# bcd_counter_ctrl

bcd_counter_ctrl/power_grid.png
(3 px per um) Pins as bars on the die edge.
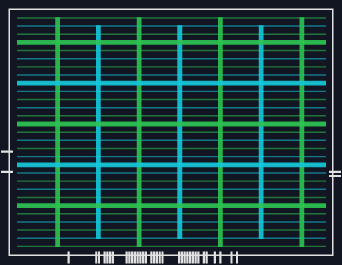
bcd_counter_ctrl/placement_by_type.png
(2 px per um) Fill, decap, tap and diode cells in grey.
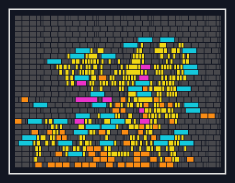
### config.mk
export PLATFORM = sky130hd
export DESIGN_NAME = bcd_counter_ctrl
export DESIGN_NICKNAME = d
export VERILOG_FILES = /design/src/rtl/bcd_counter_ctrl.sv
export SDC_FILE = /design/constraint.sdc
export NUM_CORES = 1
export LEC_CHECK = 0
export ABC_AREA = 1
export CAP_MARGIN = 20
export CORE_ASPECT_RATIO = 0.75
export CORE_MARGIN = 2
export CORE_UTILIZATION = 25
export CTS_CLUSTER_SIZE = 10
export DETAILED_ROUTE_END_ITERATION = 8
export SLEW_MARGIN = 20
export SYNTH_ARGS = -nofsm -noshare
export SYNTH_HDL_FRONTEND = slang
export SYNTH_SLANG_ARGS = --single-unit
### constraint.sdc
create_clock -name clk -period 1.8 [get_ports clk]
set_input_delay 0.36 -clock clk [delete_from_list [all_inputs] [get_ports clk]]
set_output_delay 0.36 -clock clk [all_outputs]
set_load 0.01 [all_outputs]
### src/rtl/bcd_counter_ctrl.sv
// Command-driven controller for an external 3-digit BCD counter: prescaled count
// ticks, target match with optional auto-halt, sticky overflow and load-error flags.
module bcd_counter_ctrl #(
   parameter int unsigned PRESCALE     = 10,
   parameter bit          AUTO_STOP    = 1'b1,
   parameter logic [11:0] RESET_TARGET = 12'h999
) (
   input  logic        clk,
   input  logic        reset,
   input  logic        cmd_valid,
   output logic        cmd_ready,
   input  logic [1:0]  cmd_op,
   input  logic [11:0] cmd_target,
   input  logic [3:0]  ones,
   input  logic [3:0]  tens,
   input  logic [3:0]  hundreds,
   input  logic        counter_done,
   output logic        cnt_enable,
   output logic        cnt_clear,
   output logic [1:0]  state,
   output logic        match,
   output logic        overflow,
   output logic        load_err
);

   typedef enum logic [1:0] {
      S_IDLE   = 2'b00,
      S_RUN    = 2'b01,
      S_PAUSED = 2'b10,
      S_HALT   = 2'b11
   } state_t;

   localparam logic [1:0]  OP_START = 2'b00;
   localparam logic [1:0]  OP_STOP  = 2'b01;
   localparam logic [1:0]  OP_CLEAR = 2'b10;
   localparam logic [1:0]  OP_LOAD  = 2'b11;
   localparam logic [15:0] PS_LAST  = 16'(PRESCALE - 1);

   state_t      state_q, state_d;
   logic [15:0] presc_q, presc_d;
   logic [11:0] target_q, target_d;
   logic        eval_q;
   logic        cnt_enable_d, cnt_clear_d, match_d, overflow_d, load_err_d;
   logic        fire, op_start, op_stop, op_clear, op_load, load_ok, hit;

   assign fire     = cmd_valid & cmd_ready;
   assign op_start = fire && (cmd_op == OP_START);
   assign op_stop  = fire && (cmd_op == OP_STOP);
   assign op_clear = fire && (cmd_op == OP_CLEAR);
   assign op_load  = fire && (cmd_op == OP_LOAD);
   assign load_ok  = (cmd_target[3:0] <= 4'd9) && (cmd_target[7:4] <= 4'd9) &&
                     (cmd_target[11:8] <= 4'd9);
   // eval_q marks the cycle after a tick, when the counter digits have settled
   assign hit      = eval_q && ({hundreds, tens, ones} == target_q);
   assign state    = state_q;

   always_comb begin
      state_d      = state_q;
      presc_d      = presc_q;
      target_d     = target_q;
      cnt_enable_d = 1'b0;
      cnt_clear_d  = 1'b0;
      match_d      = 1'b0;
      overflow_d   = overflow | (cnt_enable & counter_done);
      load_err_d   = load_err;

      case (state_q)
         S_IDLE: begin
            if (op_start) begin
               state_d = S_RUN;
               presc_d = '0;
            end else if (op_clear) begin
               cnt_clear_d = 1'b1;
            end
         end
         S_RUN: begin
            if (op_stop) begin
               state_d = S_PAUSED;
            end else if (op_clear) begin
               cnt_clear_d = 1'b1;
               presc_d     = '0;
            end else if (presc_q == PS_LAST) begin
               cnt_enable_d = 1'b1;
               presc_d      = '0;
            end else begin
               presc_d = presc_q + 16'd1;
            end
         end
         S_PAUSED: begin
            if (op_start) begin
               state_d = S_RUN;
            end else if (op_clear) begin
               cnt_clear_d = 1'b1;
               state_d     = S_IDLE;
               presc_d     = '0;
            end
         end
         S_HALT: begin
            if (op_clear) begin
               cnt_clear_d = 1'b1;
               state_d     = S_IDLE;
            end
         end
         default: state_d = S_IDLE;
      endcase

      // A same-cycle STOP or CLEAR outranks the auto-halt; CLEAR also kills the pulse
      if (hit && !op_clear) begin
         match_d = 1'b1;
         if (AUTO_STOP && (state_q == S_RUN) && (state_d == S_RUN)) begin
            state_d      = S_HALT;
            cnt_enable_d = 1'b0;
         end
      end

      if (op_load) begin
         if (load_ok) target_d   = cmd_target;
         else         load_err_d = 1'b1;
      end

      if (op_clear) begin
         overflow_d = 1'b0;
         load_err_d = 1'b0;
      end
   end

   always_ff @(posedge clk) begin
      if (reset) begin
         state_q    <= S_IDLE;
         presc_q    <= '0;
         target_q   <= RESET_TARGET;
         eval_q     <= 1'b0;
         cnt_enable <= 1'b0;
         cnt_clear  <= 1'b1;
         match      <= 1'b0;
         overflow   <= 1'b0;
         load_err   <= 1'b0;
         cmd_ready  <= 1'b0;
      end else begin
         state_q    <= state_d;
         presc_q    <= presc_d;
         target_q   <= target_d;
         eval_q     <= cnt_enable;
         cnt_enable <= cnt_enable_d;
         cnt_clear  <= cnt_clear_d;
         match      <= match_d;
         overflow   <= overflow_d;
         load_err   <= load_err_d;
         // the counter is busy clearing, so no command is taken that cycle
         cmd_ready  <= ~cnt_clear_d;
      end
   end

endmodule

==> results.cfg <==
; generated from flow reports
[cts]
max-clock-path-buffers = 2
numCtsBuffers = 5
cts_hold_buf = 0
htree_levels = 2
postCtsResizedCells = 0

[setup_path]
r2r-start = state[0]
path_depth = 1

[power]
maxPowerGroup = sequential cells
pwr-share-comb_pct = 12.0
p_seq_uw = 837
swShare_pct = 23.9

[route]
routed-wl-met2_um = 2180
via_per_inst = 4.26

[yosys]
synth-seq-cells = 37
synth_cell_type_count = 32
synth_warnings = 0
flop_cell = dfxtp_1
yosysSeqAreaShare_pct = 37.0

[cells_and_area]
lay_top_count = nand2_1
stdcell_count = 467

[placement]
postPlaceCellArea_um2 = 2610
dp_slack_ns = -0.162

[floorplan]
initial_utilization_pct = 25.5

[hold_path]
hp-start = cnt_enable

[run]
warnings = 27

[status]
status = complete, no violations

[global_routing]
grt_antenna_before_repair = 0

[sta]
whs_ns = 0.454
Notes on bcd_counter_ctrl/power_grid.png above:
- cyan: VDD
- green: VSS
- met4 straps: 7
- signal pins: 38
- met1 rails: 29
- met5 straps: 5
core area: 7850 um^2
worst vdd ir: 0.339 mV
Die W: 107 um
Die Y: 81.5 um

Notes on bcd_counter_ctrl/placement_by_type.png above:
- cyan: flops (cells 37; share of their area 28%)
- yellow: combinational and other logic (cells 261; share of their area 47%)
- orange: other buffers and delay cells (cells 56; share of their area 20%)
- magenta: clock drivers and dummy loads (cells 8; share of their area 4.6%)

[registers in the layout, indices dropped and copies added, names as in the netlist]
register,count
cnt_clear,1
state,2
match,1
cnt_enable,1
load_err,1
presc_q,16
target_q,12
cmd_ready,1
overflow,1
eval_q,1
[layout make-up]
cell class,count,area share (%)
multi-input combinational,216,38.8
clock buffer,6,3.01
clock inverter,2,1.37
timing repair buffer,56,19.0
sequential,37,27.0
inverter,45,6.15
tap,105,4.78

# divu_sequencer

divu_sequencer/power_grid.png
(3 px per um) Pins as bars on the die edge.
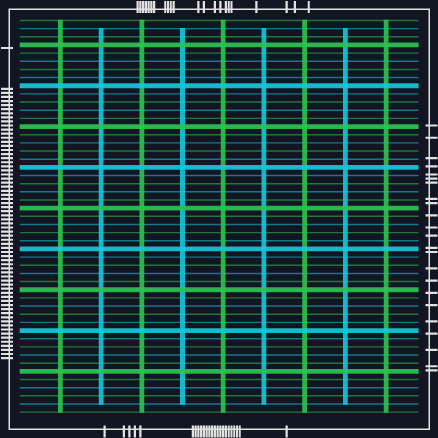
--- src/rtl/divu_sequencer.sv ---
// divu_sequencer: multi-cycle unsigned divide controller that owns LO/HI.
// It runs a restoring division that produces one quotient bit per cycle.
// It stalls the pipeline when mflo/mfhi or a new divu arrives mid-divide.
// Optional feature macro: DIVU_FAST_ZERO_EN. When it is defined, a divide
// by zero skips the iterations and completes in one cycle.
module divu_sequencer #(
  parameter int WIDTH = 32
) (
  input  logic             clk,
  input  logic             rst,
  input  logic             start,
  input  logic [WIDTH-1:0] dividend,
  input  logic [WIDTH-1:0] divisor,
  input  logic             mflo_req,
  input  logic             mfhi_req,
  output logic [WIDTH-1:0] lo,
  output logic [WIDTH-1:0] hi,
  output logic             busy,
  output logic             done,
  output logic             div_zero,
  output logic             stall
);

  localparam int CW = $clog2(WIDTH + 1);

  typedef enum logic [1:0] {
    S_IDLE = 2'd0,
    S_BUSY = 2'd1,
    S_DONE = 2'd2
  } state_t;

  state_t           state_q;
  logic [WIDTH-1:0] dvs_q;
  logic [WIDTH-1:0] quo_q;
  // The partial remainder is always below the divisor between iterations.
  // Its top bit is therefore always zero, and only WIDTH bits are stored.
  logic [WIDTH-1:0] rem_q;
  logic [CW-1:0]    cnt_q;
  logic [WIDTH-1:0] lo_q;
  logic [WIDTH-1:0] hi_q;
  logic             busy_q;
  logic             done_q;
  logic             dz_q;

  logic [WIDTH:0]   rem_sh;
  logic [WIDTH:0]   trial;
  logic [WIDTH-1:0] rem_d;
  logic [WIDTH-1:0] quo_d;

  // One restoring-division step: shift {rem,quo} left, then try the subtract.
  always_comb begin
    rem_sh = {rem_q, quo_q[WIDTH-1]};
    trial  = rem_sh - {1'b0, dvs_q};
    rem_d  = rem_sh[WIDTH-1:0];
    quo_d  = {quo_q[WIDTH-2:0], 1'b0};
    if (!trial[WIDTH]) begin
      rem_d = trial[WIDTH-1:0];
      quo_d = {quo_q[WIDTH-2:0], 1'b1};
    end
  end

  // Sequencer FSM with registered busy/done and result registers.
  always_ff @(posedge clk) begin
    if (rst) begin
      state_q <= S_IDLE;
      dvs_q   <= '0;
      quo_q   <= '0;
      rem_q   <= '0;
      cnt_q   <= '0;
      lo_q    <= '0;
      hi_q    <= '0;
      busy_q  <= 1'b0;
      done_q  <= 1'b0;
      dz_q    <= 1'b0;
    end else begin
      case (state_q)
        S_IDLE, S_DONE: begin
          done_q <= 1'b0;
          if (start) begin
            dvs_q <= divisor;
            quo_q <= dividend;
            rem_q <= '0;
            dz_q  <= (divisor == '0);
`ifdef DIVU_FAST_ZERO_EN
            if (divisor == '0) begin
              cnt_q   <= '0;
              lo_q    <= '1;
              hi_q    <= dividend;
              done_q  <= 1'b1;
              busy_q  <= 1'b0;
              state_q <= S_DONE;
            end else begin
              cnt_q   <= CW'(WIDTH);
              busy_q  <= 1'b1;
              state_q <= S_BUSY;
            end
`else
            cnt_q   <= CW'(WIDTH);
            busy_q  <= 1'b1;
            state_q <= S_BUSY;
`endif
          end else begin
            busy_q  <= 1'b0;
            state_q <= S_IDLE;
          end
        end
        S_BUSY: begin
          rem_q <= rem_d;
          quo_q <= quo_d;
          cnt_q <= cnt_q - CW'(1);
          if (cnt_q == CW'(1)) begin
            lo_q    <= quo_d;
            hi_q    <= rem_d;
            done_q  <= 1'b1;
            busy_q  <= 1'b0;
            state_q <= S_DONE;
          end
        end
        default: begin
          busy_q  <= 1'b0;
          done_q  <= 1'b0;
          state_q <= S_IDLE;
        end
      endcase
    end
  end

  assign stall    = busy_q & (start | mflo_req | mfhi_req);
  assign lo       = lo_q;
  assign hi       = hi_q;
  assign busy     = busy_q;
  assign done     = done_q;
  assign div_zero = dz_q;

endmodule
--- config.mk ---
export PLATFORM = sky130hd
export DESIGN_NAME = divu_sequencer
export DESIGN_NICKNAME = d
export VERILOG_FILES = /design/src/rtl/divu_sequencer.sv
export SDC_FILE = /design/constraint.sdc
export NUM_CORES = 1
export LEC_CHECK = 0
export ABC_AREA = 0
export CAP_MARGIN = 20
export CORE_MARGIN = 3
export CORE_UTILIZATION = 49
export DETAILED_ROUTE_END_ITERATION = 16
export PLACE_DENSITY = 0.8
export SLEW_MARGIN = 10
export SYNTH_ARGS = -nofsm -noshare
export SYNTH_HDL_FRONTEND = slang
export SYNTH_SLANG_ARGS = --single-unit
--- constraint.sdc ---
create_clock -name clk -period 2.5 [get_ports clk]
set_input_delay 0.5 -clock clk [delete_from_list [all_inputs] [get_ports clk]]
set_output_delay 0.5 -clock clk [all_outputs]
set_load 0.005 [all_outputs]
==> results.cfg <==
; generated from flow reports
[cts]
cts_root_buffer = clkbuf_16
cts_hold_buf = 0
clkSinkCount = 171
post_cts_buffers = 17
cts_tree = yes
clkTransAtPathRegs_ns = 0.07
clk_latency_ns = 0.44

[global_routing]
grt_max_degree = 65
grt-ovfl-total = 0
use_met2_pct = 44.8
grt_busiest_layer = met2
grt_pass1_wl_um = 44400

[floorplan]
ioPinCount = 137
die_area_um2 = 19500
rows = 48

[status]
violations = negative setup slack
status = finished with violations

[cells_and_area]
stdcell_count = 1522
fin_util_pct = 72.5
lay_top_count = nand2_1
diodes = 0
post_route_cells_drive_above_1_share_pct = 23.4

[power]
ir_drop_mv = 0.496
fin_total_pwr_uw = 7840
power_switching_uw = 2490
maxPowerGroup = sequential cells
p_comb_uw = 2360

[route]
dr.max_layer_used = met4
dr.first_iter.drc_count = 819
dr_wl_met3_um = 2600
wirelength_met1_um = 11500
vias = 9218
routed-wl-met2_um = 13400
wl_um = 28300
drt_first_pass_iters = 6

[run]
warnings = 30

[setup_path]
worst-r2r-setup-slack_ns = -0.21
cpPeakStageDelay_ns = 0.34
crit_arrival_ns = 3.04
worst_r2r_path_depth = 12
end_kind = flip-flop
critPathTopFamily = AND-OR/OR-AND gates
cp_slowest_cell = dfxtp_2
r2r_end = rem_q[3]
cp-start-kind = flip-flop
path_buffers = 3
worstPathRequired_ns = 2.82

[placement]
finalWeightedCongestion = 0.953
postPlaceCellArea_um2 = 11200
place.port_buffers = 136
dp_slack_ns = -0.250

[sta]
grt_setup_unrepaired = yes
relSlewSlack_pct = 63.1
setup_ws_ns = -0.213
drv_slew = 0
setup_viol = 65
post-route-min-period_ns = 2.71
setup_tns_ns = -8.90

[yosys]
syn_area_um2 = 8730
common_cells = 193 x nand2_1, 171 x dfxtp_1, 101 x a21oi_1, 65 x o211ai_1, 44 x inv_1
flop_cell = dfxtp_1
ys_cells = 1039
top_cells_by_area = dfxtp_1 39%, nand2_1 8.3%, a21oi_1 5.8%, o211ai_1 5.6%, ha_1 4.9%
synth-seq-cells = 171
yosysSeqAreaShare_pct = 39.2

[hold_path]
min_path_cells = 2
About divu_sequencer/power_grid.png:
- green: VSS
- cyan: VDD
- rows: 48
- met1 rails: 49
core area: 17,400 um^2
Die W: 139 um
Die Y: 139 um

[cell families after synthesis]
group	Yosys count	share of synthesized area (%)
fa+ha+maj	35	5.10
mux	2	0.287
flops	171	39.2
simple gates	356	19.0
compound gates	331	27.4
buf+inv	121	6.66
xor+xnor	23	2.31
[area by class of cell]
cell class / count / area (um^2) / share of cell area (%)
well taps: 225 / 282 / 2.24
inverters: 45 / 169 / 1.34
multi-input cells: 748 / 5230 / 41.6
clock buffers: 23 / 498 / 3.96
flip-flops and latches: 171 / 3440 / 27.3
repair buffers: 301 / 2890 / 22.9
clock inverters: 9 / 76.3 / 0.606

# frame_bank_arb

==> config.mk <==
export PLATFORM = sky130hd
export DESIGN_NAME = frame_bank_arb
export DESIGN_NICKNAME = d
export VERILOG_FILES = /design/src/rtl/frame_bank_arb.sv
export SDC_FILE = /design/constraint.sdc
export NUM_CORES = 1
export LEC_CHECK = 0
export ABC_CLOCK_PERIOD_IN_PS = 9100
export CELL_PAD_IN_SITES_DETAIL_PLACEMENT = 1
export CELL_PAD_IN_SITES_GLOBAL_PLACEMENT = 1
export CORE_UTILIZATION = 46
export CTS_BUF_LIST = sky130_fd_sc_hd__clkbuf_8
export DETAILED_ROUTE_END_ITERATION = 6
export PLACE_DENSITY_LB_ADDON = 0.08
export SLEW_MARGIN = 20
export SYNTH_ARGS = -nofsm -noshare
export SYNTH_HDL_FRONTEND = slang
export SYNTH_SLANG_ARGS = --single-unit
==> constraint.sdc <==
create_clock -name clk -period 9.1 [get_ports clk]
set_input_delay 1.82 -clock clk [delete_from_list [all_inputs] [get_ports clk]]
set_output_delay 1.82 -clock clk [all_outputs]
set_load 0.05 [all_outputs]
==> src/rtl/frame_bank_arb.sv <==
// frame_bank_arb: rotates NUM_BANKS frame buffers between an async writer and reader. Stats need FRAME_BANK_STATS_EN.
// Latency: bank outputs move 4 clk after a sync input edge (2 sync flops, edge register, state register).
// Backpressure: none; events are lost while frozen, and overflow is resolved by dropping frames.
module frame_bank_arb #(
    parameter int NUM_BANKS = 3,
    parameter int BANK_W    = 2,
    parameter int MODE      = 0,
    parameter int CNT_W     = 16
) (
    input  logic              clk,
    input  logic              rst_133,
    input  logic              wr_sync,
    input  logic              rd_sync,
    input  logic              freeze,
    output logic [BANK_W-1:0] wr_bank,
    output logic [BANK_W-1:0] rd_bank,
    output logic [BANK_W:0]   full_cnt,
    output logic [CNT_W-1:0]  drop_cnt,
    output logic [CNT_W-1:0]  rept_cnt
);
    typedef enum logic [1:0] {B_FREE, B_WRITING, B_FULL, B_READING} bank_st_t;

    logic [1:0] wr_meta, rd_meta, fill;
    logic       wr_prev, rd_prev, wr_arm, rd_arm, wr_evt, rd_evt;

    always_ff @(posedge clk or posedge rst_133) begin
        if (rst_133) begin
            fill    <= '0;
            wr_meta <= '0;
            rd_meta <= '0;
            wr_prev <= 1'b0;
            rd_prev <= 1'b0;
            wr_arm  <= 1'b0;
            rd_arm  <= 1'b0;
            wr_evt  <= 1'b0;
            rd_evt  <= 1'b0;
        end else begin
            fill    <= {fill[0], 1'b1};
            wr_meta <= {wr_meta[0], wr_sync};
            rd_meta <= {rd_meta[0], rd_sync};
            wr_prev <= wr_meta[1];
            rd_prev <= rd_meta[1];
            // an edge only counts once a genuine low has come through the synchroniser
            if (fill[1] && !wr_meta[1]) wr_arm <= 1'b1;
            if (fill[1] && !rd_meta[1]) rd_arm <= 1'b1;
            wr_evt  <= wr_arm & wr_meta[1] & ~wr_prev;
            rd_evt  <= rd_arm & rd_meta[1] & ~rd_prev;
        end
    end

    bank_st_t [NUM_BANKS-1:0]  st_q, st_d;
    logic [NUM_BANKS-1:0][2:0] age_q, age_d;
    logic [2:0]                seq_q, seq_d, rel, old_rel, sel_rel;
    logic [BANK_W-1:0]         wr_d, rd_d, free_idx, old_idx, sel_idx;
    logic                      free_hit, sel_hit, wr_go, rd_go, rept_inc;
    logic [3:0]                drop_inc;
    logic [BANK_W:0]           full_d;

    assign wr_go = wr_evt & ~freeze;
    assign rd_go = rd_evt & ~freeze;

    // ages are (seq - stamp) mod 8: FULL banks span at most 6 stamps, so larger means older
    always_comb begin
        st_d     = st_q;
        age_d    = age_q;
        seq_d    = seq_q;
        wr_d     = wr_bank;
        rd_d     = rd_bank;
        rel      = '0;
        old_rel  = '0;
        sel_rel  = '0;
        free_idx = '0;
        old_idx  = '0;
        sel_idx  = '0;
        free_hit = 1'b0;
        sel_hit  = 1'b0;
        rept_inc = 1'b0;
        drop_inc = '0;
        full_d   = '0;

        if (wr_go) begin
            for (int i = 0; i < NUM_BANKS; i++) begin
                rel = seq_q - age_q[i];
                if (st_q[i] == B_FREE && !free_hit) begin
                    free_hit = 1'b1;
                    free_idx = BANK_W'(i);
                end
                if (st_q[i] == B_FULL && rel > old_rel) begin
                    old_rel = rel;
                    old_idx = BANK_W'(i);
                end
            end
            if (free_hit || MODE == 0) begin
                for (int i = 0; i < NUM_BANKS; i++) begin
                    if (BANK_W'(i) == wr_bank) begin
                        st_d[i]  = B_FULL;
                        age_d[i] = seq_q;
                    end
                end
                seq_d = seq_q + 3'd1;
                wr_d  = free_hit ? free_idx : old_idx;
                for (int i = 0; i < NUM_BANKS; i++) begin
                    if (BANK_W'(i) == wr_d) st_d[i] = B_WRITING;
                end
            end
            if (!free_hit) drop_inc = 4'd1;
        end

        // reader sees the post-write bank picture, so it may grab the frame just completed
        if (rd_go) begin
            for (int i = 0; i < NUM_BANKS; i++) begin
                rel = seq_d - age_d[i];
                if (st_d[i] == B_FULL &&
                    (!sel_hit || ((MODE == 0) ? (rel < sel_rel) : (rel > sel_rel)))) begin
                    sel_hit = 1'b1;
                    sel_idx = BANK_W'(i);
                    sel_rel = rel;
                end
            end
            if (sel_hit) begin
                for (int i = 0; i < NUM_BANKS; i++) begin
                    if (BANK_W'(i) == rd_bank) begin
                        st_d[i] = B_FREE;
                    end else if (BANK_W'(i) == sel_idx) begin
                        st_d[i] = B_READING;
                    end else if (MODE == 0 && st_d[i] == B_FULL) begin
                        st_d[i]  = B_FREE;
                        drop_inc = drop_inc + 4'd1;
                    end
                end
                rd_d = sel_idx;
            end else begin
                rept_inc = 1'b1;
            end
        end

        for (int i = 0; i < NUM_BANKS; i++) begin
            if (st_d[i] == B_FULL) full_d = full_d + (BANK_W+1)'(1);
        end
    end

    always_ff @(posedge clk or posedge rst_133) begin
        if (rst_133) begin
            for (int i = 0; i < NUM_BANKS; i++) begin
                st_q[i]  <= (i == 0) ? B_READING : ((i == 1) ? B_WRITING : B_FREE);
                age_q[i] <= '0;
            end
            seq_q    <= '0;
            wr_bank  <= BANK_W'(1);
            rd_bank  <= '0;
            full_cnt <= '0;
        end else begin
            st_q     <= st_d;
            age_q    <= age_d;
            seq_q    <= seq_d;
            wr_bank  <= wr_d;
            rd_bank  <= rd_d;
            full_cnt <= full_d;
        end
    end

`ifdef FRAME_BANK_STATS_EN
    function automatic logic [CNT_W-1:0] sat_add(input logic [CNT_W-1:0] a, input logic [3:0] b);
        logic [CNT_W+3:0] s;
        s = (CNT_W+4)'(a) + (CNT_W+4)'(b);
        return (s > (CNT_W+4)'({CNT_W{1'b1}})) ? {CNT_W{1'b1}} : s[CNT_W-1:0];
    endfunction

    always_ff @(posedge clk or posedge rst_133) begin
        if (rst_133) begin
            drop_cnt <= '0;
            rept_cnt <= '0;
        end else begin
            drop_cnt <= sat_add(drop_cnt, drop_inc);
            rept_cnt <= sat_add(rept_cnt, {3'b000, rept_inc});
        end
    end
`else
    logic stats_unused;
    assign stats_unused = ^{drop_inc, rept_inc};
    assign drop_cnt     = '0;
    assign rept_cnt     = '0;
`endif
endmodule

frame_bank_arb/power_grid.png
(4 px per um) Pins as bars on the die edge.
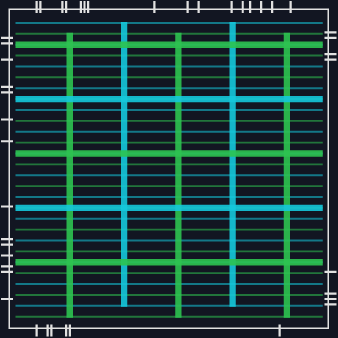
- cyan: VDD
- green: VSS
- met5 straps: 5
- met1 rails: 28
- signal pins: 44
Die W: 79.4 um
Die Y: 79.4 um
core area: 5640 um^2

==> results.cfg <==
; generated from flow reports
[yosys]
edf_count = 0
ys_async_sr_fraction_pct = 100
synth_dominant_cell_count = dfrtp_1
logic_family = simple AND/OR/NAND/NOR gates
synth_cell_type_count = 62
top_area_share_pct = 30.0

[cts]
max-clock-path-buffers = 2
htree_levels = 2
postCtsResizedCells = 0
cts_root_buffer = clkbuf_8
cts_tree = yes
post_cts_buffers = 0

[sta]
clock_skew_ns = 0.00475
post-route-period-util_pct = 78.1
worstMarginPinSlew_ns = 0.837
whs_ns = 0.361
setup_ws_ns = 1.99
hold_viol_final = 0
setup_tns_ns = 0

[route]
vias = 1864

[setup_path]
startpoint = seq_q[0]
end_kind = flip-flop
worstPathRequired_ns = 9.32
r2r_end = full_cnt[1]

[status]
status = complete, no violations

[cells_and_area]
stdcell_count = 366
diodes = 0
area_share_nonclk_buffers_pct = 4.02

[global_routing]
use_met1_pct = 29.8
grt_pass1_wl_um = 9870
grt_pass1_vias = 1914

[placement]
dp_slack_ns = 1.95
postPlaceCellArea_um2 = 2810
finalWeightedCongestion = 0.908

[floorplan]
taps = 72
die_area_um2 = 6300
ioPinCount = 44

[run]
warnings = 27
frame_bank_arb/placement_by_type.png
(3 px per um) Fill, decap, tap and diode cells in grey.
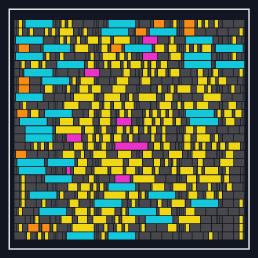
- cyan: flops (cells 37; share of their area 33%)
- yellow: combinational and other logic (cells 237; share of their area 59%)
- orange: other buffers and delay cells (cells 12; share of their area 4.1%)
- magenta: clock drivers and dummy loads (cells 8; share of their area 4.1%)
Final Cell Area: 2930 um^2
Final Util: 51.9%
sequential share of cell area: 31.8%
Core Rows: 27

==> critical path, delay by kind of cell (launching register included) <==
family | cells | cell delay (ns)
AND-OR/OR-AND | 12 | 2.73
XOR/XNOR | 2 | 0.31
adder cells (fa/ha/maj) | 6 | 1.73
buffers and inverters | 2 | 0.19
flip-flops | 1 | 0.43
multiplexers | 2 | 0.52
AND/OR/NAND/NOR | 6 | 1.11

# seg_decoder

seg_decoder/wires.png
(6 px per um) Two of the layers only.
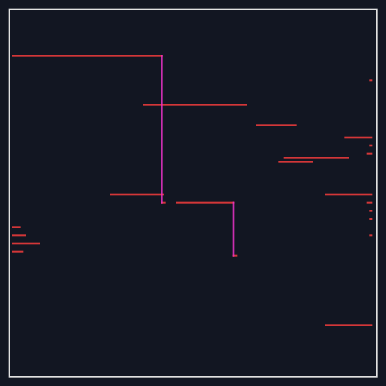
[config.mk]
export PLATFORM = sky130hd
export DESIGN_NAME = seg_decoder
export DESIGN_NICKNAME = d
export VERILOG_FILES = /design/src/rtl/seg_decoder.sv
export SDC_FILE = /design/constraint.sdc
export NUM_CORES = 1
export LEC_CHECK = 0
export ABC_AREA = 0
export CAP_MARGIN = 0
export CORE_UTILIZATION = 55
export CTS_BUF_LIST = sky130_fd_sc_hd__clkbuf_4
export DETAILED_ROUTE_END_ITERATION = 12
export PLACE_DENSITY_LB_ADDON = 0.25
export REMOVE_ABC_BUFFERS = 1
export SYNTH_ARGS = -nofsm -noshare
export SYNTH_HDL_FRONTEND = slang
export SYNTH_SLANG_ARGS = --single-unit
[constraint.sdc]
create_clock -name clk -period 3.22 [get_ports clk]
set_clock_uncertainty 0.05 [all_clocks]
set_input_delay 0.644 -clock clk [delete_from_list [all_inputs] [get_ports clk]]
set_output_delay 0.644 -clock clk [all_outputs]
set_load 0.02 [all_outputs]
[src/rtl/seg_decoder.sv]
// -----------------------------------------------------------------------------
// seg_decoder
//
// Receive side of a 7-segment display link. The module samples an active-low
// segment bus, waits until a pattern has been stable for STABLE_CYCLES
// samples, and recovers the digit that produced it. Each new digit is offered
// once on a valid/ready pair. Blank and illegal patterns are flagged, and
// illegal ones are counted.
//
// Optional feature: when the macro SEG_DEC_HEX_EN is defined, digit_out is
// 4 bits wide and the hex patterns 8..F decode as legal digits. When it is
// undefined, digit_out is 3 bits wide and those patterns are illegal.
//
// Ports:
//   clk          rising-edge clock
//   rst_n        asynchronous active-low reset
//   seg_in[6:0]  segment bus, bit0=a .. bit6=g, active-low
//   seg_en       source enable; low means seg_in is not meaningful
//   digit_out    decoded digit (3 bits, or 4 with SEG_DEC_HEX_EN)
//   digit_valid  digit_out holds a digit not yet accepted
//   digit_ready  consumer accepts digit_out
//   blank        last accepted pattern was all segments off
//   err_pulse    one-cycle pulse when an illegal pattern is accepted
//   err_count    saturating count of illegal patterns
//   overrun      sticky: a pending digit was overwritten
//   clr_err      synchronous clear of err_count and overrun
//
// Handshake: digit_valid rises when a legal digit is decoded and stays high,
// with digit_out held constant, until a cycle where digit_valid and
// digit_ready are both high; it falls on the following edge unless a new
// digit loads on that same edge.
// -----------------------------------------------------------------------------
module seg_decoder #(
    parameter int STABLE_CYCLES = 3,
    parameter int ERR_CNT_W     = 8
) (
    input  logic                 clk,
    input  logic                 rst_n,
    input  logic [6:0]           seg_in,
    input  logic                 seg_en,
`ifdef SEG_DEC_HEX_EN
    output logic [3:0]           digit_out,
`else
    output logic [2:0]           digit_out,
`endif
    output logic                 digit_valid,
    input  logic                 digit_ready,
    output logic                 blank,
    output logic                 err_pulse,
    output logic [ERR_CNT_W-1:0] err_count,
    output logic                 overrun,
    input  logic                 clr_err
);

`ifdef SEG_DEC_HEX_EN
    localparam int DIGIT_W = 4;
`else
    localparam int DIGIT_W = 3;
`endif

    localparam logic [3:0] CNT_MAX = 4'(STABLE_CYCLES - 1);
    localparam logic [6:0] PAT_BLANK = 7'b1111111;

    localparam logic [0:0] ST_WAIT_STABLE = 1'b0;
    localparam logic [0:0] ST_LOCKED      = 1'b1;

    logic [6:0] seg_q;
    logic [3:0] stable_cnt;
    logic [0:0] state;
    logic [6:0] last_pat;
    logic       last_none;   // "no pattern accepted yet": the next stable one always emits

    logic               fire;
    logic [DIGIT_W:0]   dec;       // {legal, digit}
    logic               dec_legal;
    logic [DIGIT_W-1:0] dec_digit;
    logic               accept;
    logic [ERR_CNT_W-1:0] err_one;

    function automatic logic [DIGIT_W:0] legal_digit(input int unsigned d);
        return {1'b1, DIGIT_W'(d)};
    endfunction

    function automatic logic [DIGIT_W:0] decode(input logic [6:0] p);
        logic [DIGIT_W:0] r;
        r = '0;
        case (p)
            7'b1000000: r = legal_digit(0);
            7'b1111001: r = legal_digit(1);
            7'b0100100: r = legal_digit(2);
            7'b0110000: r = legal_digit(3);
            7'b0011001: r = legal_digit(4);
            7'b0010010: r = legal_digit(5);
            7'b0000010: r = legal_digit(6);
            7'b1111000: r = legal_digit(7);
`ifdef SEG_DEC_HEX_EN
            7'b0000000: r = legal_digit(8);
            7'b0010000: r = legal_digit(9);
            7'b0001000: r = legal_digit(10);
            7'b0000011: r = legal_digit(11);
            7'b1000110: r = legal_digit(12);
            7'b0100001: r = legal_digit(13);
            7'b0000110: r = legal_digit(14);
            7'b0001110: r = legal_digit(15);
`endif
            default:    r = '0;
        endcase
        return r;
    endfunction

    assign err_one   = {{(ERR_CNT_W-1){1'b0}}, 1'b1};
    assign dec       = decode(seg_q);
    assign dec_legal = dec[DIGIT_W];
    assign dec_digit = dec[DIGIT_W-1:0];
    assign accept    = digit_valid && digit_ready;

    // A decode event happens once seg_q has been seen stable long enough and
    // differs from the last pattern acted upon.
    assign fire = seg_en && (state == ST_WAIT_STABLE) && (stable_cnt == CNT_MAX) &&
                  (last_none || (seg_q != last_pat));

    // Input register and stability counter.
    always_ff @(posedge clk or negedge rst_n) begin
        if (!rst_n) begin
            seg_q      <= '0;
            stable_cnt <= '0;
        end else begin
            seg_q <= seg_in;
            if (!seg_en || (seg_in != seg_q)) begin
                stable_cnt <= '0;
            end else if (stable_cnt != CNT_MAX) begin
                stable_cnt <= stable_cnt + 4'd1;
            end
        end
    end

    // Lock FSM and last accepted pattern.
    always_ff @(posedge clk or negedge rst_n) begin
        if (!rst_n) begin
            state     <= ST_WAIT_STABLE;
            last_pat  <= '0;
            last_none <= 1'b1;
        end else if (!seg_en) begin
            state     <= ST_WAIT_STABLE;
            last_none <= 1'b1;
        end else begin
            case (state)
                ST_WAIT_STABLE: begin
                    if (stable_cnt == CNT_MAX) begin
                        if (fire) begin
                            last_pat  <= seg_q;
                            last_none <= 1'b0;
                        end
                        // If the bus moves on the very edge we lock, stay
                        // waiting; otherwise LOCKED would miss that change
                        // because seg_q catches up on the same edge.
                        state <= (seg_in != seg_q) ? ST_WAIT_STABLE : ST_LOCKED;
                    end
                end
                ST_LOCKED: begin
                    if (seg_in != seg_q) begin
                        state <= ST_WAIT_STABLE;
                    end
                end
                default: state <= ST_WAIT_STABLE;
            endcase
        end
    end

    // Output side: handshake, blank flag, error reporting.
    always_ff @(posedge clk or negedge rst_n) begin
        if (!rst_n) begin
            digit_out   <= '0;
            digit_valid <= 1'b0;
            blank       <= 1'b0;
            err_pulse   <= 1'b0;
            err_count   <= '0;
            overrun     <= 1'b0;
        end else begin
            err_pulse <= 1'b0;
            if (accept) begin
                digit_valid <= 1'b0;
            end
            if (fire) begin
                if (dec_legal) begin
                    digit_out   <= dec_digit;
                    digit_valid <= 1'b1;
                    blank       <= 1'b0;
                    if (digit_valid && !digit_ready) begin
                        overrun <= 1'b1;
                    end
                end else if (seg_q == PAT_BLANK) begin
                    blank <= 1'b1;
                end else begin
                    err_pulse <= 1'b1;
                    blank     <= 1'b0;
                    if (err_count != {ERR_CNT_W{1'b1}}) begin
                        err_count <= err_count + err_one;
                    end
                end
            end
            // Clearing wins over a same-cycle increment or overrun.
            if (clr_err) begin
                err_count <= '0;
                overrun   <= 1'b0;
            end
        end
    end

endmodule

==> results.cfg <==
; generated from flow reports
[status]
status = complete, no violations

[cts]
clk_latency_ns = 0.34
post_cts_buffers = 0
htree_levels = 2
postCtsResizedCells = 0
cts_tree = yes

[sta]
hold_viol_final = 0
setup_tns_ns = 0
drv_slew = 0

[floorplan]
ioPinCount = 27
rows = 21
die_area_um2 = 3720

[global_routing]
use_met2_pct = 37.4
met3_usage_pct = 5.04
grt_max_degree = 36

[yosys]
top_cells_by_area = dfrtp_1 44%, mux2_2 5.3%, xnor2_1 4.6%, xor2_1 3.7%, mux2_4 3.1%
synth_dominant_cell_count = dfrtp_1
synth_cell_type_count = 49
syn_area_um2 = 1920

[cells_and_area]
post_route_cells_drive_above_1_share_pct = 18.5
seq_area_um2 = 877
clock_area_share_pct = 2.58
finalNetCount = 209
area_share_nonclk_buffers_pct = 12.3
stdcell_area_um2 = 2230
syn2layout_area_growth_pct = 16.4
stdcell_count = 241

[route]
drt.antenna.violating_nets = 0
dr_wl_met3_um = 114
drt_first_pass_iters = 4

[setup_path]
worst-r2r-setup-slack_ns = 0.67
r2r-start = stable_cnt[0]
cpPeakStageDelay_ns = 0.42
cp_slowest_cell = dfrtp_1
end_kind = flip-flop

[placement]
finalWeightedCongestion = 0.811
dp.cells = 233

[run]
maxCapViolations = 0

[power]
fin_total_pwr_uw = 748
## Picture notes: seg_decoder/wires.png
- magenta: metal 4 (wire length 33.3 um)
- red: metal 3 (wire length 114 um)
via count: 1,355
Routed wire per std cell: 14.7 um
final wirelength: 3540 um
gr usage total: 21.3%

## worst max-delay path: cells and delay by family (launching register included)
kind / cells / cell delay (ns)
multiplexers: 1 / 0.38
AND/OR/NAND/NOR: 2 / 0.81
flip-flops: 1 / 0.42
adder cells (fa/ha/maj): 1 / 0.18
buffers and inverters: 1 / 0.10
AND-OR/OR-AND: 2 / 0.50
## report_power, final
| group | switching (uW) | leakage, uW | internal (uW) |
|---|---|---|---|
| sequential | 13.0 | 0.000469 | 444 |
| clock | 150 | 0.0000288 | 83.7 |
| combinational | 28.4 | 0.000456 | 28.5 |

# capture_sequencer

capture_sequencer/power_grid.png
(3 px per um) Pins as bars on the die edge.
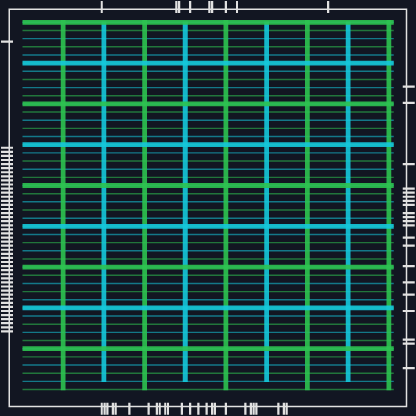
capture_sequencer/placement_by_type.png
(2 px per um) Fill, decap, tap and diode cells in grey.
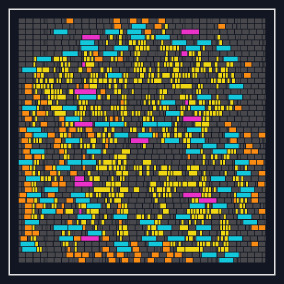
capture_sequencer/clk_routes.png
(4 px per um)
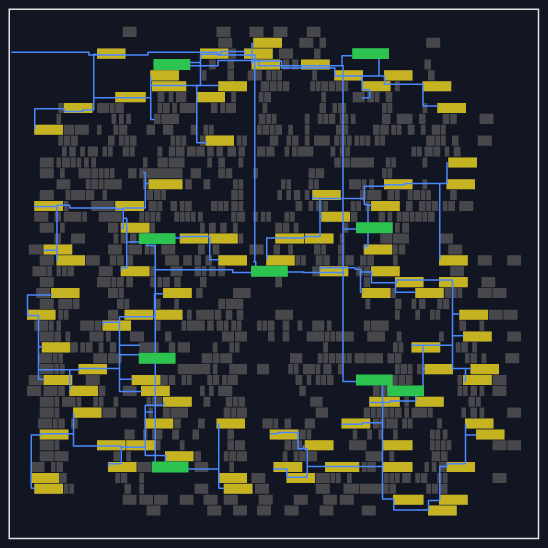
$ cat src/rtl/capture_pkg.sv
// Shared types for the capture sequencer: FSM state encoding and timeout width.
package capture_pkg;

  typedef enum logic [2:0] {
    S_IDLE = 3'd0,
    S_PRE  = 3'd1,
    S_ARM  = 3'd2,
    S_WAIT = 3'd3,
    S_POST = 3'd4,
    S_DONE = 3'd5
  } capture_state_t;

  localparam int TIMEOUT_WIDTH = 32;

endpackage

$ cat src/rtl/capture_addr_gen.sv
// Circular sample-RAM write-address counter; clear wins over increment,
// natural binary wrap from 2**ADDR_WIDTH-1 back to 0.
module capture_addr_gen #(
  parameter int ADDR_WIDTH = 12
) (
  input  logic                  clock,
  input  logic                  reset,
  input  logic                  clr,
  input  logic                  inc,
  output logic [ADDR_WIDTH-1:0] addr
);

  localparam logic [ADDR_WIDTH-1:0] ADDR_ONE = {{(ADDR_WIDTH-1){1'b0}}, 1'b1};

  logic [ADDR_WIDTH-1:0] addr_q, addr_d;

  always_comb begin
    addr_d = addr_q;
    if (clr) begin
      addr_d = '0;
    end else if (inc) begin
      addr_d = addr_q + ADDR_ONE;
    end
  end

  always_ff @(posedge clock) begin
    if (reset) begin
      addr_q <= '0;
    end else begin
      addr_q <= addr_d;
    end
  end

  assign addr = addr_q;

endmodule

$ cat src/rtl/capture_sequencer.sv
// Logic-analyzer acquisition sequencer: pre-fill, arm, wait for trigger, post-fill.
// Optional trigger timeout enabled by defining CAPTURE_TIMEOUT_EN.
module capture_sequencer
  import capture_pkg::*;
#(
  parameter int SAMPLE_WIDTH = 8,
  parameter int ADDR_WIDTH   = 12
) (
  input  logic                     clock,
  input  logic                     reset,
  input  logic                     start,
  input  logic                     abort,
  input  logic                     valid,
  input  logic [SAMPLE_WIDTH-1:0]  cfg_rising,
  input  logic [SAMPLE_WIDTH-1:0]  cfg_falling,
  input  logic [ADDR_WIDTH-1:0]    cfg_pre,
  input  logic [ADDR_WIDTH-1:0]    cfg_post,
  input  logic                     trig_run,
`ifdef CAPTURE_TIMEOUT_EN
  input  logic [TIMEOUT_WIDTH-1:0] cfg_timeout,
  output logic                     timed_out,
`endif
  output logic                     trig_arm,
  output logic [SAMPLE_WIDTH-1:0]  trig_rising,
  output logic [SAMPLE_WIDTH-1:0]  trig_falling,
  output logic                     wr_en,
  output logic [ADDR_WIDTH-1:0]    wr_addr,
  output logic [ADDR_WIDTH-1:0]    trig_addr,
  output logic [ADDR_WIDTH-1:0]    start_addr,
  output logic                     busy,
  output logic                     done
);

  localparam logic [ADDR_WIDTH:0] CNT_ONE = {{ADDR_WIDTH{1'b0}}, 1'b1};

  capture_state_t state_q, state_d;
  logic [SAMPLE_WIDTH-1:0] rise_q, rise_d, fall_q, fall_d;
  logic [ADDR_WIDTH-1:0]   pre_q, pre_d, post_q, post_d;
  logic [ADDR_WIDTH-1:0]   trig_addr_q, trig_addr_d, start_addr_q, start_addr_d;
  logic [ADDR_WIDTH:0]     cnt_q, cnt_d, cnt_inc;
  logic [ADDR_WIDTH-1:0]   addr;
  logic                    trig_arm_q, active, write, addr_clr, fire;

  assign active  = (state_q == S_PRE) || (state_q == S_ARM) ||
                   (state_q == S_WAIT) || (state_q == S_POST);
  assign write   = valid & active & ~abort;
  assign cnt_inc = cnt_q + CNT_ONE;

`ifdef CAPTURE_TIMEOUT_EN
  logic [TIMEOUT_WIDTH-1:0] to_cnt_q, to_cnt_d;
  logic [TIMEOUT_WIDTH:0]   to_sum;
  logic                     to_hit, timed_out_q, timed_out_d;

  // The current valid cycle counts toward the timeout, so a limit of N fires on the Nth.
  assign to_sum = {1'b0, to_cnt_q} + {{TIMEOUT_WIDTH{1'b0}}, valid};
  assign to_hit = (state_q == S_WAIT) && (cfg_timeout != '0) &&
                  (to_sum == {1'b0, cfg_timeout});
  assign fire   = trig_run | to_hit;
`else
  assign fire   = trig_run;
`endif

  always_comb begin
    state_d      = state_q;
    rise_d       = rise_q;
    fall_d       = fall_q;
    pre_d        = pre_q;
    post_d       = post_q;
    cnt_d        = cnt_q;
    trig_addr_d  = trig_addr_q;
    start_addr_d = start_addr_q;
    addr_clr     = 1'b0;
`ifdef CAPTURE_TIMEOUT_EN
    to_cnt_d     = to_cnt_q;
    timed_out_d  = timed_out_q;
`endif
    if (abort) begin
      state_d = S_IDLE;
    end else begin
      case (state_q)
        S_IDLE, S_DONE: begin
          if (start) begin
            rise_d   = cfg_rising;
            fall_d   = cfg_falling;
            pre_d    = cfg_pre;
            post_d   = cfg_post;
            cnt_d    = '0;
            addr_clr = 1'b1;
            state_d  = (cfg_pre == '0) ? S_ARM : S_PRE;
`ifdef CAPTURE_TIMEOUT_EN
            to_cnt_d    = '0;
            timed_out_d = 1'b0;
`endif
          end
        end
        S_PRE: begin
          if (valid) begin
            cnt_d = cnt_inc;
            if (cnt_inc == {1'b0, pre_q}) state_d = S_ARM;
          end
        end
        S_ARM: state_d = S_WAIT;
        S_WAIT: begin
`ifdef CAPTURE_TIMEOUT_EN
          to_cnt_d = to_sum[TIMEOUT_WIDTH-1:0];
          if (to_hit && !trig_run) timed_out_d = 1'b1;
`endif
          if (fire) begin
            trig_addr_d  = addr;
            start_addr_d = addr - pre_q;
            cnt_d        = '0;
            state_d      = (post_q == '0) ? S_DONE : S_POST;
          end
        end
        S_POST: begin
          if (valid) begin
            cnt_d = cnt_inc;
            if (cnt_inc == {1'b0, post_q}) state_d = S_DONE;
          end
        end
        default: state_d = S_IDLE;
      endcase
    end
  end

  always_ff @(posedge clock) begin
    if (reset) begin
      state_q      <= S_IDLE;
      rise_q       <= '0;
      fall_q       <= '0;
      pre_q        <= '0;
      post_q       <= '0;
      cnt_q        <= '0;
      trig_addr_q  <= '0;
      start_addr_q <= '0;
      trig_arm_q   <= 1'b0;
`ifdef CAPTURE_TIMEOUT_EN
      to_cnt_q     <= '0;
      timed_out_q  <= 1'b0;
`endif
    end else begin
      state_q      <= state_d;
      rise_q       <= rise_d;
      fall_q       <= fall_d;
      pre_q        <= pre_d;
      post_q       <= post_d;
      cnt_q        <= cnt_d;
      trig_addr_q  <= trig_addr_d;
      start_addr_q <= start_addr_d;
      trig_arm_q   <= (state_d == S_ARM);
`ifdef CAPTURE_TIMEOUT_EN
      to_cnt_q     <= to_cnt_d;
      timed_out_q  <= timed_out_d;
`endif
    end
  end

  capture_addr_gen #(
    .ADDR_WIDTH(ADDR_WIDTH)
  ) u_addr_gen (
    .clock(clock),
    .reset(reset),
    .clr  (addr_clr),
    .inc  (write),
    .addr (addr)
  );

`ifdef CAPTURE_TIMEOUT_EN
  assign timed_out = timed_out_q;
`endif
  assign trig_arm     = trig_arm_q;
  assign trig_rising  = rise_q;
  assign trig_falling = fall_q;
  assign wr_en        = write;
  assign wr_addr      = addr;
  assign trig_addr    = trig_addr_q;
  assign start_addr   = start_addr_q;
  assign busy         = active;
  assign done         = (state_q == S_DONE);

endmodule

$ cat config.mk
export PLATFORM = sky130hd
export DESIGN_NAME = capture_sequencer
export DESIGN_NICKNAME = d
export VERILOG_FILES = /design/src/rtl/capture_pkg.sv /design/src/rtl/capture_addr_gen.sv /design/src/rtl/capture_sequencer.sv
export SDC_FILE = /design/constraint.sdc
export NUM_CORES = 1
export LEC_CHECK = 0
export ABC_AREA = 1
export CORE_MARGIN = 4
export CORE_UTILIZATION = 32
export CTS_CLUSTER_SIZE = 40
export DETAILED_ROUTE_END_ITERATION = 10
export GPL_TIMING_DRIVEN = 0
export PLACE_DENSITY_LB_ADDON = 0.15
export SYNTH_ARGS = -nofsm -noshare
export SYNTH_HDL_FRONTEND = slang
export SYNTH_HIERARCHICAL = 1
export SYNTH_SLANG_ARGS = --single-unit
$ cat constraint.sdc
create_clock -name clock -period 2.18 [get_ports clock]
set_input_delay 0.327 -clock clock [delete_from_list [all_inputs] [get_ports clock]]
set_output_delay 0.327 -clock clock [all_outputs]
set_load 0.02 [all_outputs]
==> results.cfg <==
; generated from flow reports
[yosys]
avgSynthCellArea_um2 = 6.87
yosys.area_share.simple_pct = 30.9
logic_family = simple AND/OR/NAND/NOR gates
ys_area_um2 = 4920
synthesis.instances = 716
top_area_share_pct = 37.9
common_cells = 154 x nand2_1, 93 x dfxtp_1, 86 x nor2_1, 74 x inv_1, 67 x a21oi_1
flop_cell = dfxtp_1

[sta]
hold_viol_final = 0
clock_skew_ns = 0.00586
grt_setup_unrepaired = yes
relSlewSlack_pct = 51.0
post-route-period-util_pct = 91.8
setup_tns_ns = 0
post-route-min-period_ns = 2.00
setup_viol = 0
whs_ns = 0.467

[setup_path]
crit_arrival_ns = 2.22
r2r_end = state_q[0]
worst_r2r_path_depth = 15
worstSetupPathType = reg2reg
critPathTopFamily = simple AND/OR/NAND/NOR gates
crit_chain = ha_1, buf_6, nand3_1, inv_2, nand2_1, nand2_1, nand3_1, nand2_1, nand3_1, nor2_4, nand2_1, nand2_1, nand2_2, nand2_1, nor2_2
path_buffers = 2
cp_slowest_cell = dfxtp_4
worst-r2r-setup-slack_ns = 0.18

[floorplan]
core_um2 = 15100
rows = 45

[power]
maxPowerGroup = sequential cells
p_seq_uw = 1790
p_comb_uw = 575
ir_drop_mv = 0.360
fin_total_pwr_uw = 3940
p_leak_uw = 0.00275
seqPwrFrac_pct = 45.5
p_int_uw = 2910

[global_routing]
track_usage_pct = 18.8
grt_antenna_before_repair = 0
grt_pass1_vias = 4944
grt_pass1_wl_um = 26000

[cells_and_area]
nFillCells = 1587
fin_util_pct = 43.5
lay_top_count = nand2_1
nClkBuffers = 11
largest_reg_flops = 13
top_register = cnt_q
stdcell_area_um2 = 6580
syn2layout_area_growth_pct = 33.9
diodes = 0
post_route_cells_drive_above_1_share_pct = 9.90
clock_area_share_pct = 4.43
seq_cell_count = 93
layout_top_cells = 152 x nand2_1, 99 x clkdlybuf4s50_1, 85 x dfxtp_1, 83 x nor2_1, 73 x inv_1
inv_count = 77
comb_share_pct = 41.1

[cts]
max-clock-path-buffers = 2
cts_hold_buf = 0
clkSinkCount = 93
clkTransAtPathRegs_ns = 0.06
cts_root_buffer = clkbuf_16
htree_levels = 3
numCtsBuffers = 9

[placement]
dp_hpwl_um = 12300

[route]
vias = 5081
via_per_inst = 4.95

[status]
status = complete, no violations

[hold_path]
hold_path_class = reg2reg
hp-start = trig_addr[8]

[run]
maxCapViolations = 0
Notes on capture_sequencer/power_grid.png above:
- green: VSS
- cyan: VDD
- met5 straps: 9
- signal pins: 102
- met4 straps: 9
- met1 rails: 46
- rows: 45

Notes on capture_sequencer/placement_by_type.png above:
- yellow: combinational and other logic (cells 598; share of their area 47%)
- orange: other buffers and delay cells (cells 132; share of their area 19%)
- magenta: clock drivers and dummy loads (cells 15; share of their area 4.6%)
- cyan: flops (cells 93; share of their area 30%)

Notes on capture_sequencer/clk_routes.png above:
- green: clock drivers (count 9)
- yellow: flip-flops (count 93)
- blue: clock wires (length 1,300 um)
- flops lie: spread over the die
total clock network power: 1570 uW
Clock power frac: 39.9%

==> worst reg2reg max path, stage by stage, from the launching register on <==
cell,delay (ns)
dfxtp_4,0.37
ha_1,0.16
buf_6,0.14
nand3_1,0.12
inv_2,0.13
nand2_1,0.09
nand2_1,0.11
nand3_1,0.07
nand2_1,0.07
nand3_1,0.12
nor2_4,0.19
nand2_1,0.08
nand2_1,0.07
nand2_2,0.06
nand2_1,0.07
nor2_2,0.03
==> routing by layer <==
metal	vias to the layer above	wire length, um	track usage, %
met3	22	1030	5.69
li1	2583	-	-
met2	134	7000	28.7
met4	0	355	6.42
met1	2342	7640	25.3
met5	-	0	0

# alsu_param

alsu_param/power_grid.png
(3 px per um) Pins as bars on the die edge.
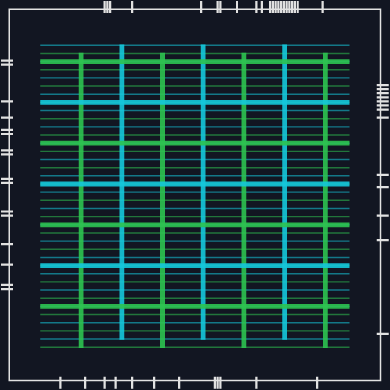
alsu_param/placement_by_type.png
(2 px per um) Fill, decap, tap and diode cells in grey.
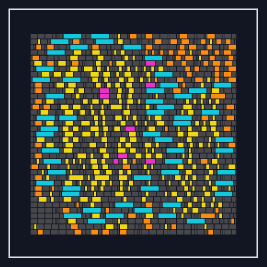
--- config.mk ---
export PLATFORM = sky130hd
export DESIGN_NAME = alsu_param
export DESIGN_NICKNAME = d
export VERILOG_FILES = /design/src/rtl/alsu_pkg.sv /design/src/rtl/alsu_led_blinker.sv /design/src/rtl/alsu_param.sv
export SDC_FILE = /design/constraint.sdc
export NUM_CORES = 1
export LEC_CHECK = 0
export ABC_AREA = 0
export CELL_PAD_IN_SITES_DETAIL_PLACEMENT = 2
export CELL_PAD_IN_SITES_GLOBAL_PLACEMENT = 2
export CORE_MARGIN = 10
export CORE_UTILIZATION = 33
export DETAILED_ROUTE_END_ITERATION = 10
export GPL_TIMING_DRIVEN = 0
export PLACE_DENSITY_LB_ADDON = 0.1
export SYNTH_ARGS = -nofsm -noshare
export SYNTH_HDL_FRONTEND = slang
export SYNTH_HIERARCHICAL = 1
export SYNTH_SLANG_ARGS = --single-unit
--- constraint.sdc ---
create_clock -name CLK -period 3 [get_ports CLK]
set_clock_uncertainty 0.15 [all_clocks]
set_input_delay 0.9 -clock CLK [delete_from_list [all_inputs] [get_ports CLK]]
set_output_delay 0.9 -clock CLK [all_outputs]
set_load 0.05 [all_outputs]
--- src/rtl/alsu_pkg.sv ---
// alsu_pkg: shared opcode encoding, LED patterns and the invalid-operation predicate
// for the ALSU slice.
// Macro ALSU_MULT_EN: when undefined, opcode 3 (MULT) is reported as invalid.
package alsu_pkg;

    typedef enum logic [2:0] {
        OP_AND    = 3'd0,
        OP_XOR    = 3'd1,
        OP_ADD    = 3'd2,
        OP_MULT   = 3'd3,
        OP_SHIFT  = 3'd4,
        OP_ROTATE = 3'd5
    } opcode_e;

    localparam logic [15:0] LED_ON  = 16'hFFFF;
    localparam logic [15:0] LED_OFF = 16'h0000;

    // Reduction is only meaningful for the bitwise ops; anything else with a
    // reduction flag, or an unused opcode, is an invalid request.
    function automatic logic is_invalid_op(input logic [2:0] op, input logic red);
        logic bad;
        bad = (op >= 3'd6) || (red && op > 3'd1);
`ifndef ALSU_MULT_EN
        bad = bad || (op == OP_MULT);
`endif
        return bad;
    endfunction

endpackage

--- src/rtl/alsu_led_blinker.sv ---
// alsu_led_blinker: blinks all LEDs while the error flag is set.
// Ports: clk, rst_n (async active-low), err (sticky error flag),
//        restart (an invalid request completes this cycle), leds (16-bit pattern).
// leds show LED_ON for DIV cycles, then LED_OFF for DIV cycles, repeating,
// starting with LED_ON on the first cycle err is high after a restart.
module alsu_led_blinker
    import alsu_pkg::*;
#(
    parameter int DIV = 4
) (
    input  logic        clk,
    input  logic        rst_n,
    input  logic        err,
    input  logic        restart,
    output logic [15:0] leds
);

    logic [15:0] cnt;
    logic        phase;

    always_ff @(posedge clk or negedge rst_n) begin
        if (!rst_n) begin
            cnt   <= '0;
            phase <= 1'b0;
        end else if (restart) begin
            cnt   <= '0;
            phase <= 1'b0;
        end else if (err) begin
            if (cnt == 16'(DIV - 1)) begin
                cnt   <= '0;
                phase <= ~phase;
            end else begin
                cnt <= cnt + 16'd1;
            end
        end
    end

    assign leds = (err && !phase) ? LED_ON : LED_OFF;

endmodule

--- src/rtl/alsu_param.sv ---
// alsu_param: two-stage pipelined arithmetic/logic/shift unit with sticky error
// flag and blinking error LEDs.
// Ports: CLK, RST_n (async active-low), in_valid, A, B, opcode, cin, serial_in,
//        direction (1 = left), red_op_A, red_op_B, bypass_A, bypass_B ->
//        out (2*WIDTH, registered), out_valid (pulse), err (sticky), leds (16).
// Macro ALSU_MULT_EN: defined enables opcode 3 (MULT); undefined makes it invalid
// and builds no multiplier.
module alsu_param
    import alsu_pkg::*;
#(
    parameter int WIDTH          = 8,
    parameter     INPUT_PRIORITY = "A",
    parameter     FULL_ADDER     = "ON",
    parameter int BLINK_DIV      = 4
) (
    input  logic               CLK,
    input  logic               RST_n,
    input  logic               in_valid,
    input  logic [WIDTH-1:0]   A,
    input  logic [WIDTH-1:0]   B,
    input  logic [2:0]         opcode,
    input  logic               cin,
    input  logic               serial_in,
    input  logic               direction,
    input  logic               red_op_A,
    input  logic               red_op_B,
    input  logic               bypass_A,
    input  logic               bypass_B,
    output logic [2*WIDTH-1:0] out,
    output logic               out_valid,
    output logic               err,
    output logic [15:0]        leds
);

    localparam int OW    = 2 * WIDTH;
    localparam bit PRI_A = (INPUT_PRIORITY == "A");
    localparam bit USE_C = (FULL_ADDER == "ON");

    logic             v1;
    logic [WIDTH-1:0] a1, b1;
    opcode_e          op1;
    logic             cin1, sin1, dir1, ra1, rb1, ba1, bb1;

    always_ff @(posedge CLK or negedge RST_n) begin
        if (!RST_n) begin
            v1   <= 1'b0;
            a1   <= '0;
            b1   <= '0;
            op1  <= OP_AND;
            cin1 <= 1'b0;
            sin1 <= 1'b0;
            dir1 <= 1'b0;
            ra1  <= 1'b0;
            rb1  <= 1'b0;
            ba1  <= 1'b0;
            bb1  <= 1'b0;
        end else begin
            v1 <= in_valid;
            if (in_valid) begin
                a1   <= A;
                b1   <= B;
                op1  <= opcode_e'(opcode);
                cin1 <= cin;
                sin1 <= serial_in;
                dir1 <= direction;
                ra1  <= red_op_A;
                rb1  <= red_op_B;
                ba1  <= bypass_A;
                bb1  <= bypass_B;
            end
        end
    end

    logic             byp, inv;
    logic [WIDTH-1:0] pri_opd, byp_opd, red_opd, low;
    logic [WIDTH:0]   sum;
    logic [OW-1:0]    res;

    // The same priority operand resolves both the bypass and the reduction tie.
    assign pri_opd = PRI_A ? a1 : b1;
    assign byp     = ba1 || bb1;
    assign byp_opd = (ba1 && bb1) ? pri_opd : (ba1 ? a1 : b1);
    assign red_opd = (ra1 && rb1) ? pri_opd : (ra1 ? a1 : b1);
    assign inv     = !byp && is_invalid_op(op1, ra1 || rb1);
    assign sum     = (WIDTH+1)'(a1) + (WIDTH+1)'(b1) + (WIDTH+1)'(USE_C && cin1);
    // Shift/rotate work on the low half of the currently held result.
    assign low     = out[WIDTH-1:0];

    always_comb begin
        res = '0;
        if (byp) begin
            res = OW'(byp_opd);
        end else if (!inv) begin
            case (op1)
                OP_AND:    res = (ra1 || rb1) ? OW'(&red_opd) : OW'(a1 & b1);
                OP_XOR:    res = (ra1 || rb1) ? OW'(^red_opd) : OW'(a1 ^ b1);
                OP_ADD:    res = OW'(sum);
`ifdef ALSU_MULT_EN
                OP_MULT:   res = OW'(a1) * OW'(b1);
`endif
                OP_SHIFT:  res = OW'(dir1 ? {low[WIDTH-2:0], sin1} : {sin1, low[WIDTH-1:1]});
                OP_ROTATE: res = OW'(dir1 ? {low[WIDTH-2:0], low[WIDTH-1]} : {low[0], low[WIDTH-1:1]});
                default:   res = '0;
            endcase
        end
    end

    always_ff @(posedge CLK or negedge RST_n) begin
        if (!RST_n) begin
            out       <= '0;
            out_valid <= 1'b0;
            err       <= 1'b0;
        end else begin
            out_valid <= v1;
            if (v1) begin
                out <= res;
                err <= inv;
            end
        end
    end

    alsu_led_blinker #(
        .DIV(BLINK_DIV)
    ) u_blink (
        .clk    (CLK),
        .rst_n  (RST_n),
        .err    (err),
        .restart(v1 && inv),
        .leds   (leds)
    );

endmodule

==> results.cfg <==
; generated from flow reports
[status]
status = complete, no violations

[yosys]
yosys.area_share.simple_pct = 15.9
yosysTopAreaCell = dfrtp_1

[setup_path]
path_depth = 6
endpoint = leds[4]
r2r-start = b1[0]
path_buffers = 5

[power]
power_switching_uw = 879
seqPwrFrac_pct = 40.5
p_seq_uw = 929

[cells_and_area]
top_regs = u_blink/cnt (16), out (9)

[cts]
htree_levels = 2
cts_hold_buf = 0
postCtsResizedCells = 48

[sta]
max_freq_mhz = 349

[global_routing]
grt-ovfl-total = 0
About alsu_param/power_grid.png:
- green: VSS
- cyan: VDD
- signal pins: 63
- rows: 37

About alsu_param/placement_by_type.png:
- cyan: flops (cells 55; share of their area 32%)
- orange: other buffers and delay cells (cells 95; share of their area 20%)
- magenta: clock drivers and dummy loads (cells 8; share of their area 2.4%)
- yellow: combinational and other logic (cells 265; share of their area 45%)

metrics by stage:
stage	instances	setup slack [ns]	hold WS, ns	TNS (ns)	power [uW]
after CTS	558	0.0126	0.241	0	2330
after global placement	549	-0.907	0.204	-50.63	1830
after detailed placement	550	-0.106	0.219	-1.61	1860
final	559	0.135	0.236	0	2290
after floorplan	358	0.193	0.199	0	1540
after global routing	559	0.0135	0.261	0	2450
final cells by class:
class	instances	area, um^2
clock buffer	7	96.3
inverter	15	56.3
fill	1132	5940
tap	136	170
clock inverter	1	7.51
multi-input combinational	250	1850
buffer	38	263
timing repair buffer	57	606
sequential	55	1380

# button_debouncer

button_debouncer/power_grid.png
(4 px per um) Pins as bars on the die edge.
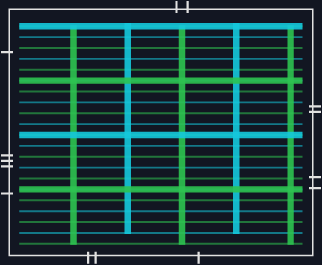
button_debouncer/placement_by_type.png
(4 px per um) Fill, decap, tap and diode cells in grey.
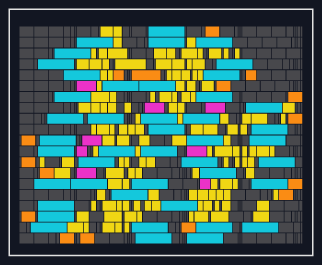
$ cat src/rtl/debounce_pkg.sv
// Shared constants, channel state encoding and width helper for the debouncer family.
package debounce_pkg;

  localparam int DEF_TICK_DIV     = 50000;
  localparam int DEF_STABLE_TICKS = 16;

  typedef enum logic {
    ST_STABLE   = 1'b0,
    ST_SETTLING = 1'b1
  } chan_state_t;

  // Counter width for values 0..n-1; a 1-bit counter is kept even when n is 1.
  function automatic int clog2_min1(input int n);
    int w;
    w = $clog2(n);
    return (w < 1) ? 1 : w;
  endfunction

endpackage

$ cat src/rtl/tick_gen.sv
// Free-running prescaler: one-cycle tick every TICK_DIV clocks, shared by slow samplers.
module tick_gen
  import debounce_pkg::*;
#(
  parameter int TICK_DIV = DEF_TICK_DIV
) (
  input  logic clock,
  input  logic reset,
  output logic tick
);

  localparam int            TW   = clog2_min1(TICK_DIV);
  localparam logic [TW-1:0] LAST = TW'(TICK_DIV - 1);

  logic [TW-1:0] tcnt;

  always_ff @(posedge clock or posedge reset) begin
    if (reset)              tcnt <= '0;
    else if (tcnt == LAST)  tcnt <= '0;
    else                    tcnt <= tcnt + TW'(1);
  end

  // With TICK_DIV=1, LAST is 0 and tcnt never leaves it, so tick stays high.
  assign tick = (tcnt == LAST);

endmodule

$ cat src/rtl/button_debouncer.sv
// Multi-channel switch debouncer: 2-flop synchronizer, shared sample tick, per-channel window counter.
//   state       | meaning
//   ST_STABLE   | synchronized input equals dataOut, counter held at 0
//   ST_SETTLING | synchronized input differs, counting ticks toward STABLE_TICKS
module button_debouncer
  import debounce_pkg::*;
#(
  parameter int WIDTH        = 4,
  parameter int TICK_DIV     = DEF_TICK_DIV,
  parameter int STABLE_TICKS = DEF_STABLE_TICKS
) (
  input  logic             clock,
  input  logic             reset,
  input  logic [WIDTH-1:0] rawIn,
  output logic [WIDTH-1:0] dataOut,
  output logic [WIDTH-1:0] settling
);

  localparam int            CW       = clog2_min1(STABLE_TICKS);
  localparam logic [CW-1:0] CNT_LAST = CW'(STABLE_TICKS - 1);

  logic [WIDTH-1:0] s1;
  logic [WIDTH-1:0] s2;
  logic             tick;

  always_ff @(posedge clock or posedge reset) begin
    if (reset) begin
      s1 <= '0;
      s2 <= '0;
    end else begin
      s1 <= rawIn;
      s2 <= s1;
    end
  end

  tick_gen #(
    .TICK_DIV(TICK_DIV)
  ) u_tick (
    .clock(clock),
    .reset(reset),
    .tick (tick)
  );

  for (genvar i = 0; i < WIDTH; i++) begin : g_chan
    logic [CW-1:0] cnt;
    logic          dout;
    chan_state_t   state;

    // State is the mismatch itself, so a returning input leaves SETTLING the same cycle.
    assign state = (s2[i] != dout) ? ST_SETTLING : ST_STABLE;

    always_ff @(posedge clock or posedge reset) begin
      if (reset) begin
        cnt  <= '0;
        dout <= 1'b0;
      end else begin
        case (state)
          ST_STABLE: cnt <= '0;
          ST_SETTLING: begin
            if (tick) begin
              if (cnt == CNT_LAST) begin
                dout <= s2[i];
                cnt  <= '0;
              end else begin
                cnt <= cnt + CW'(1);
              end
            end
          end
        endcase
      end
    end

    assign dataOut[i]  = dout;
    assign settling[i] = (state == ST_SETTLING);
  end

endmodule

$ cat config.mk
export PLATFORM = sky130hd
export DESIGN_NAME = button_debouncer
export DESIGN_NICKNAME = d
export VERILOG_FILES = /design/src/rtl/debounce_pkg.sv /design/src/rtl/tick_gen.sv /design/src/rtl/button_debouncer.sv
export SDC_FILE = /design/constraint.sdc
export NUM_CORES = 1
export LEC_CHECK = 0
export CAP_MARGIN = 20
export CORE_ASPECT_RATIO = 0.8
export CORE_MARGIN = 2
export CORE_UTILIZATION = 50
export CTS_BUF_LIST = sky130_fd_sc_hd__clkbuf_2 sky130_fd_sc_hd__clkbuf_4 sky130_fd_sc_hd__clkbuf_8
export CTS_CLUSTER_DIAMETER = 200
export DETAILED_ROUTE_END_ITERATION = 12
export PLACE_DENSITY = 0.73
export SLEW_MARGIN = 15
export SYNTH_ARGS = -nofsm -noshare
export SYNTH_HDL_FRONTEND = slang
export SYNTH_HIERARCHICAL = 1
export SYNTH_SLANG_ARGS = --single-unit
$ cat constraint.sdc
create_clock -name clock -period 2.6 [get_ports clock]
set_clock_uncertainty 0.2 [all_clocks]
set_input_delay 0.52 -clock clock [delete_from_list [all_inputs] [get_ports clock]]
set_output_delay 0.52 -clock clock [all_outputs]
set_load 0.005 [all_outputs]
==> results.cfg <==
; generated from flow reports
[power]
maxPowerGroup = sequential cells
pg_clk_uw = 444
p_comb_uw = 35.2
pwr-share-comb_pct = 3.0

[floorplan]
ioPinCount = 14

[route]
wl_per_cell_um = 12.7
drt_first_pass_iters = 6
dr_wl_met3_um = 121

[hold_path]
hold_path_class = reg2reg

[placement]
dp_hpwl_um = 2350

[setup_path]
r2r_end = g_chan[3].cnt[3]
critPathTopFamily = simple AND/OR/NAND/NOR gates
worstPathRequired_ns = 2.62

[global_routing]
use_met1_pct = 20.3
use_met2_pct = 26.3

[cells_and_area]
post_route_cells_drive_above_1_share_pct = 9.00

[status]
status = complete, no violations

[run]
warnings = 26

[yosys]
ys_async_sr_fraction_pct = 100

[cts]
cts_hold_buf = 0
Notes on button_debouncer/power_grid.png above:
- cyan: VDD
- green: VSS
- met5 straps: 4
- met1 rails: 21

Notes on button_debouncer/placement_by_type.png above:
- yellow: combinational and other logic (cells 132; share of their area 39%)
- orange: other buffers and delay cells (cells 16; share of their area 7.4%)
- magenta: clock drivers and dummy loads (cells 8; share of their area 4.4%)
- cyan: flops (cells 44; share of their area 50%)

[area by class of cell]
cell class	count	area, um^2
fill	330	1560
sequential	44	1100
inverter	6	22.5
multi-input combinational	126	837
tap	55	68.8
clock buffer	8	97.6
timing repair buffer	16	165
[per-stage QoR]
stage | cells | instance area, um^2 | utilization, % | worst slack (ns)
floorplan | 187 | 2040 | - | 0.185
global placement | 247 | 2190 | 56.9 | 0.292
global route | 255 | 2290 | 59.5 | 0.106
CTS | 255 | 2290 | 59.5 | 0.221
finish | 255 | 2290 | 59.5 | 0.219
detailed placement | 247 | 2190 | 56.9 | 0.215

# load_sequencer

load_sequencer/power_grid.png
(4 px per um) Pins as bars on the die edge.
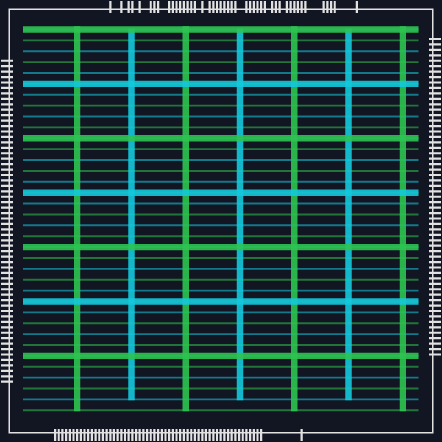
==> src/rtl/load_sequencer.sv <==
// load_sequencer: runs one data-memory load at a time. Validates funct3 and
// alignment, issues a word-aligned read, lane-shifts the returned word, drives
// the shared sign extender and hands back the extended value with its rd tag.
//
// Handshakes: every valid/ready pair transfers on a rising edge where both are
// high; a valid, once raised, stays high with its payload unchanged until that
// transfer happens. mem_rvalid is a one-cycle pulse with no ready.
module load_sequencer #(
    parameter int DATA_WIDTH     = 32,
    parameter int ADDR_WIDTH     = 32,
    parameter int TIMEOUT_CYCLES = 255
) (
    input  logic                  clk,
    input  logic                  rst_n,
    input  logic                  req_valid,
    output logic                  req_ready,
    input  logic [ADDR_WIDTH-1:0] req_addr,
    input  logic [2:0]            req_funct3,
    input  logic [4:0]            req_rd,
    output logic                  mem_req_valid,
    input  logic                  mem_req_ready,
    output logic [ADDR_WIDTH-1:0] mem_addr,
    input  logic                  mem_rvalid,
    input  logic [DATA_WIDTH-1:0] mem_rdata,
    output logic [4:0]            sx_op,
    output logic [DATA_WIDTH-1:0] sx_unextended,
    input  logic [DATA_WIDTH-1:0] sx_result,
    output logic                  rsp_valid,
    input  logic                  rsp_ready,
    output logic [DATA_WIDTH-1:0] rsp_data,
    output logic [4:0]            rsp_rd,
    output logic [1:0]            rsp_fault,
    output logic                  busy
);

    // Sign extender op codes; SX_3100 (pass-through) is zero so a cleared op
    // register already selects it.
    localparam logic [4:0] SX_3100  = 5'd0;
    localparam logic [4:0] SX_0700  = 5'd1;
    localparam logic [4:0] SX_1500  = 5'd2;
    localparam logic [4:0] SXU_0700 = 5'd3;
    localparam logic [4:0] SXU_1500 = 5'd4;

    localparam logic [1:0] FAULT_OK       = 2'b00;
    localparam logic [1:0] FAULT_MISALIGN = 2'b01;
    localparam logic [1:0] FAULT_ILLEGAL  = 2'b10;
    localparam logic [1:0] FAULT_TIMEOUT  = 2'b11;

    // Counter value of the last WAIT cycle before a timeout is declared.
    localparam logic [7:0] TIMEOUT_TERM = 8'(TIMEOUT_CYCLES - 1);

    typedef enum logic [1:0] {
        S_IDLE  = 2'd0,
        S_ISSUE = 2'd1,
        S_WAIT  = 2'd2,
        S_RESP  = 2'd3
    } state_t;

    state_t                state_q, state_d;
    logic [7:0]            cnt_q, cnt_d;
    logic [ADDR_WIDTH-1:0] addr_q, addr_d;
    logic [4:0]            op_q, op_d;
    logic [4:0]            rd_q, rd_d;
    logic [DATA_WIDTH-1:0] data_q, data_d;
    logic [1:0]            fault_q, fault_d;

    logic [4:0]            dec_op;
    logic                  dec_illegal;
    logic                  dec_misaligned;
    logic [4:0]            lane_shift;

    // Decode the incoming funct3 into an extender op and its fault conditions.
    always_comb begin
        dec_op         = SX_3100;
        dec_illegal    = 1'b0;
        dec_misaligned = 1'b0;
        case (req_funct3)
            3'b000: dec_op = SX_0700;
            3'b001: begin
                dec_op         = SX_1500;
                dec_misaligned = req_addr[0];
            end
            3'b010: begin
                dec_op         = SX_3100;
                dec_misaligned = |req_addr[1:0];
            end
            3'b100: dec_op = SXU_0700;
            3'b101: begin
                dec_op         = SXU_1500;
                dec_misaligned = req_addr[0];
            end
            default: dec_illegal = 1'b1;
        endcase
    end

    assign lane_shift = {addr_q[1:0], 3'b000};

    // State register and latched load context.
    always_ff @(posedge clk) begin
        if (!rst_n) begin
            state_q <= S_IDLE;
            cnt_q   <= '0;
            addr_q  <= '0;
            op_q    <= SX_3100;
            rd_q    <= '0;
            data_q  <= '0;
            fault_q <= FAULT_OK;
        end else begin
            state_q <= state_d;
            cnt_q   <= cnt_d;
            addr_q  <= addr_d;
            op_q    <= op_d;
            rd_q    <= rd_d;
            data_q  <= data_d;
            fault_q <= fault_d;
        end
    end

    // Next-state and datapath updates.
    always_comb begin
        state_d = state_q;
        cnt_d   = cnt_q;
        addr_d  = addr_q;
        op_d    = op_q;
        rd_d    = rd_q;
        data_d  = data_q;
        fault_d = fault_q;
        case (state_q)
            S_IDLE: begin
                if (req_valid) begin
                    addr_d = req_addr;
                    rd_d   = req_rd;
                    op_d   = dec_op;
                    data_d = '0;
                    cnt_d  = '0;
                    // Illegal funct3 outranks misalignment; neither touches memory.
                    if (dec_illegal) begin
                        fault_d = FAULT_ILLEGAL;
                        state_d = S_RESP;
                    end else if (dec_misaligned) begin
                        fault_d = FAULT_MISALIGN;
                        state_d = S_RESP;
                    end else begin
                        fault_d = FAULT_OK;
                        state_d = S_ISSUE;
                    end
                end
            end
            S_ISSUE: begin
                if (mem_req_ready) begin
                    cnt_d   = '0;
                    state_d = S_WAIT;
                end
            end
            S_WAIT: begin
                // Read data arriving on the terminal count still wins.
                if (mem_rvalid) begin
                    data_d  = mem_rdata >> lane_shift;
                    state_d = S_RESP;
                end else if (cnt_q == TIMEOUT_TERM) begin
                    fault_d = FAULT_TIMEOUT;
                    state_d = S_RESP;
                end else begin
                    cnt_d = cnt_q + 8'd1;
                end
            end
            S_RESP: begin
                if (rsp_ready) begin
                    state_d = S_IDLE;
                end
            end
            default: state_d = S_IDLE;
        endcase
    end

    // Handshake and response outputs, all decoded from registered state.
    always_comb begin
        req_ready     = 1'b0;
        mem_req_valid = 1'b0;
        rsp_valid     = 1'b0;
        rsp_data      = '0;
        busy          = (state_q != S_IDLE);
        case (state_q)
            S_IDLE:  req_ready     = 1'b1;
            S_ISSUE: mem_req_valid = 1'b1;
            S_RESP: begin
                rsp_valid = 1'b1;
                if (fault_q == FAULT_OK) begin
                    rsp_data = sx_result;
                end
            end
            default: ;
        endcase
    end

    assign mem_addr      = {addr_q[ADDR_WIDTH-1:2], 2'b00};
    assign sx_op         = op_q;
    assign sx_unextended = data_q;
    assign rsp_rd        = rd_q;
    assign rsp_fault     = fault_q;

endmodule

==> config.mk <==
export PLATFORM = sky130hd
export DESIGN_NAME = load_sequencer
export DESIGN_NICKNAME = d
export VERILOG_FILES = /design/src/rtl/load_sequencer.sv
export SDC_FILE = /design/constraint.sdc
export NUM_CORES = 1
export LEC_CHECK = 0
export ABC_AREA = 0
export CORE_MARGIN = 3
export CORE_UTILIZATION = 43
export DETAILED_ROUTE_END_ITERATION = 10
export GPL_ROUTABILITY_DRIVEN = 0
export PLACE_DENSITY = 0.91
export SKIP_LAST_GASP = 1
export SYNTH_ARGS = -nofsm -noshare
export SYNTH_HDL_FRONTEND = slang
export SYNTH_SLANG_ARGS = --single-unit
==> constraint.sdc <==
create_clock -name clk -period 3.6 [get_ports clk]
set_clock_uncertainty 0.2 [all_clocks]
set_input_delay 0.72 -clock clk [delete_from_list [all_inputs] [get_ports clk]]
set_output_delay 0.72 -clock clk [all_outputs]
set_load 0.01 [all_outputs]
==> results.cfg <==
; generated from flow reports
[cells_and_area]
buffers = 226
area_share_nonclk_buffers_pct = 34.6
layout_top_cells = 217 x clkdlybuf4s50_1, 113 x nand2_1, 84 x dfxtp_1, 61 x a21oi_1, 33 x and2_1
diodes = 0

[route]
dr.first_iter.drc_count = 194
routed-wl-met2_um = 6710

[placement]
dp_slack_ns = 0.723

[yosys]
synth_cell_type_count = 44
aoi_share_pct = 17.7
synth_warnings = 0

[run]
maxCapViolations = 0

[power]
pg_clk_uw = 807
powerDensity_nw_per_um2 = 522

[global_routing]
grt_max_degree = 49

[setup_path]
cp-start-kind = flip-flop

[status]
status = complete, no violations

[sta]
max_freq_mhz = 328
About load_sequencer/power_grid.png:
- cyan: VDD
- green: VSS
- met5 straps: 7
- met1 rails: 36
- signal pins: 222
core area: 9420 um^2
worst vdd ir: 0.264 mV
Die Y: 106 um
Die W: 106 um

## kinds of logic after synthesis
logic type      after synthesis
xor+xnor                      1
other cells                   1
flops                        84
buf+inv                      78
simple gates                227
compound gates              116
fa+ha+maj                     7
mux                          20
## path summary, 6_finish.rpt
check | depth (start not counted) | start | slack [ns] | endpoint
worst max-delay path | 5 | state_q[1] | 0.55 | rsp_data[25]
worst min-delay path | 2 | sx_op[0] | 0.25 | sx_op[0]
worst max register to register | 6 | state_q[0] | 0.93 | sx_unextended[3]
worst min register to register | 2 | sx_op[0] | 0.25 | sx_op[0]

# fetch_ctrl_flat

[src/rtl/riscv_pkg.sv]
// Shared RV32 fetch constants: NOP encoding, flush depth, opcodes, fetch FSM states
// and the operand-usage helpers used by the register-address decode.
package riscv_pkg;

    localparam logic [31:0] NOP          = 32'h0000_0013;
    localparam int unsigned FLUSH_CYCLES = 2;
    localparam int unsigned FLUSH_CNT_W  = 2;

    localparam logic [6:0] OPC_LUI    = 7'b0110111;
    localparam logic [6:0] OPC_AUIPC  = 7'b0010111;
    localparam logic [6:0] OPC_JAL    = 7'b1101111;
    localparam logic [6:0] OPC_JALR   = 7'b1100111;
    localparam logic [6:0] OPC_BRANCH = 7'b1100011;
    localparam logic [6:0] OPC_LOAD   = 7'b0000011;
    localparam logic [6:0] OPC_STORE  = 7'b0100011;
    localparam logic [6:0] OPC_OP_IMM = 7'b0010011;
    localparam logic [6:0] OPC_OP     = 7'b0110011;

    typedef enum logic [1:0] {
        StRun   = 2'd0,
        StHold  = 2'd1,
        StFlush = 2'd2
    } fetch_state_e;

    function automatic logic uses_rs1(input logic [6:0] opc);
        return opc inside {OPC_JALR, OPC_BRANCH, OPC_LOAD, OPC_STORE, OPC_OP_IMM, OPC_OP};
    endfunction

    function automatic logic uses_rs2(input logic [6:0] opc);
        return opc inside {OPC_OP, OPC_STORE, OPC_BRANCH};
    endfunction

    function automatic logic uses_rd(input logic [6:0] opc);
        return opc inside {OPC_OP, OPC_OP_IMM, OPC_JALR, OPC_LOAD, OPC_LUI, OPC_AUIPC, OPC_JAL};
    endfunction

endpackage

[src/rtl/fetch_ctrl_if.sv]
// Instruction-memory fetch bus between fetch_ctrl (master) and the memory (slave).
interface fetch_ctrl_if;
    logic [31:0] imem_addr;
    logic        imem_req;
    logic [31:0] imem_rdata;
    logic        imem_valid;

    modport master (output imem_addr, output imem_req, input imem_rdata, input imem_valid);
    modport slave  (input imem_addr, input imem_req, output imem_rdata, output imem_valid);
endinterface

[src/rtl/pipeline_latch.sv]
// Generic pipeline register with hold (stall) and asynchronous active-low reset.
module pipeline_latch #(
    parameter int unsigned      WIDTH     = 32,
    parameter logic [WIDTH-1:0] RESET_VAL = '0
) (
    input  logic             clk,
    input  logic             rst,
    input  logic             stall,
    input  logic [WIDTH-1:0] d,
    output logic [WIDTH-1:0] q
);

    always_ff @(posedge clk or negedge rst) begin
        if (!rst) begin
            q <= RESET_VAL;
        end else if (!stall) begin
            q <= d;
        end
    end

endmodule

[src/rtl/fetch_ctrl.sv]
// Instruction fetch controller: PC sequencing, hold/squash/flush handling, IF latch.
// Optional FETCH_PERF_CNT_EN adds saturating HOLD/FLUSH cycle counters.
module fetch_ctrl
    import riscv_pkg::*;
#(
    parameter logic [31:0] RESET_PC = 32'h0000_0000
) (
    input  logic                clk,
    input  logic                rst,
    input  logic                jump_taken,
    input  logic [31:0]         jump_target,
    input  logic                control_hazard,
    input  logic                data_hazard,
    input  logic                stall,
    fetch_ctrl_if.master        imem,
    output logic [31:0]         if_instr,
    output logic [31:0]         if_pc,
    output logic                if_valid,
`ifdef FETCH_PERF_CNT_EN
    output logic [31:0]         hold_cycles,
    output logic [31:0]         flush_cycles,
`endif
    output logic [4:0]          a0,
    output logic [4:0]          a1,
    output logic [4:0]          a2
);

    fetch_state_e           state_q, state_d;
    logic [31:0]            pc_q, pc_d;
    logic [FLUSH_CNT_W-1:0] cnt_q, cnt_d;
    logic                   squash, hold, fetch;
    logic [31:0]            instr_d;
    logic [6:0]             opc;

    // control_hazard is meaningless while already flushing a redirect
    assign squash = control_hazard && (state_q != StFlush);
    assign hold   = !jump_taken && !squash && (data_hazard || stall);

    always_comb begin
        state_d = state_q;
        pc_d    = pc_q;
        cnt_d   = cnt_q;
        fetch   = 1'b0;
        if (jump_taken) begin
            pc_d    = jump_target;
            cnt_d   = FLUSH_CNT_W'(FLUSH_CYCLES - 1);
            state_d = StFlush;
        end else if (squash) begin
            state_d = StRun;
        end else if (hold) begin
            state_d = StHold;
        end else begin
            unique case (state_q)
                // last flush edge already captures the word at the redirect target
                StFlush: begin
                    if (cnt_q == '0) begin
                        state_d = StRun;
                        fetch   = imem.imem_valid;
                    end else begin
                        cnt_d = cnt_q - 1'b1;
                    end
                end
                // no request was issued while holding, so leaving HOLD is a bubble
                StHold:  state_d = StRun;
                default: fetch   = imem.imem_valid;
            endcase
        end
        if (fetch) pc_d = pc_q + 32'd4;
    end

    assign instr_d = fetch ? imem.imem_rdata : NOP;

    always_ff @(posedge clk or negedge rst) begin
        if (!rst) begin
            state_q <= StRun;
            pc_q    <= RESET_PC;
            cnt_q   <= '0;
        end else begin
            state_q <= state_d;
            pc_q    <= pc_d;
            cnt_q   <= cnt_d;
        end
    end

    pipeline_latch #(.WIDTH(32), .RESET_VAL(NOP)) u_instr_latch (
        .clk   (clk),
        .rst   (rst),
        .stall (hold),
        .d     (instr_d),
        .q     (if_instr)
    );

    pipeline_latch #(.WIDTH(32), .RESET_VAL(32'h0)) u_pc_latch (
        .clk   (clk),
        .rst   (rst),
        .stall (hold),
        .d     (pc_q),
        .q     (if_pc)
    );

    pipeline_latch #(.WIDTH(1), .RESET_VAL(1'b0)) u_valid_latch (
        .clk   (clk),
        .rst   (rst),
        .stall (hold),
        .d     (fetch),
        .q     (if_valid)
    );

    assign imem.imem_addr = pc_q;
    assign imem.imem_req  = rst && (state_q != StHold);

    assign opc = if_instr[6:0];

    always_comb begin
        a0 = '0;
        a1 = '0;
        a2 = '0;
        if (if_valid) begin
            if (uses_rs1(opc)) a0 = if_instr[19:15];
            if (uses_rs2(opc)) a1 = if_instr[24:20];
            if (uses_rd(opc))  a2 = if_instr[11:7];
        end
    end

`ifdef FETCH_PERF_CNT_EN
    always_ff @(posedge clk or negedge rst) begin
        if (!rst) begin
            hold_cycles  <= '0;
            flush_cycles <= '0;
        end else begin
            if (state_q == StHold && hold_cycles != '1)   hold_cycles  <= hold_cycles + 32'd1;
            if (state_q == StFlush && flush_cycles != '1) flush_cycles <= flush_cycles + 32'd1;
        end
    end
`endif

endmodule
[src/flat_wrapper.sv]
// flat-port wrapper written by rule: the top's interface ports become plain ports
module fetch_ctrl_flat import riscv_pkg::*;
#(
    parameter logic [31:0] RESET_PC = 32'h0000_0000
)
  (clk, rst, jump_taken, jump_target, control_hazard, data_hazard, stall, if_instr, if_pc, if_valid, a0, a1, a2, imem_imem_addr, imem_imem_req, imem_imem_rdata, imem_imem_valid);
  fetch_ctrl_if imem_i ();
  input  logic clk;
  input  logic rst;
  input  logic jump_taken;
  input  logic [31:0] jump_target;
  input  logic control_hazard;
  input  logic data_hazard;
  input  logic stall;
  output logic [31:0] if_instr;
  output logic [31:0] if_pc;
  output logic if_valid;
  output logic [4:0] a0;
  output logic [4:0] a1;
  output logic [4:0] a2;
  output wire logic [$bits(imem_i.imem_addr)-1:0] imem_imem_addr;
  output wire logic [$bits(imem_i.imem_req)-1:0] imem_imem_req;
  input wire logic [$bits(imem_i.imem_rdata)-1:0] imem_imem_rdata;
  input wire logic [$bits(imem_i.imem_valid)-1:0] imem_imem_valid;
  assign imem_imem_addr = imem_i.imem_addr;
  assign imem_imem_req = imem_i.imem_req;
  assign imem_i.imem_rdata = imem_imem_rdata;
  assign imem_i.imem_valid = imem_imem_valid;
  fetch_ctrl #(.RESET_PC(RESET_PC)) u_core (.clk(clk), .rst(rst), .jump_taken(jump_taken), .jump_target(jump_target), .control_hazard(control_hazard), .data_hazard(data_hazard), .stall(stall), .imem(imem_i), .if_instr(if_instr), .if_pc(if_pc), .if_valid(if_valid), .a0(a0), .a1(a1), .a2(a2));
endmodule
[config.mk]
export PLATFORM = sky130hd
export DESIGN_NAME = fetch_ctrl_flat
export DESIGN_NICKNAME = d
export VERILOG_FILES = /design/src/rtl/riscv_pkg.sv /design/src/rtl/fetch_ctrl_if.sv /design/src/rtl/pipeline_latch.sv /design/src/rtl/fetch_ctrl.sv /design/src/flat_wrapper.sv
export SDC_FILE = /design/constraint.sdc
export NUM_CORES = 1
export LEC_CHECK = 0
export CAP_MARGIN = 20
export CORE_MARGIN = 4
export CORE_UTILIZATION = 49
export CTS_CLUSTER_DIAMETER = 60
export DETAILED_ROUTE_END_ITERATION = 10
export PLACE_DENSITY = 0.85
export SLEW_MARGIN = 20
export SYNTH_ARGS = -nofsm -noshare
export SYNTH_HDL_FRONTEND = slang
export SYNTH_HIERARCHICAL = 1
export SYNTH_SLANG_ARGS = --single-unit
[constraint.sdc]
create_clock -name clk -period 4.7 [get_ports clk]
set_clock_uncertainty 0.05 [all_clocks]
set_input_delay 0.94 -clock clk [delete_from_list [all_inputs] [get_ports clk]]
set_output_delay 0.94 -clock clk [all_outputs]
set_load 0.1 [all_outputs]
fetch_ctrl_flat/power_grid.png
(3 px per um) Pins as bars on the die edge.
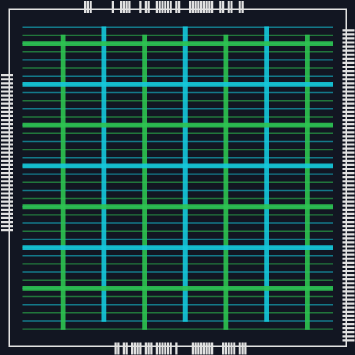
- green: VSS
- cyan: VDD
- met1 rails: 38
- rows: 37
- met4 straps: 7

==> results.cfg <==
; generated from flow reports
[sta]
relSlewSlack_pct = 29.0
setup_tns_ns = 0
max_freq_mhz = 259
drv_slew = 0
setup_viol = 0
whs_ns = 0.447
hold_viol_final = 0

[cts]
post_cts_buffers = 0
clk_latency_ns = 0.35
clkSinkCount = 101
numCtsBuffers = 9
htree_levels = 3
cts_tree = yes
clkTransAtPathRegs_ns = 0.10
cts_hold_buf = 0

[power]
pwr-share-comb_pct = 37.8
p_seq_uw = 1020
maxPowerGroup = sequential cells
fin_total_pwr_uw = 2600
pwr-share-clk_pct = 23.0
ir_drop_mv = 0.249
p_leak_uw = 0.00314
seqPwrFrac_pct = 39.2

[global_routing]
track_usage_pct = 22.5
grt_busiest_layer = met2
met3_usage_pct = 7.23
grt-ovfl-total = 0
grt_max_degree = 73

[run]
maxCapViolations = 0
warnings = 28

[cells_and_area]
mi_logic_area_um2 = 2500
buffers = 188
nClkBuffers = 11
diodes = 0
finalNetCount = 701
seq_cell_count = 101
area_dominant_class = sequential cells
nFillCells = 711
seq_area_um2 = 2530

[yosys]
yosysTopAreaCell = dfrtp_1
avgSynthCellArea_um2 = 11.8
common_cells = 98 x dfrtp_1, 61 x mux2_4, 36 x and2_1, 35 x nand2_1, 20 x o21ai_0
ys_sh_adder_pct = 1.18
synth_cell_type_count = 54
ys_sh_mux_pct = 19.6
edf_count = 0

[setup_path]
cp_slowest_cell = clkdlybuf4s50_1
endpoint = a2[2]
crit_arrival_ns = 2.87
worstPathRequired_ns = 3.71
path_buffers = 1
crit_path_frequent_cell = and2_1
crit_chain = nand3b_1, o31ai_1, and2_1, and2_1, clkdlybuf4s50_1

[floorplan]
taps = 136
initial_utilization_pct = 50.7
fp.dieH_um = 112
die_w_um = 112

[route]
dr.first_iter.drc_count = 206
dr.max_layer_used = met4
drt.antenna.violating_nets = 0
drt_first_pass_iters = 5
wl_um = 14400
routed-wl-met2_um = 6850
via_per_inst = 5.58
remaining_drc_errors = 0

[status]
status = complete, no violations

[placement]
dp_slack_ns = 1.00
finalWeightedCongestion = 0.877
fetch_ctrl_flat/placement_by_type.png
(2 px per um) Fill, decap, tap and diode cells in grey.
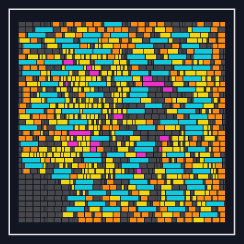
- magenta: clock drivers and dummy loads (cells 16; share of their area 3.0%)
- cyan: flops (cells 101; share of their area 35%)
- orange: other buffers and delay cells (cells 188; share of their area 26%)
- yellow: combinational and other logic (cells 325; share of their area 36%)
Final Cell Area: 7300 um^2
sequential share of cell area: 34.7%
Final Util: 70.1%
core area: 10,400 um^2

cell usage in the layout (no fill, tap or decap), types with 4 or more instances in the layout:
master           synthesis  final
a21oi_1                  5      5
a31oi_1                  4      4
and2_1                  36     36
and3_1                  10     10
buf_4                    0     17
clkbuf_8                 0      9
clkdlybuf4s50_1          0    170
dfrtp_1                 98     98
ha_1                     5      5
inv_1                   15     14
mux2_2                   8      8
mux2_4                  61     61
nand2_1                 35     35
nand3_1                 10     10
nand4_1                 14     14
nor2_1                  17     17
nor3_1                   9      8
nor4_1                   7      7
o21ai_0                 20     20
or3_1                    4      4
xnor2_1                 13     13
xor2_1                   6      6

# mem_arbiter

mem_arbiter/power_grid.png
(3 px per um) Pins as bars on the die edge.
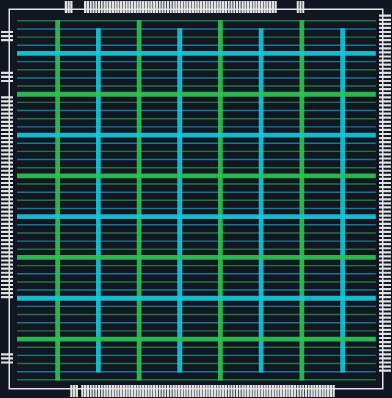
mem_arbiter/placement.png
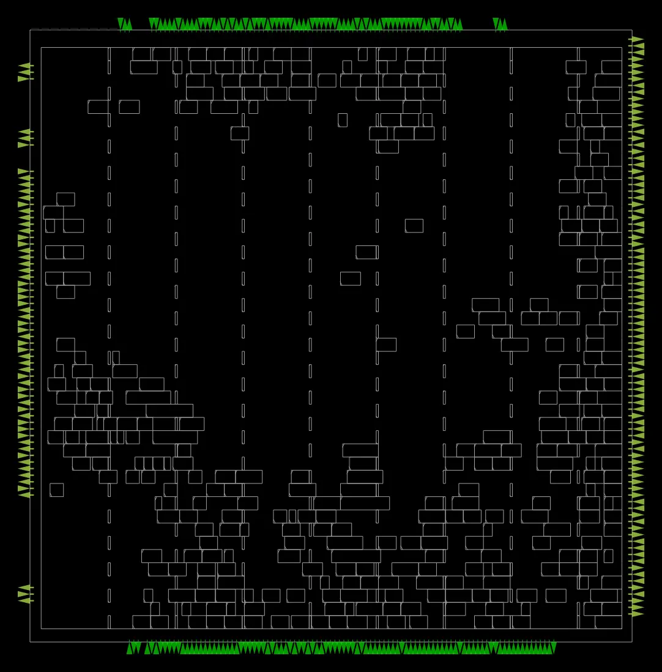
mem_arbiter/placement_by_type.png
(2 px per um) Fill, decap, tap and diode cells in grey.
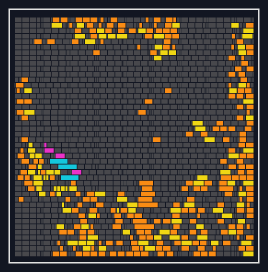
## config.mk

```make
export PLATFORM = sky130hd
export DESIGN_NAME = mem_arbiter
export DESIGN_NICKNAME = d
export VERILOG_FILES = /design/src/rtl/mem_arbiter_pkg.sv /design/src/rtl/mem_arbiter.sv
export SDC_FILE = /design/constraint.sdc
export NUM_CORES = 1
export LEC_CHECK = 0
export CORE_AREA = 2 2 122 124
export CTS_BUF_LIST = sky130_fd_sc_hd__clkbuf_8
export CTS_CLUSTER_SIZE = 8
export DETAILED_ROUTE_END_ITERATION = 10
export DIE_AREA = 0 0 124 126
export GPL_TIMING_DRIVEN = 1
export PLACE_DENSITY = 0.51
export SYNTH_ARGS = -nofsm -noshare
export SYNTH_HDL_FRONTEND = slang
export SYNTH_SLANG_ARGS = --single-unit
export TNS_END_PERCENT = 20
```

## constraint.sdc

```tcl
create_clock -name clk -period 1.3 [get_ports clk]
set_clock_uncertainty 0.05 [all_clocks]
set_input_delay 0.13 -clock clk [delete_from_list [all_inputs] [get_ports clk]]
set_output_delay 0.13 -clock clk [all_outputs]
set_load 0.02 [all_outputs]
```

## src/rtl/mem_arbiter_pkg.sv

```systemverilog
// rtl/mem_arbiter_pkg.sv - shared memory request types and arbiter enums
package mem_arbiter_pkg;

  localparam int ADDR_W = 32;
  localparam int DATA_W = 32;

  typedef logic [ADDR_W-1:0] addr_t;
  typedef logic [DATA_W-1:0] mtrans_t;

  typedef struct packed {
    addr_t                 a;
    logic                  we;
    logic [DATA_W/8-1:0]   be;
    mtrans_t               d;
  } mem_req_t;

  typedef enum logic {OWNER_IF, OWNER_LS} owner_e;
  typedef enum logic {ST_IDLE, ST_BUSY} state_e;

endpackage

```

## src/rtl/mem_arbiter.sv

```systemverilog
// rtl/mem_arbiter.sv - two-requester single-outstanding memory port arbiter
// MEM_ARB_RR_EN selects round-robin arbitration; default is fixed priority LS over IF.
module mem_arbiter
  import mem_arbiter_pkg::*;
(
  input  logic     clk,
  input  logic     rst,
  input  logic     if_req_valid_i,
  output logic     if_req_ready_o,
  input  mem_req_t if_req_data_i,
  output logic     if_resp_valid_o,
  input  logic     if_resp_ready_i,
  output mtrans_t  if_resp_data_o,
  input  logic     ls_req_valid_i,
  output logic     ls_req_ready_o,
  input  mem_req_t ls_req_data_i,
  output logic     ls_resp_valid_o,
  input  logic     ls_resp_ready_i,
  output mtrans_t  ls_resp_data_o,
  output logic     bus_req_valid_o,
  input  logic     bus_req_ready_i,
  output mem_req_t bus_req_data_o,
  input  logic     bus_resp_valid_i,
  output logic     bus_resp_ready_o,
  input  mtrans_t  bus_resp_data_i,
  input  logic     flush_i
);

  state_e state_q, state_d;
  owner_e owner_q, owner_d;
  logic   drop_q, drop_d;
`ifdef MEM_ARB_RR_EN
  owner_e last_owner_q, last_owner_d;
`endif

  logic   if_cand, ls_cand, req_any, drop_now, resp_rdy;
  owner_e grant;

  assign if_resp_data_o   = bus_resp_data_i;
  assign ls_resp_data_o   = bus_resp_data_i;
  assign bus_resp_ready_o = resp_rdy;

  always_ff @(posedge clk or posedge rst) begin
    if (rst) begin
      state_q      <= ST_IDLE;
      owner_q      <= OWNER_LS;
      drop_q       <= 1'b0;
`ifdef MEM_ARB_RR_EN
      last_owner_q <= OWNER_LS;
`endif
    end else begin
      state_q      <= state_d;
      owner_q      <= owner_d;
      drop_q       <= drop_d;
`ifdef MEM_ARB_RR_EN
      last_owner_q <= last_owner_d;
`endif
    end
  end

  always_comb begin
    state_d         = state_q;
    owner_d         = owner_q;
    drop_d          = drop_q;
`ifdef MEM_ARB_RR_EN
    last_owner_d    = last_owner_q;
`endif
    if_cand         = 1'b0;
    ls_cand         = 1'b0;
    req_any         = 1'b0;
    grant           = OWNER_IF;
    drop_now        = 1'b0;
    resp_rdy        = 1'b0;
    bus_req_valid_o = 1'b0;
    bus_req_data_o  = if_req_data_i;
    if_req_ready_o  = 1'b0;
    ls_req_ready_o  = 1'b0;
    if_resp_valid_o = 1'b0;
    ls_resp_valid_o = 1'b0;

    case (state_q)
      ST_IDLE: begin
        // A flush blocks a fetch grant in the same cycle the fetch is being discarded.
        if_cand = if_req_valid_i & ~flush_i;
        ls_cand = ls_req_valid_i;
        req_any = if_cand | ls_cand;
`ifdef MEM_ARB_RR_EN
        if (if_cand && ls_cand) begin
          grant = (last_owner_q == OWNER_LS) ? OWNER_IF : OWNER_LS;
        end else begin
          grant = ls_cand ? OWNER_LS : OWNER_IF;
        end
`else
        grant = ls_cand ? OWNER_LS : OWNER_IF;
`endif
        bus_req_valid_o = req_any;
        bus_req_data_o  = (grant == OWNER_LS) ? ls_req_data_i : if_req_data_i;
        if_req_ready_o  = req_any & (grant == OWNER_IF) & bus_req_ready_i;
        ls_req_ready_o  = req_any & (grant == OWNER_LS) & bus_req_ready_i;
        if (req_any && bus_req_ready_i) begin
          state_d = ST_BUSY;
          owner_d = grant;
          drop_d  = 1'b0;
`ifdef MEM_ARB_RR_EN
          last_owner_d = grant;
`endif
        end
      end
      default: begin
        // Flushed fetch data is swallowed: accepted from the bus, never presented.
        drop_now = drop_q | ((owner_q == OWNER_IF) & flush_i);
        if (owner_q == OWNER_IF) begin
          if_resp_valid_o = bus_resp_valid_i & ~drop_now;
          resp_rdy        = drop_now | if_resp_ready_i;
        end else begin
          ls_resp_valid_o = bus_resp_valid_i;
          resp_rdy        = ls_resp_ready_i;
        end
        drop_d = drop_now;
        if (bus_resp_valid_i && resp_rdy) begin
          state_d = ST_IDLE;
          drop_d  = 1'b0;
        end
      end
    endcase

    if (rst) begin
      bus_req_valid_o = 1'b0;
      if_req_ready_o  = 1'b0;
      ls_req_ready_o  = 1'b0;
      if_resp_valid_o = 1'b0;
      ls_resp_valid_o = 1'b0;
      resp_rdy        = 1'b0;
    end
  end

endmodule

```

==> results.cfg <==
; generated from flow reports
[status]
status = finished with violations
violations = negative setup slack

[floorplan]
fp.dieH_um = 126
die_w_um = 124
initial_utilization_pct = 11.0

[yosys]
ys_async_sr_fraction_pct = 100
ys_sh_mux_pct = 49.2
synth-seq-cells = 3
aoi_share_pct = 1.90

[setup_path]
r2r_end = drop_q
crit_arrival_ns = 1.60
worstPathRequired_ns = 1.12

[cells_and_area]
area_share_nonclk_buffers_pct = 61.6
clock_area_share_pct = 1.18
fin_util_pct = 26.6
comb_share_pct = 28.9
post_route_cells_drive_above_1_share_pct = 53.1
layout_top_cells = 143 x clkdlybuf4s50_1, 38 x buf_6, 36 x mux2_4, 34 x buf_2, 33 x mux2_2

[route]
dr.max_layer_used = met4
drt_first_pass_iters = 3

[placement]
dp.cells = 515
place.port_buffers = 221

[sta]
setup_ws_ns = -0.481
setup_viol = 76
relSlewSlack_pct = 85.4

[power]
swShare_pct = 39.5
powerDensity_nw_per_um2 = 939

[cts]
cts_root_buffer = clkbuf_8
Notes on mem_arbiter/power_grid.png above:
- green: VSS
- cyan: VDD
- met5 straps: 8
- signal pins: 318
- met1 rails: 45

Notes on mem_arbiter/placement.png above:
# Taps: 184
Cell Count, Final, Fillers Out: 525
seq_cells: 3
core area: 14,300 um^2
fillcell total: 1,520

Notes on mem_arbiter/placement_by_type.png above:
- magenta: clock drivers and dummy loads (cells 4; share of their area 1.3%)
- yellow: combinational and other logic (cells 94; share of their area 31%)
- orange: other buffers and delay cells (cells 240; share of their area 66%)
- cyan: flops (cells 3; share of their area 2.1%)

-- registers in the layout, summed over array words and instances (netlist names) --
register and count:
state_q 1, owner_q 1, drop_q 1
-- what timing repair did --
action                                  4_1_cts  5_1_grt
cloned                                        4        0
gates resized                               394       38
endpoints found under the setup margin       77       77
pin swaps                                     3        2
setup buffers                                 5        0
hold buffers                                  0        0
-- layer usage --
layer | vias up | global-route usage (%)
li1 | 870 | -
met1 | 844 | 10.9
met3 | 23 | 2.72
met2 | 113 | 18.6
met5 | - | 0
met4 | 0 | 1.98

# wb_port_arbiter

wb_port_arbiter/power_grid.png
(4 px per um) Pins as bars on the die edge.
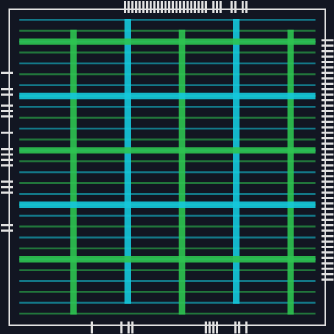
wb_port_arbiter/placement_by_type.png
(4 px per um) Fill, decap, tap and diode cells in grey.
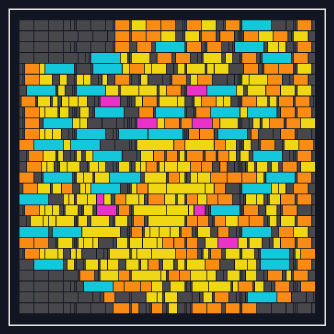
File: src/rtl/wb_port_arbiter.sv
// Round-robin arbiter sharing one register-file write port among NUM_REQ write-back sources.
// Optional macro WB_BYPASS_EN adds a combinational byp_* copy of the handshake-cycle write.
module wb_port_arbiter #(
   parameter int unsigned NUM_REQ = 3,
   parameter int unsigned DATA_W  = 16,
   parameter int unsigned ADDR_W  = 3
) (
   input  logic                        clk,
   input  logic                        reset,
   input  logic                        wb_hold,
   input  logic [NUM_REQ-1:0]          req_valid,
   input  logic [NUM_REQ*ADDR_W-1:0]   req_addr,
   input  logic [NUM_REQ*DATA_W-1:0]   req_data,
   output logic [NUM_REQ-1:0]          req_ready,
   output logic                        rf_we,
   output logic [ADDR_W-1:0]           rf_waddr,
   output logic [DATA_W-1:0]           rf_wdata,
   output logic [15:0]                 conflict_cnt
`ifdef WB_BYPASS_EN
   ,
   output logic                        byp_valid,
   output logic [ADDR_W-1:0]           byp_addr,
   output logic [DATA_W-1:0]           byp_data
`endif
);

   localparam int unsigned PTR_W = (NUM_REQ > 1) ? $clog2(NUM_REQ) : 1;
   localparam int unsigned IDX_W = PTR_W + 1;
   localparam int unsigned POP_W = $clog2(NUM_REQ + 1);

   logic [PTR_W-1:0]  r_ptr;
   logic [PTR_W-1:0]  w_win;
   logic [PTR_W-1:0]  w_ptr_nxt;
   logic [IDX_W-1:0]  w_idx;
   logic              w_found;
   logic              w_xfer;
   logic              w_we;
   logic              w_conflict;
   logic [POP_W-1:0]  w_pop;
   logic [ADDR_W-1:0] w_addr;
   logic [DATA_W-1:0] w_data;

   // First valid source at or after the pointer, wrapping modulo NUM_REQ
   always_comb begin
      w_found = 1'b0;
      w_win   = '0;
      w_idx   = '0;
      for (int unsigned k = 0; k < NUM_REQ; k++) begin
         w_idx = IDX_W'(r_ptr) + IDX_W'(k);
         if (w_idx >= IDX_W'(NUM_REQ)) begin
            w_idx = w_idx - IDX_W'(NUM_REQ);
         end
         if (!w_found && req_valid[PTR_W'(w_idx)]) begin
            w_found = 1'b1;
            w_win   = PTR_W'(w_idx);
         end
      end
   end

   always_comb begin
      req_ready = '0;
      w_xfer    = reset & ~wb_hold & w_found;
      if (w_xfer) begin
         req_ready[w_win] = 1'b1;
      end
      w_addr    = req_addr[32'(w_win) * ADDR_W +: ADDR_W];
      w_data    = req_data[32'(w_win) * DATA_W +: DATA_W];
      w_we      = w_xfer & (w_addr != '0);
      w_ptr_nxt = (w_win == PTR_W'(NUM_REQ - 1)) ? '0 : w_win + 1'b1;
   end

   always_comb begin
      w_pop = '0;
      for (int unsigned i = 0; i < NUM_REQ; i++) begin
         w_pop = w_pop + POP_W'(req_valid[i]);
      end
      w_conflict = (w_pop >= POP_W'(2));
   end

   // Register-0 writes are consumed but never reach the register file
   always_ff @(posedge clk) begin
      if (!reset) begin
         r_ptr        <= '0;
         rf_we        <= 1'b0;
         rf_waddr     <= '0;
         rf_wdata     <= '0;
         conflict_cnt <= '0;
      end else begin
         rf_we <= w_we;
         if (w_xfer) begin
            r_ptr    <= w_ptr_nxt;
            rf_waddr <= w_addr;
            rf_wdata <= w_data;
         end
         if (w_conflict && (conflict_cnt != 16'hFFFF)) begin
            conflict_cnt <= conflict_cnt + 16'd1;
         end
      end
   end

`ifdef WB_BYPASS_EN
   assign byp_valid = w_we;
   assign byp_addr  = w_addr;
   assign byp_data  = w_data;
`endif

endmodule

File: config.mk
export PLATFORM = sky130hd
export DESIGN_NAME = wb_port_arbiter
export DESIGN_NICKNAME = d
export VERILOG_FILES = /design/src/rtl/wb_port_arbiter.sv
export SDC_FILE = /design/constraint.sdc
export NUM_CORES = 1
export LEC_CHECK = 0
export CORE_MARGIN = 2
export CORE_UTILIZATION = 43
export DETAILED_ROUTE_END_ITERATION = 10
export PLACE_DENSITY = 0.81
export SLEW_MARGIN = 20
export SYNTH_ARGS = -nofsm -noshare
export SYNTH_HDL_FRONTEND = slang
export SYNTH_SLANG_ARGS = --single-unit
File: constraint.sdc
create_clock -name clk -period 3.15 [get_ports clk]
set_clock_uncertainty 0.1 [all_clocks]
set_input_delay 0.7875 -clock clk [delete_from_list [all_inputs] [get_ports clk]]
set_output_delay 0.7875 -clock clk [all_outputs]
set_load 0.02 [all_outputs]
==> results.cfg <==
; generated from flow reports
[placement]
postPlaceCellArea_um2 = 3680
dp_hpwl_um = 5310
place.port_buffers = 101

[yosys]
synth-seq-cells = 38
top_cells_by_area = dfxtp_1 32%, nand3_1 8.4%, mux2i_1 7.9%, o211ai_2 5.2%, ha_1 3.1%
ys_sh_xor_pct = 3.66
yosysSeqAreaShare_pct = 31.8
syn_area_um2 = 2390
ys_sh_mux_pct = 8.88
synthesis.instances = 263
ys_async_sr_fraction_pct = 0
synth_dominant_cell_count = nand3_1
ys_area_um2 = 2390
synth_warnings = 0
ys_cells = 263

[sta]
hold_viol_final = 0
relSlewSlack_pct = 66.0
grt_setup_unrepaired = no
drv_slew = 0
setup_ws_ns = 0.0706

[power]
p_leak_uw = 0.00150
powerDensity_nw_per_um2 = 524
pwr-share-comb_pct = 52.8
swShare_pct = 36.3
seqPwrFrac_pct = 29.8
p_int_uw = 1290
p_comb_uw = 1070
power_switching_uw = 735

[cells_and_area]
layout_top_cells = 95 x clkdlybuf4s50_1, 41 x buf_4, 40 x nand3_1, 36 x dfxtp_1
seq_area_um2 = 766
clock_area_share_pct = 2.46
nFillCells = 418
seq_cell_count = 38
buffers = 145
lay_top_count = clkdlybuf4s50_1
mi_logic_area_um2 = 1550
inv_count = 10
area_share_nonclk_buffers_pct = 34.5

[route]
via_per_inst = 5.34
drt_first_pass_iters = 4
dr.first_iter.drc_count = 60
remaining_drc_errors = 0

[setup_path]
cpPeakStageDelay_ns = 0.28
endpoint = req_ready[1]
worst_r2r_path_depth = 11
worstPathRequired_ns = 2.26
worstSetupPathType = in2out
startpoint = req_valid[1]
path_depth = 7
r2r-start = r_ptr[0]
end_kind = output pin
cp-start-kind = input pin

[hold_path]
min_to = rf_waddr[2]
min_path_cells = 1
hp-start = rf_waddr[2]

[cts]
clkTransAtPathRegs_ns = 0.07
clk_latency_ns = 0.29
numCtsBuffers = 5
cts_tree = yes

[floorplan]
ioPinCount = 102
taps = 72

[global_routing]
use_met2_pct = 41.1
grt_pass1_vias = 2430
grt-ovfl-total = 0

[status]
status = complete, no violations

[run]
maxCapViolations = 0
## Picture notes: wb_port_arbiter/power_grid.png
- cyan: VDD
- green: VSS
- rows: 27
- met4 straps: 5
- met5 straps: 5
- met1 rails: 28
- signal pins: 102
worst vdd ir: 0.257 mV
Die W: 78.6 um
core area: 5440 um^2

## Picture notes: wb_port_arbiter/placement_by_type.png
- yellow: combinational and other logic (cells 210; share of their area 42%)
- magenta: clock drivers and dummy loads (cells 8; share of their area 2.5%)
- cyan: flops (cells 38; share of their area 20%)
- orange: other buffers and delay cells (cells 145; share of their area 35%)
Final Util: 71.2%
Final Cell Area: 3870 um^2
sequential share of cell area: 19.8%
Core Rows: 27

[what timing repair did]
item,in CTS,in global routing
pin swaps,2,6
hold buffers,0,0
buffers inserted,1,3
endpoints found under the setup margin,3,3
gates cloned,1,0
gates resized,26,14
[per-layer routing]
layer	share of wire (%)	vias up
met2	50	79
met1	43	1187
met3	6.3	6
met5	0	-
li1	-	1253
met4	0.72	0
[sequential cells by signal, summed over array words and instances, names as in the netlist]
name	cells
rf_we	1
rf_wdata	16
rf_waddr	3
conflict_cnt	16
r_ptr	2

# stopwatch_timer

stopwatch_timer/power_grid.png
(3 px per um) Pins as bars on the die edge.
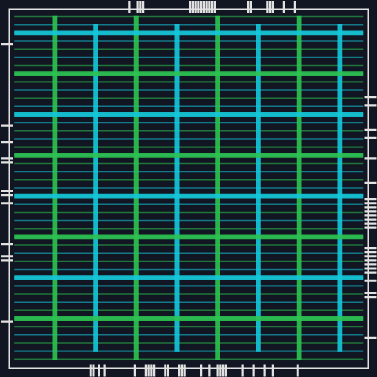
stopwatch_timer/placement_by_type.png
(2 px per um) Fill, decap, tap and diode cells in grey.
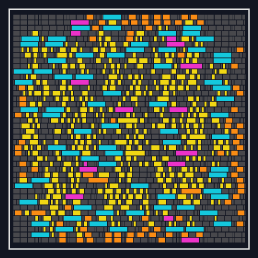
**config.mk**
```make
export PLATFORM = sky130hd
export DESIGN_NAME = stopwatch_timer
export DESIGN_NICKNAME = d
export VERILOG_FILES = /design/src/rtl/stopwatch_timer.sv
export SDC_FILE = /design/constraint.sdc
export NUM_CORES = 1
export LEC_CHECK = 0
export CAP_MARGIN = 40
export CELL_PAD_IN_SITES_DETAIL_PLACEMENT = 1
export CELL_PAD_IN_SITES_GLOBAL_PLACEMENT = 2
export CORE_UTILIZATION = 35
export CTS_CLUSTER_DIAMETER = 60
export DETAILED_ROUTE_END_ITERATION = 6
export GPL_TIMING_DRIVEN = 0
export HOLD_SLACK_MARGIN = 0.12
export PLACE_DENSITY = 0.82
export REMOVE_ABC_BUFFERS = 1
export SYNTH_ARGS = -nofsm -noshare
export SYNTH_HDL_FRONTEND = slang
export SYNTH_SLANG_ARGS = --single-unit
```
**constraint.sdc**
```tcl
create_clock -name clock -period 8 [get_ports clock]
set_clock_uncertainty 0.15 [all_clocks]
set_input_delay 0.8 -clock clock [delete_from_list [all_inputs] [get_ports clock]]
set_output_delay 0.8 -clock clock [all_outputs]
set_load 0.005 [all_outputs]
```
**src/rtl/stopwatch_timer.sv**
```systemverilog
// Up/down stopwatch and countdown timer with lap capture.
// Six BCD digits MM:SS.cc, advanced by a prescaled centisecond tick.
module stopwatch_timer #(
    parameter int CLK_HZ  = 50_000_000,
    parameter int TICK_HZ = 100,
    parameter bit WRAP_UP = 1'b1
) (
    input  logic        clock,
    input  logic        reset,
    input  logic        start_stop,
    input  logic        clear,
    input  logic        load,
    input  logic [23:0] load_digits,
    input  logic        mode,
    input  logic        lap,
    output logic [23:0] digits,
    output logic [23:0] lap_digits,
    output logic        lap_valid,
    output logic        running,
    output logic        expired,
    output logic        tick
);

    localparam int DIV = CLK_HZ / TICK_HZ;
    localparam int PW  = (DIV > 2) ? $clog2(DIV) : 1;
    localparam logic [PW-1:0] P_LAST = PW'(DIV - 1);

    localparam logic [23:0] D_ZERO = 24'h000000;
    localparam logic [23:0] D_ONE  = 24'h000001;
    localparam logic [23:0] D_MAX  = 24'h595999;

    typedef enum logic [1:0] {
        S_IDLE,
        S_RUN,
        S_PAUSE,
        S_EXP
    } state_t;

    state_t        r_state;
    state_t        w_state_nx;
    logic [PW-1:0] r_presc;
    logic [PW-1:0] w_presc_nx;
    logic [23:0]   r_digits;
    logic [23:0]   w_digits_nx;
    logic [23:0]   r_lap;
    logic [23:0]   w_lap_nx;
    logic          r_mode;
    logic          w_mode_nx;
    logic          r_lap_valid;
    logic          w_lap_valid_nx;

    logic          w_tick;
    logic          w_zero;
    logic          w_one;
    logic          w_max;
    logic          w_lap_ok;
    logic [23:0]   w_inc;
    logic [23:0]   w_dec;
    logic [23:0]   w_clamp;

    // Digit order from LSB: c1, c10, s1, s10, m1, m10.
    function automatic logic [3:0] f_max(input int idx);
        return (idx == 3 || idx == 5) ? 4'd5 : 4'd9;
    endfunction

    function automatic logic [23:0] f_inc(input logic [23:0] d);
        logic [23:0] r;
        logic        carry;
        r     = d;
        carry = 1'b1;
        for (int i = 0; i < 6; i++) begin
            if (carry) begin
                if (d[i*4 +: 4] >= f_max(i)) begin
                    r[i*4 +: 4] = 4'd0;
                end else begin
                    r[i*4 +: 4] = d[i*4 +: 4] + 4'd1;
                    carry       = 1'b0;
                end
            end
        end
        return r;
    endfunction

    function automatic logic [23:0] f_dec(input logic [23:0] d);
        logic [23:0] r;
        logic        borrow;
        r      = d;
        borrow = 1'b1;
        for (int i = 0; i < 6; i++) begin
            if (borrow) begin
                if (d[i*4 +: 4] == 4'd0) begin
                    r[i*4 +: 4] = f_max(i);
                end else begin
                    r[i*4 +: 4] = d[i*4 +: 4] - 4'd1;
                    borrow      = 1'b0;
                end
            end
        end
        return r;
    endfunction

    function automatic logic [23:0] f_clamp(input logic [23:0] d);
        logic [23:0] r;
        r = d;
        for (int i = 0; i < 6; i++) begin
            if (d[i*4 +: 4] > f_max(i)) begin
                r[i*4 +: 4] = f_max(i);
            end
        end
        return r;
    endfunction

    always_comb begin
        w_tick   = (r_state == S_RUN) && (r_presc == P_LAST);
        w_zero   = (r_digits == D_ZERO);
        w_one    = (r_digits == D_ONE);
        w_max    = (r_digits == D_MAX);
        w_lap_ok = lap && ((r_state == S_RUN) || (r_state == S_PAUSE));
        w_inc    = f_inc(r_digits);
        w_dec    = f_dec(r_digits);
        w_clamp  = f_clamp(load_digits);
    end

    always_comb begin
        w_state_nx     = r_state;
        w_presc_nx     = r_presc;
        w_digits_nx    = r_digits;
        w_mode_nx      = r_mode;
        w_lap_nx       = r_lap;
        w_lap_valid_nx = 1'b0;

        // Snapshot is taken independently so a coincident clear still records it.
        if (w_lap_ok) begin
            w_lap_nx       = r_digits;
            w_lap_valid_nx = 1'b1;
        end

        if (clear) begin
            w_state_nx  = S_IDLE;
            w_presc_nx  = '0;
            w_digits_nx = D_ZERO;
        end else begin
            unique case (r_state)
                S_IDLE: begin
                    if (load) begin
                        w_digits_nx = w_clamp;
                        w_presc_nx  = '0;
                    end else if (start_stop && !(mode && w_zero)) begin
                        w_state_nx = S_RUN;
                        w_mode_nx  = mode;
                    end
                end
                S_RUN: begin
                    w_presc_nx = w_tick ? '0 : r_presc + PW'(1);
                    if (start_stop) begin
                        w_state_nx = S_PAUSE;
                    end
                    // A count step that expires wins over a same-cycle pause.
                    if (w_tick) begin
                        if (r_mode) begin
                            if (w_one || w_zero) begin
                                w_digits_nx = D_ZERO;
                                w_state_nx  = S_EXP;
                            end else begin
                                w_digits_nx = w_dec;
                            end
                        end else if (w_max && !WRAP_UP) begin
                            w_state_nx = S_EXP;
                        end else begin
                            w_digits_nx = w_inc;
                        end
                    end
                end
                S_PAUSE: begin
                    if (load) begin
                        w_digits_nx = w_clamp;
                        w_presc_nx  = '0;
                    end else if (start_stop) begin
                        w_state_nx = S_RUN;
                    end
                end
                S_EXP: begin
                    w_state_nx = S_EXP;
                end
                default: begin
                    w_state_nx = S_IDLE;
                end
            endcase
        end
    end

    always_ff @(posedge clock or posedge reset) begin
        if (reset) begin
            r_state     <= S_IDLE;
            r_presc     <= '0;
            r_digits    <= D_ZERO;
            r_lap       <= D_ZERO;
            r_mode      <= 1'b0;
            r_lap_valid <= 1'b0;
        end else begin
            r_state     <= w_state_nx;
            r_presc     <= w_presc_nx;
            r_digits    <= w_digits_nx;
            r_lap       <= w_lap_nx;
            r_mode      <= w_mode_nx;
            r_lap_valid <= w_lap_valid_nx;
        end
    end

    assign digits     = r_digits;
    assign lap_digits = r_lap;
    assign lap_valid  = r_lap_valid;
    assign running    = (r_state == S_RUN);
    assign expired    = (r_state == S_EXP);
    assign tick       = w_tick;

endmodule

```
==> results.cfg <==
; generated from flow reports
[placement]
dp.cells = 771
finalWeightedCongestion = 0.852
dp_hpwl_um = 10500
dp_slack_ns = 4.45

[sta]
drv_slew = 0
max_freq_mhz = 254
relSlewSlack_pct = 39.6
worstMarginPinSlew_ns = 0.906
post-route-period-util_pct = 49.3
setup_ws_ns = 4.06
hold_viol_final = 0

[yosys]
edf_count = 0
synth-seq-cells = 71
synth_warnings = 0
top_area_share_pct = 37.0
synth_cell_type_count = 76

[route]
dr.first_iter.drc_count = 205
wirelength_met1_um = 6590
wl_um = 14500
dr.max_layer_used = met4
dr_wl_met3_um = 440

[global_routing]
grt_pass1_wl_um = 24400
grt_antenna_before_repair = 0
met3_usage_pct = 2.78
grt-ovfl-total = 0

[cells_and_area]
finalNetCount = 662
comb_share_pct = 45.8
lay_top_count = clkdlybuf4s50_1
logic_gate_count = 413
mi_logic_area_um2 = 2820
nFillCells = 1518
seq_area_share_pct = 28.8
seq_area_um2 = 1780
nClkBuffers = 12
buffers = 87

[hold_path]
hp-start = lap_digits[16]

[setup_path]
cp_slowest_cell = clkdlybuf4s50_1
cpPeakStageDelay_ns = 0.64
startpoint = r_state[1]
crit_chain = inv_1, ha_1, nor4bb_1, nand2_1, nor4_1, clkdlybuf4s50_1
path_buffers = 2
r2r-start = digits[20]
critPathTopFamily = simple AND/OR/NAND/NOR gates
worstSetupPathType = reg2out
worstPathRequired_ns = 7.05
endpoint = tick

[run]
warnings = 42

[cts]
cts_root_buffer = clkbuf_16
postCtsResizedCells = 0
numCtsBuffers = 9
clkTransAtPathRegs_ns = 0.06
max-clock-path-buffers = 2
cts_hold_buf = 0
cts_tree = yes

[power]
seqPwrFrac_pct = 26.0
p_comb_uw = 1310
fin_total_pwr_uw = 2380
swShare_pct = 43.0

[status]
status = complete, no violations

[floorplan]
die_area_um2 = 14200
initial_utilization_pct = 36.1
Notes on stopwatch_timer/power_grid.png above:
- green: VSS
- cyan: VDD
- met1 rails: 43
- met5 straps: 8
Die W: 119 um
worst vdd ir: 0.301 mV
Die Y: 119 um
core area: 13,300 um^2

Notes on stopwatch_timer/placement_by_type.png above:
- orange: other buffers and delay cells (cells 87; share of their area 15%)
- cyan: flops (cells 71; share of their area 30%)
- yellow: combinational and other logic (cells 437; share of their area 49%)
- magenta: clock drivers and dummy loads (cells 15; share of their area 5.6%)

## through the flow
stage	hold WS, ns	util [%]	instance area (um^2)
4_1_cts	0.334	46.4	6160
3_5_place_dp	0.321	43.9	5830
3_3_place_gp	0.314	43.1	5730
6_report	0.326	46.4	6160
2_1_floorplan	0.311	-	4690
5_1_grt	0.360	46.4	6160
## cells by family after synthesis
family / Yosys count / share of synthesized area (%)
adders and majority gates: 25 / 6.51
DFF: 71 / 37.0
AOI/OAI and AO/OA: 162 / 23.2
muxes: 26 / 6.20
buffers and inverters: 52 / 4.32
and+or+nand+nor: 185 / 20.0
xor gates and xnor gates: 15 / 2.73


## Gallery

Routed metal, one colour a layer.
shot_01.png
(3 px per um) Two of the layers only.
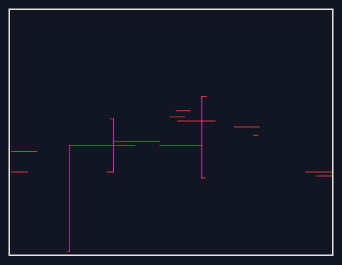
shot_02.png
(4 px per um) Two of the layers only.
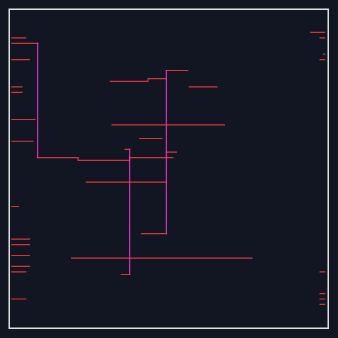
shot_03.png
(3 px per um) Two of the layers only.
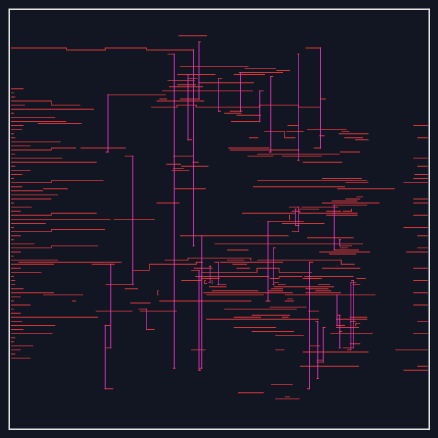
shot_04.png
(3 px per um) Two of the layers only.
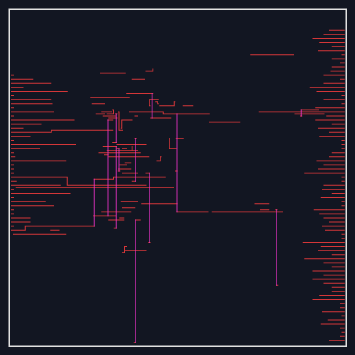
shot_05.png
(3 px per um) Two of the layers only.
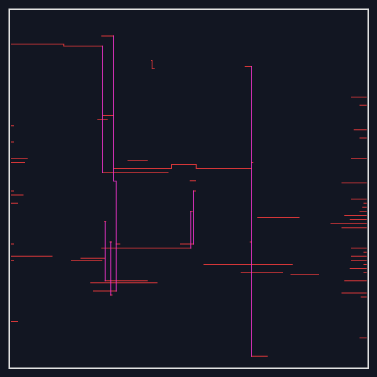
shot_06.png
(3 px per um) Two of the layers only.
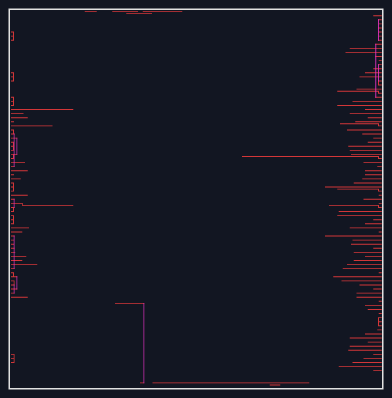
mem_arbiter -> shot_06.png
stopwatch_timer -> shot_05.png
divu_sequencer -> shot_03.png
bcd_counter_ctrl -> shot_01.png
frame_bank_arb -> shot_02.png
fetch_ctrl_flat -> shot_04.png


## Gallery

Cell outlines without signal wires.
picture 1
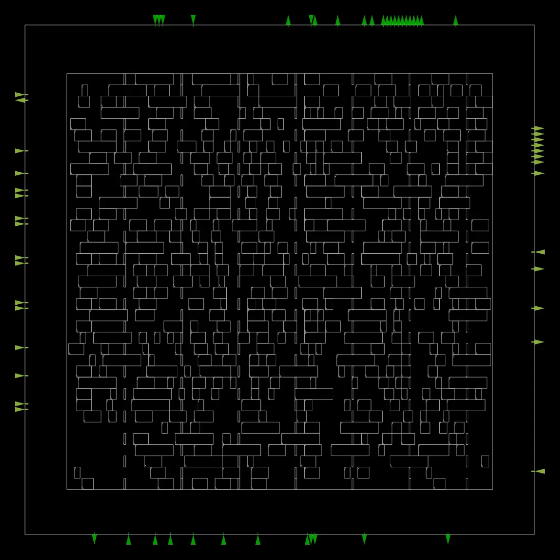
picture 2
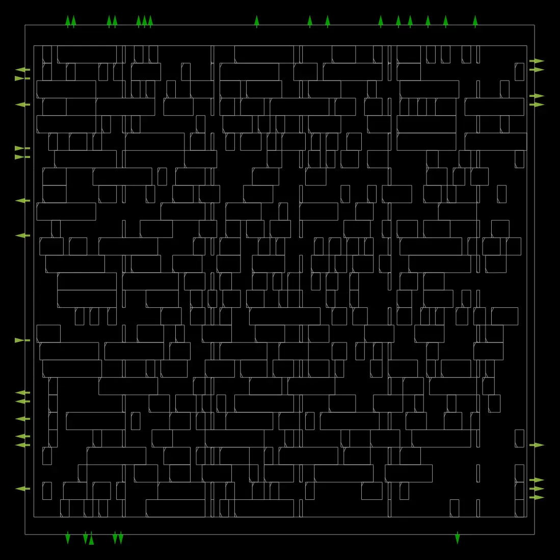
picture 3
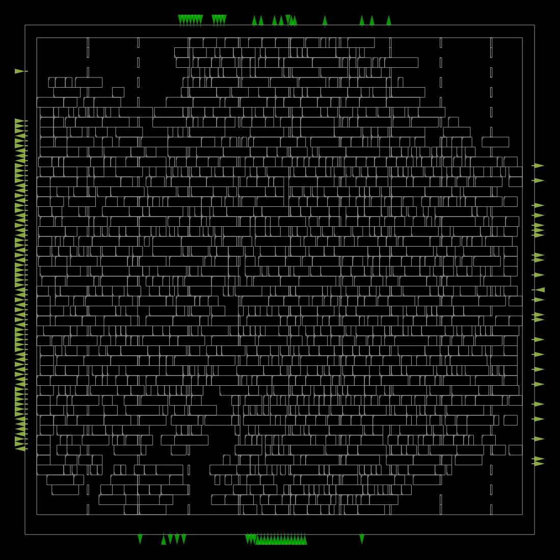
picture 4
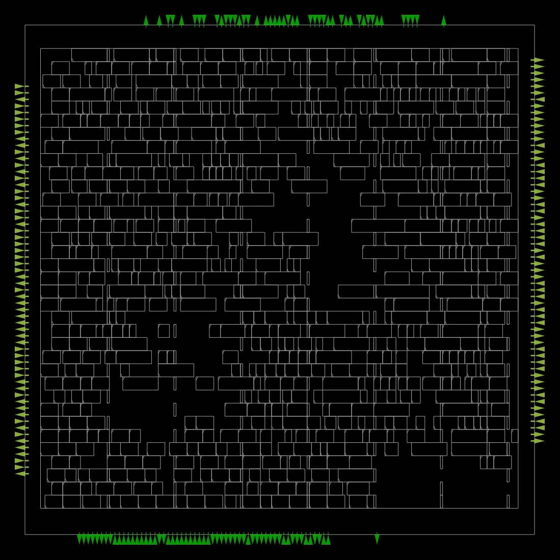
picture 5
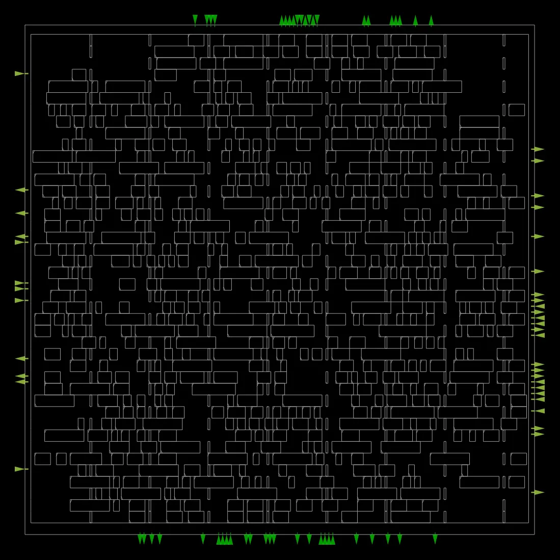
picture 6
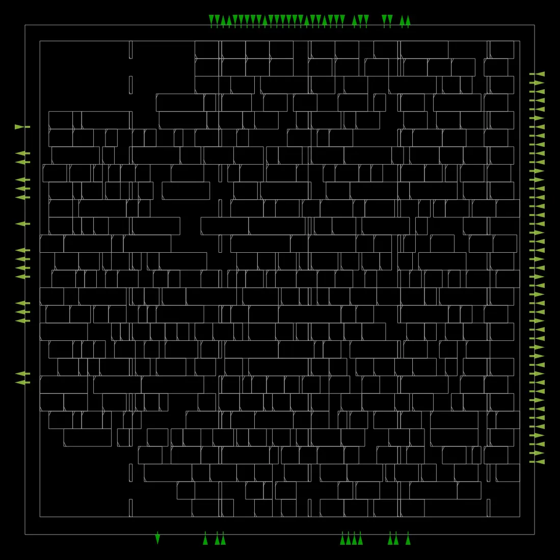
stopwatch_timer is picture 5.
wb_port_arbiter is picture 6.
divu_sequencer is picture 3.
load_sequencer is picture 4.
alsu_param is picture 1.
frame_bank_arb is picture 2.

No activity file was given, so power comes from the tool's default toggle rates.
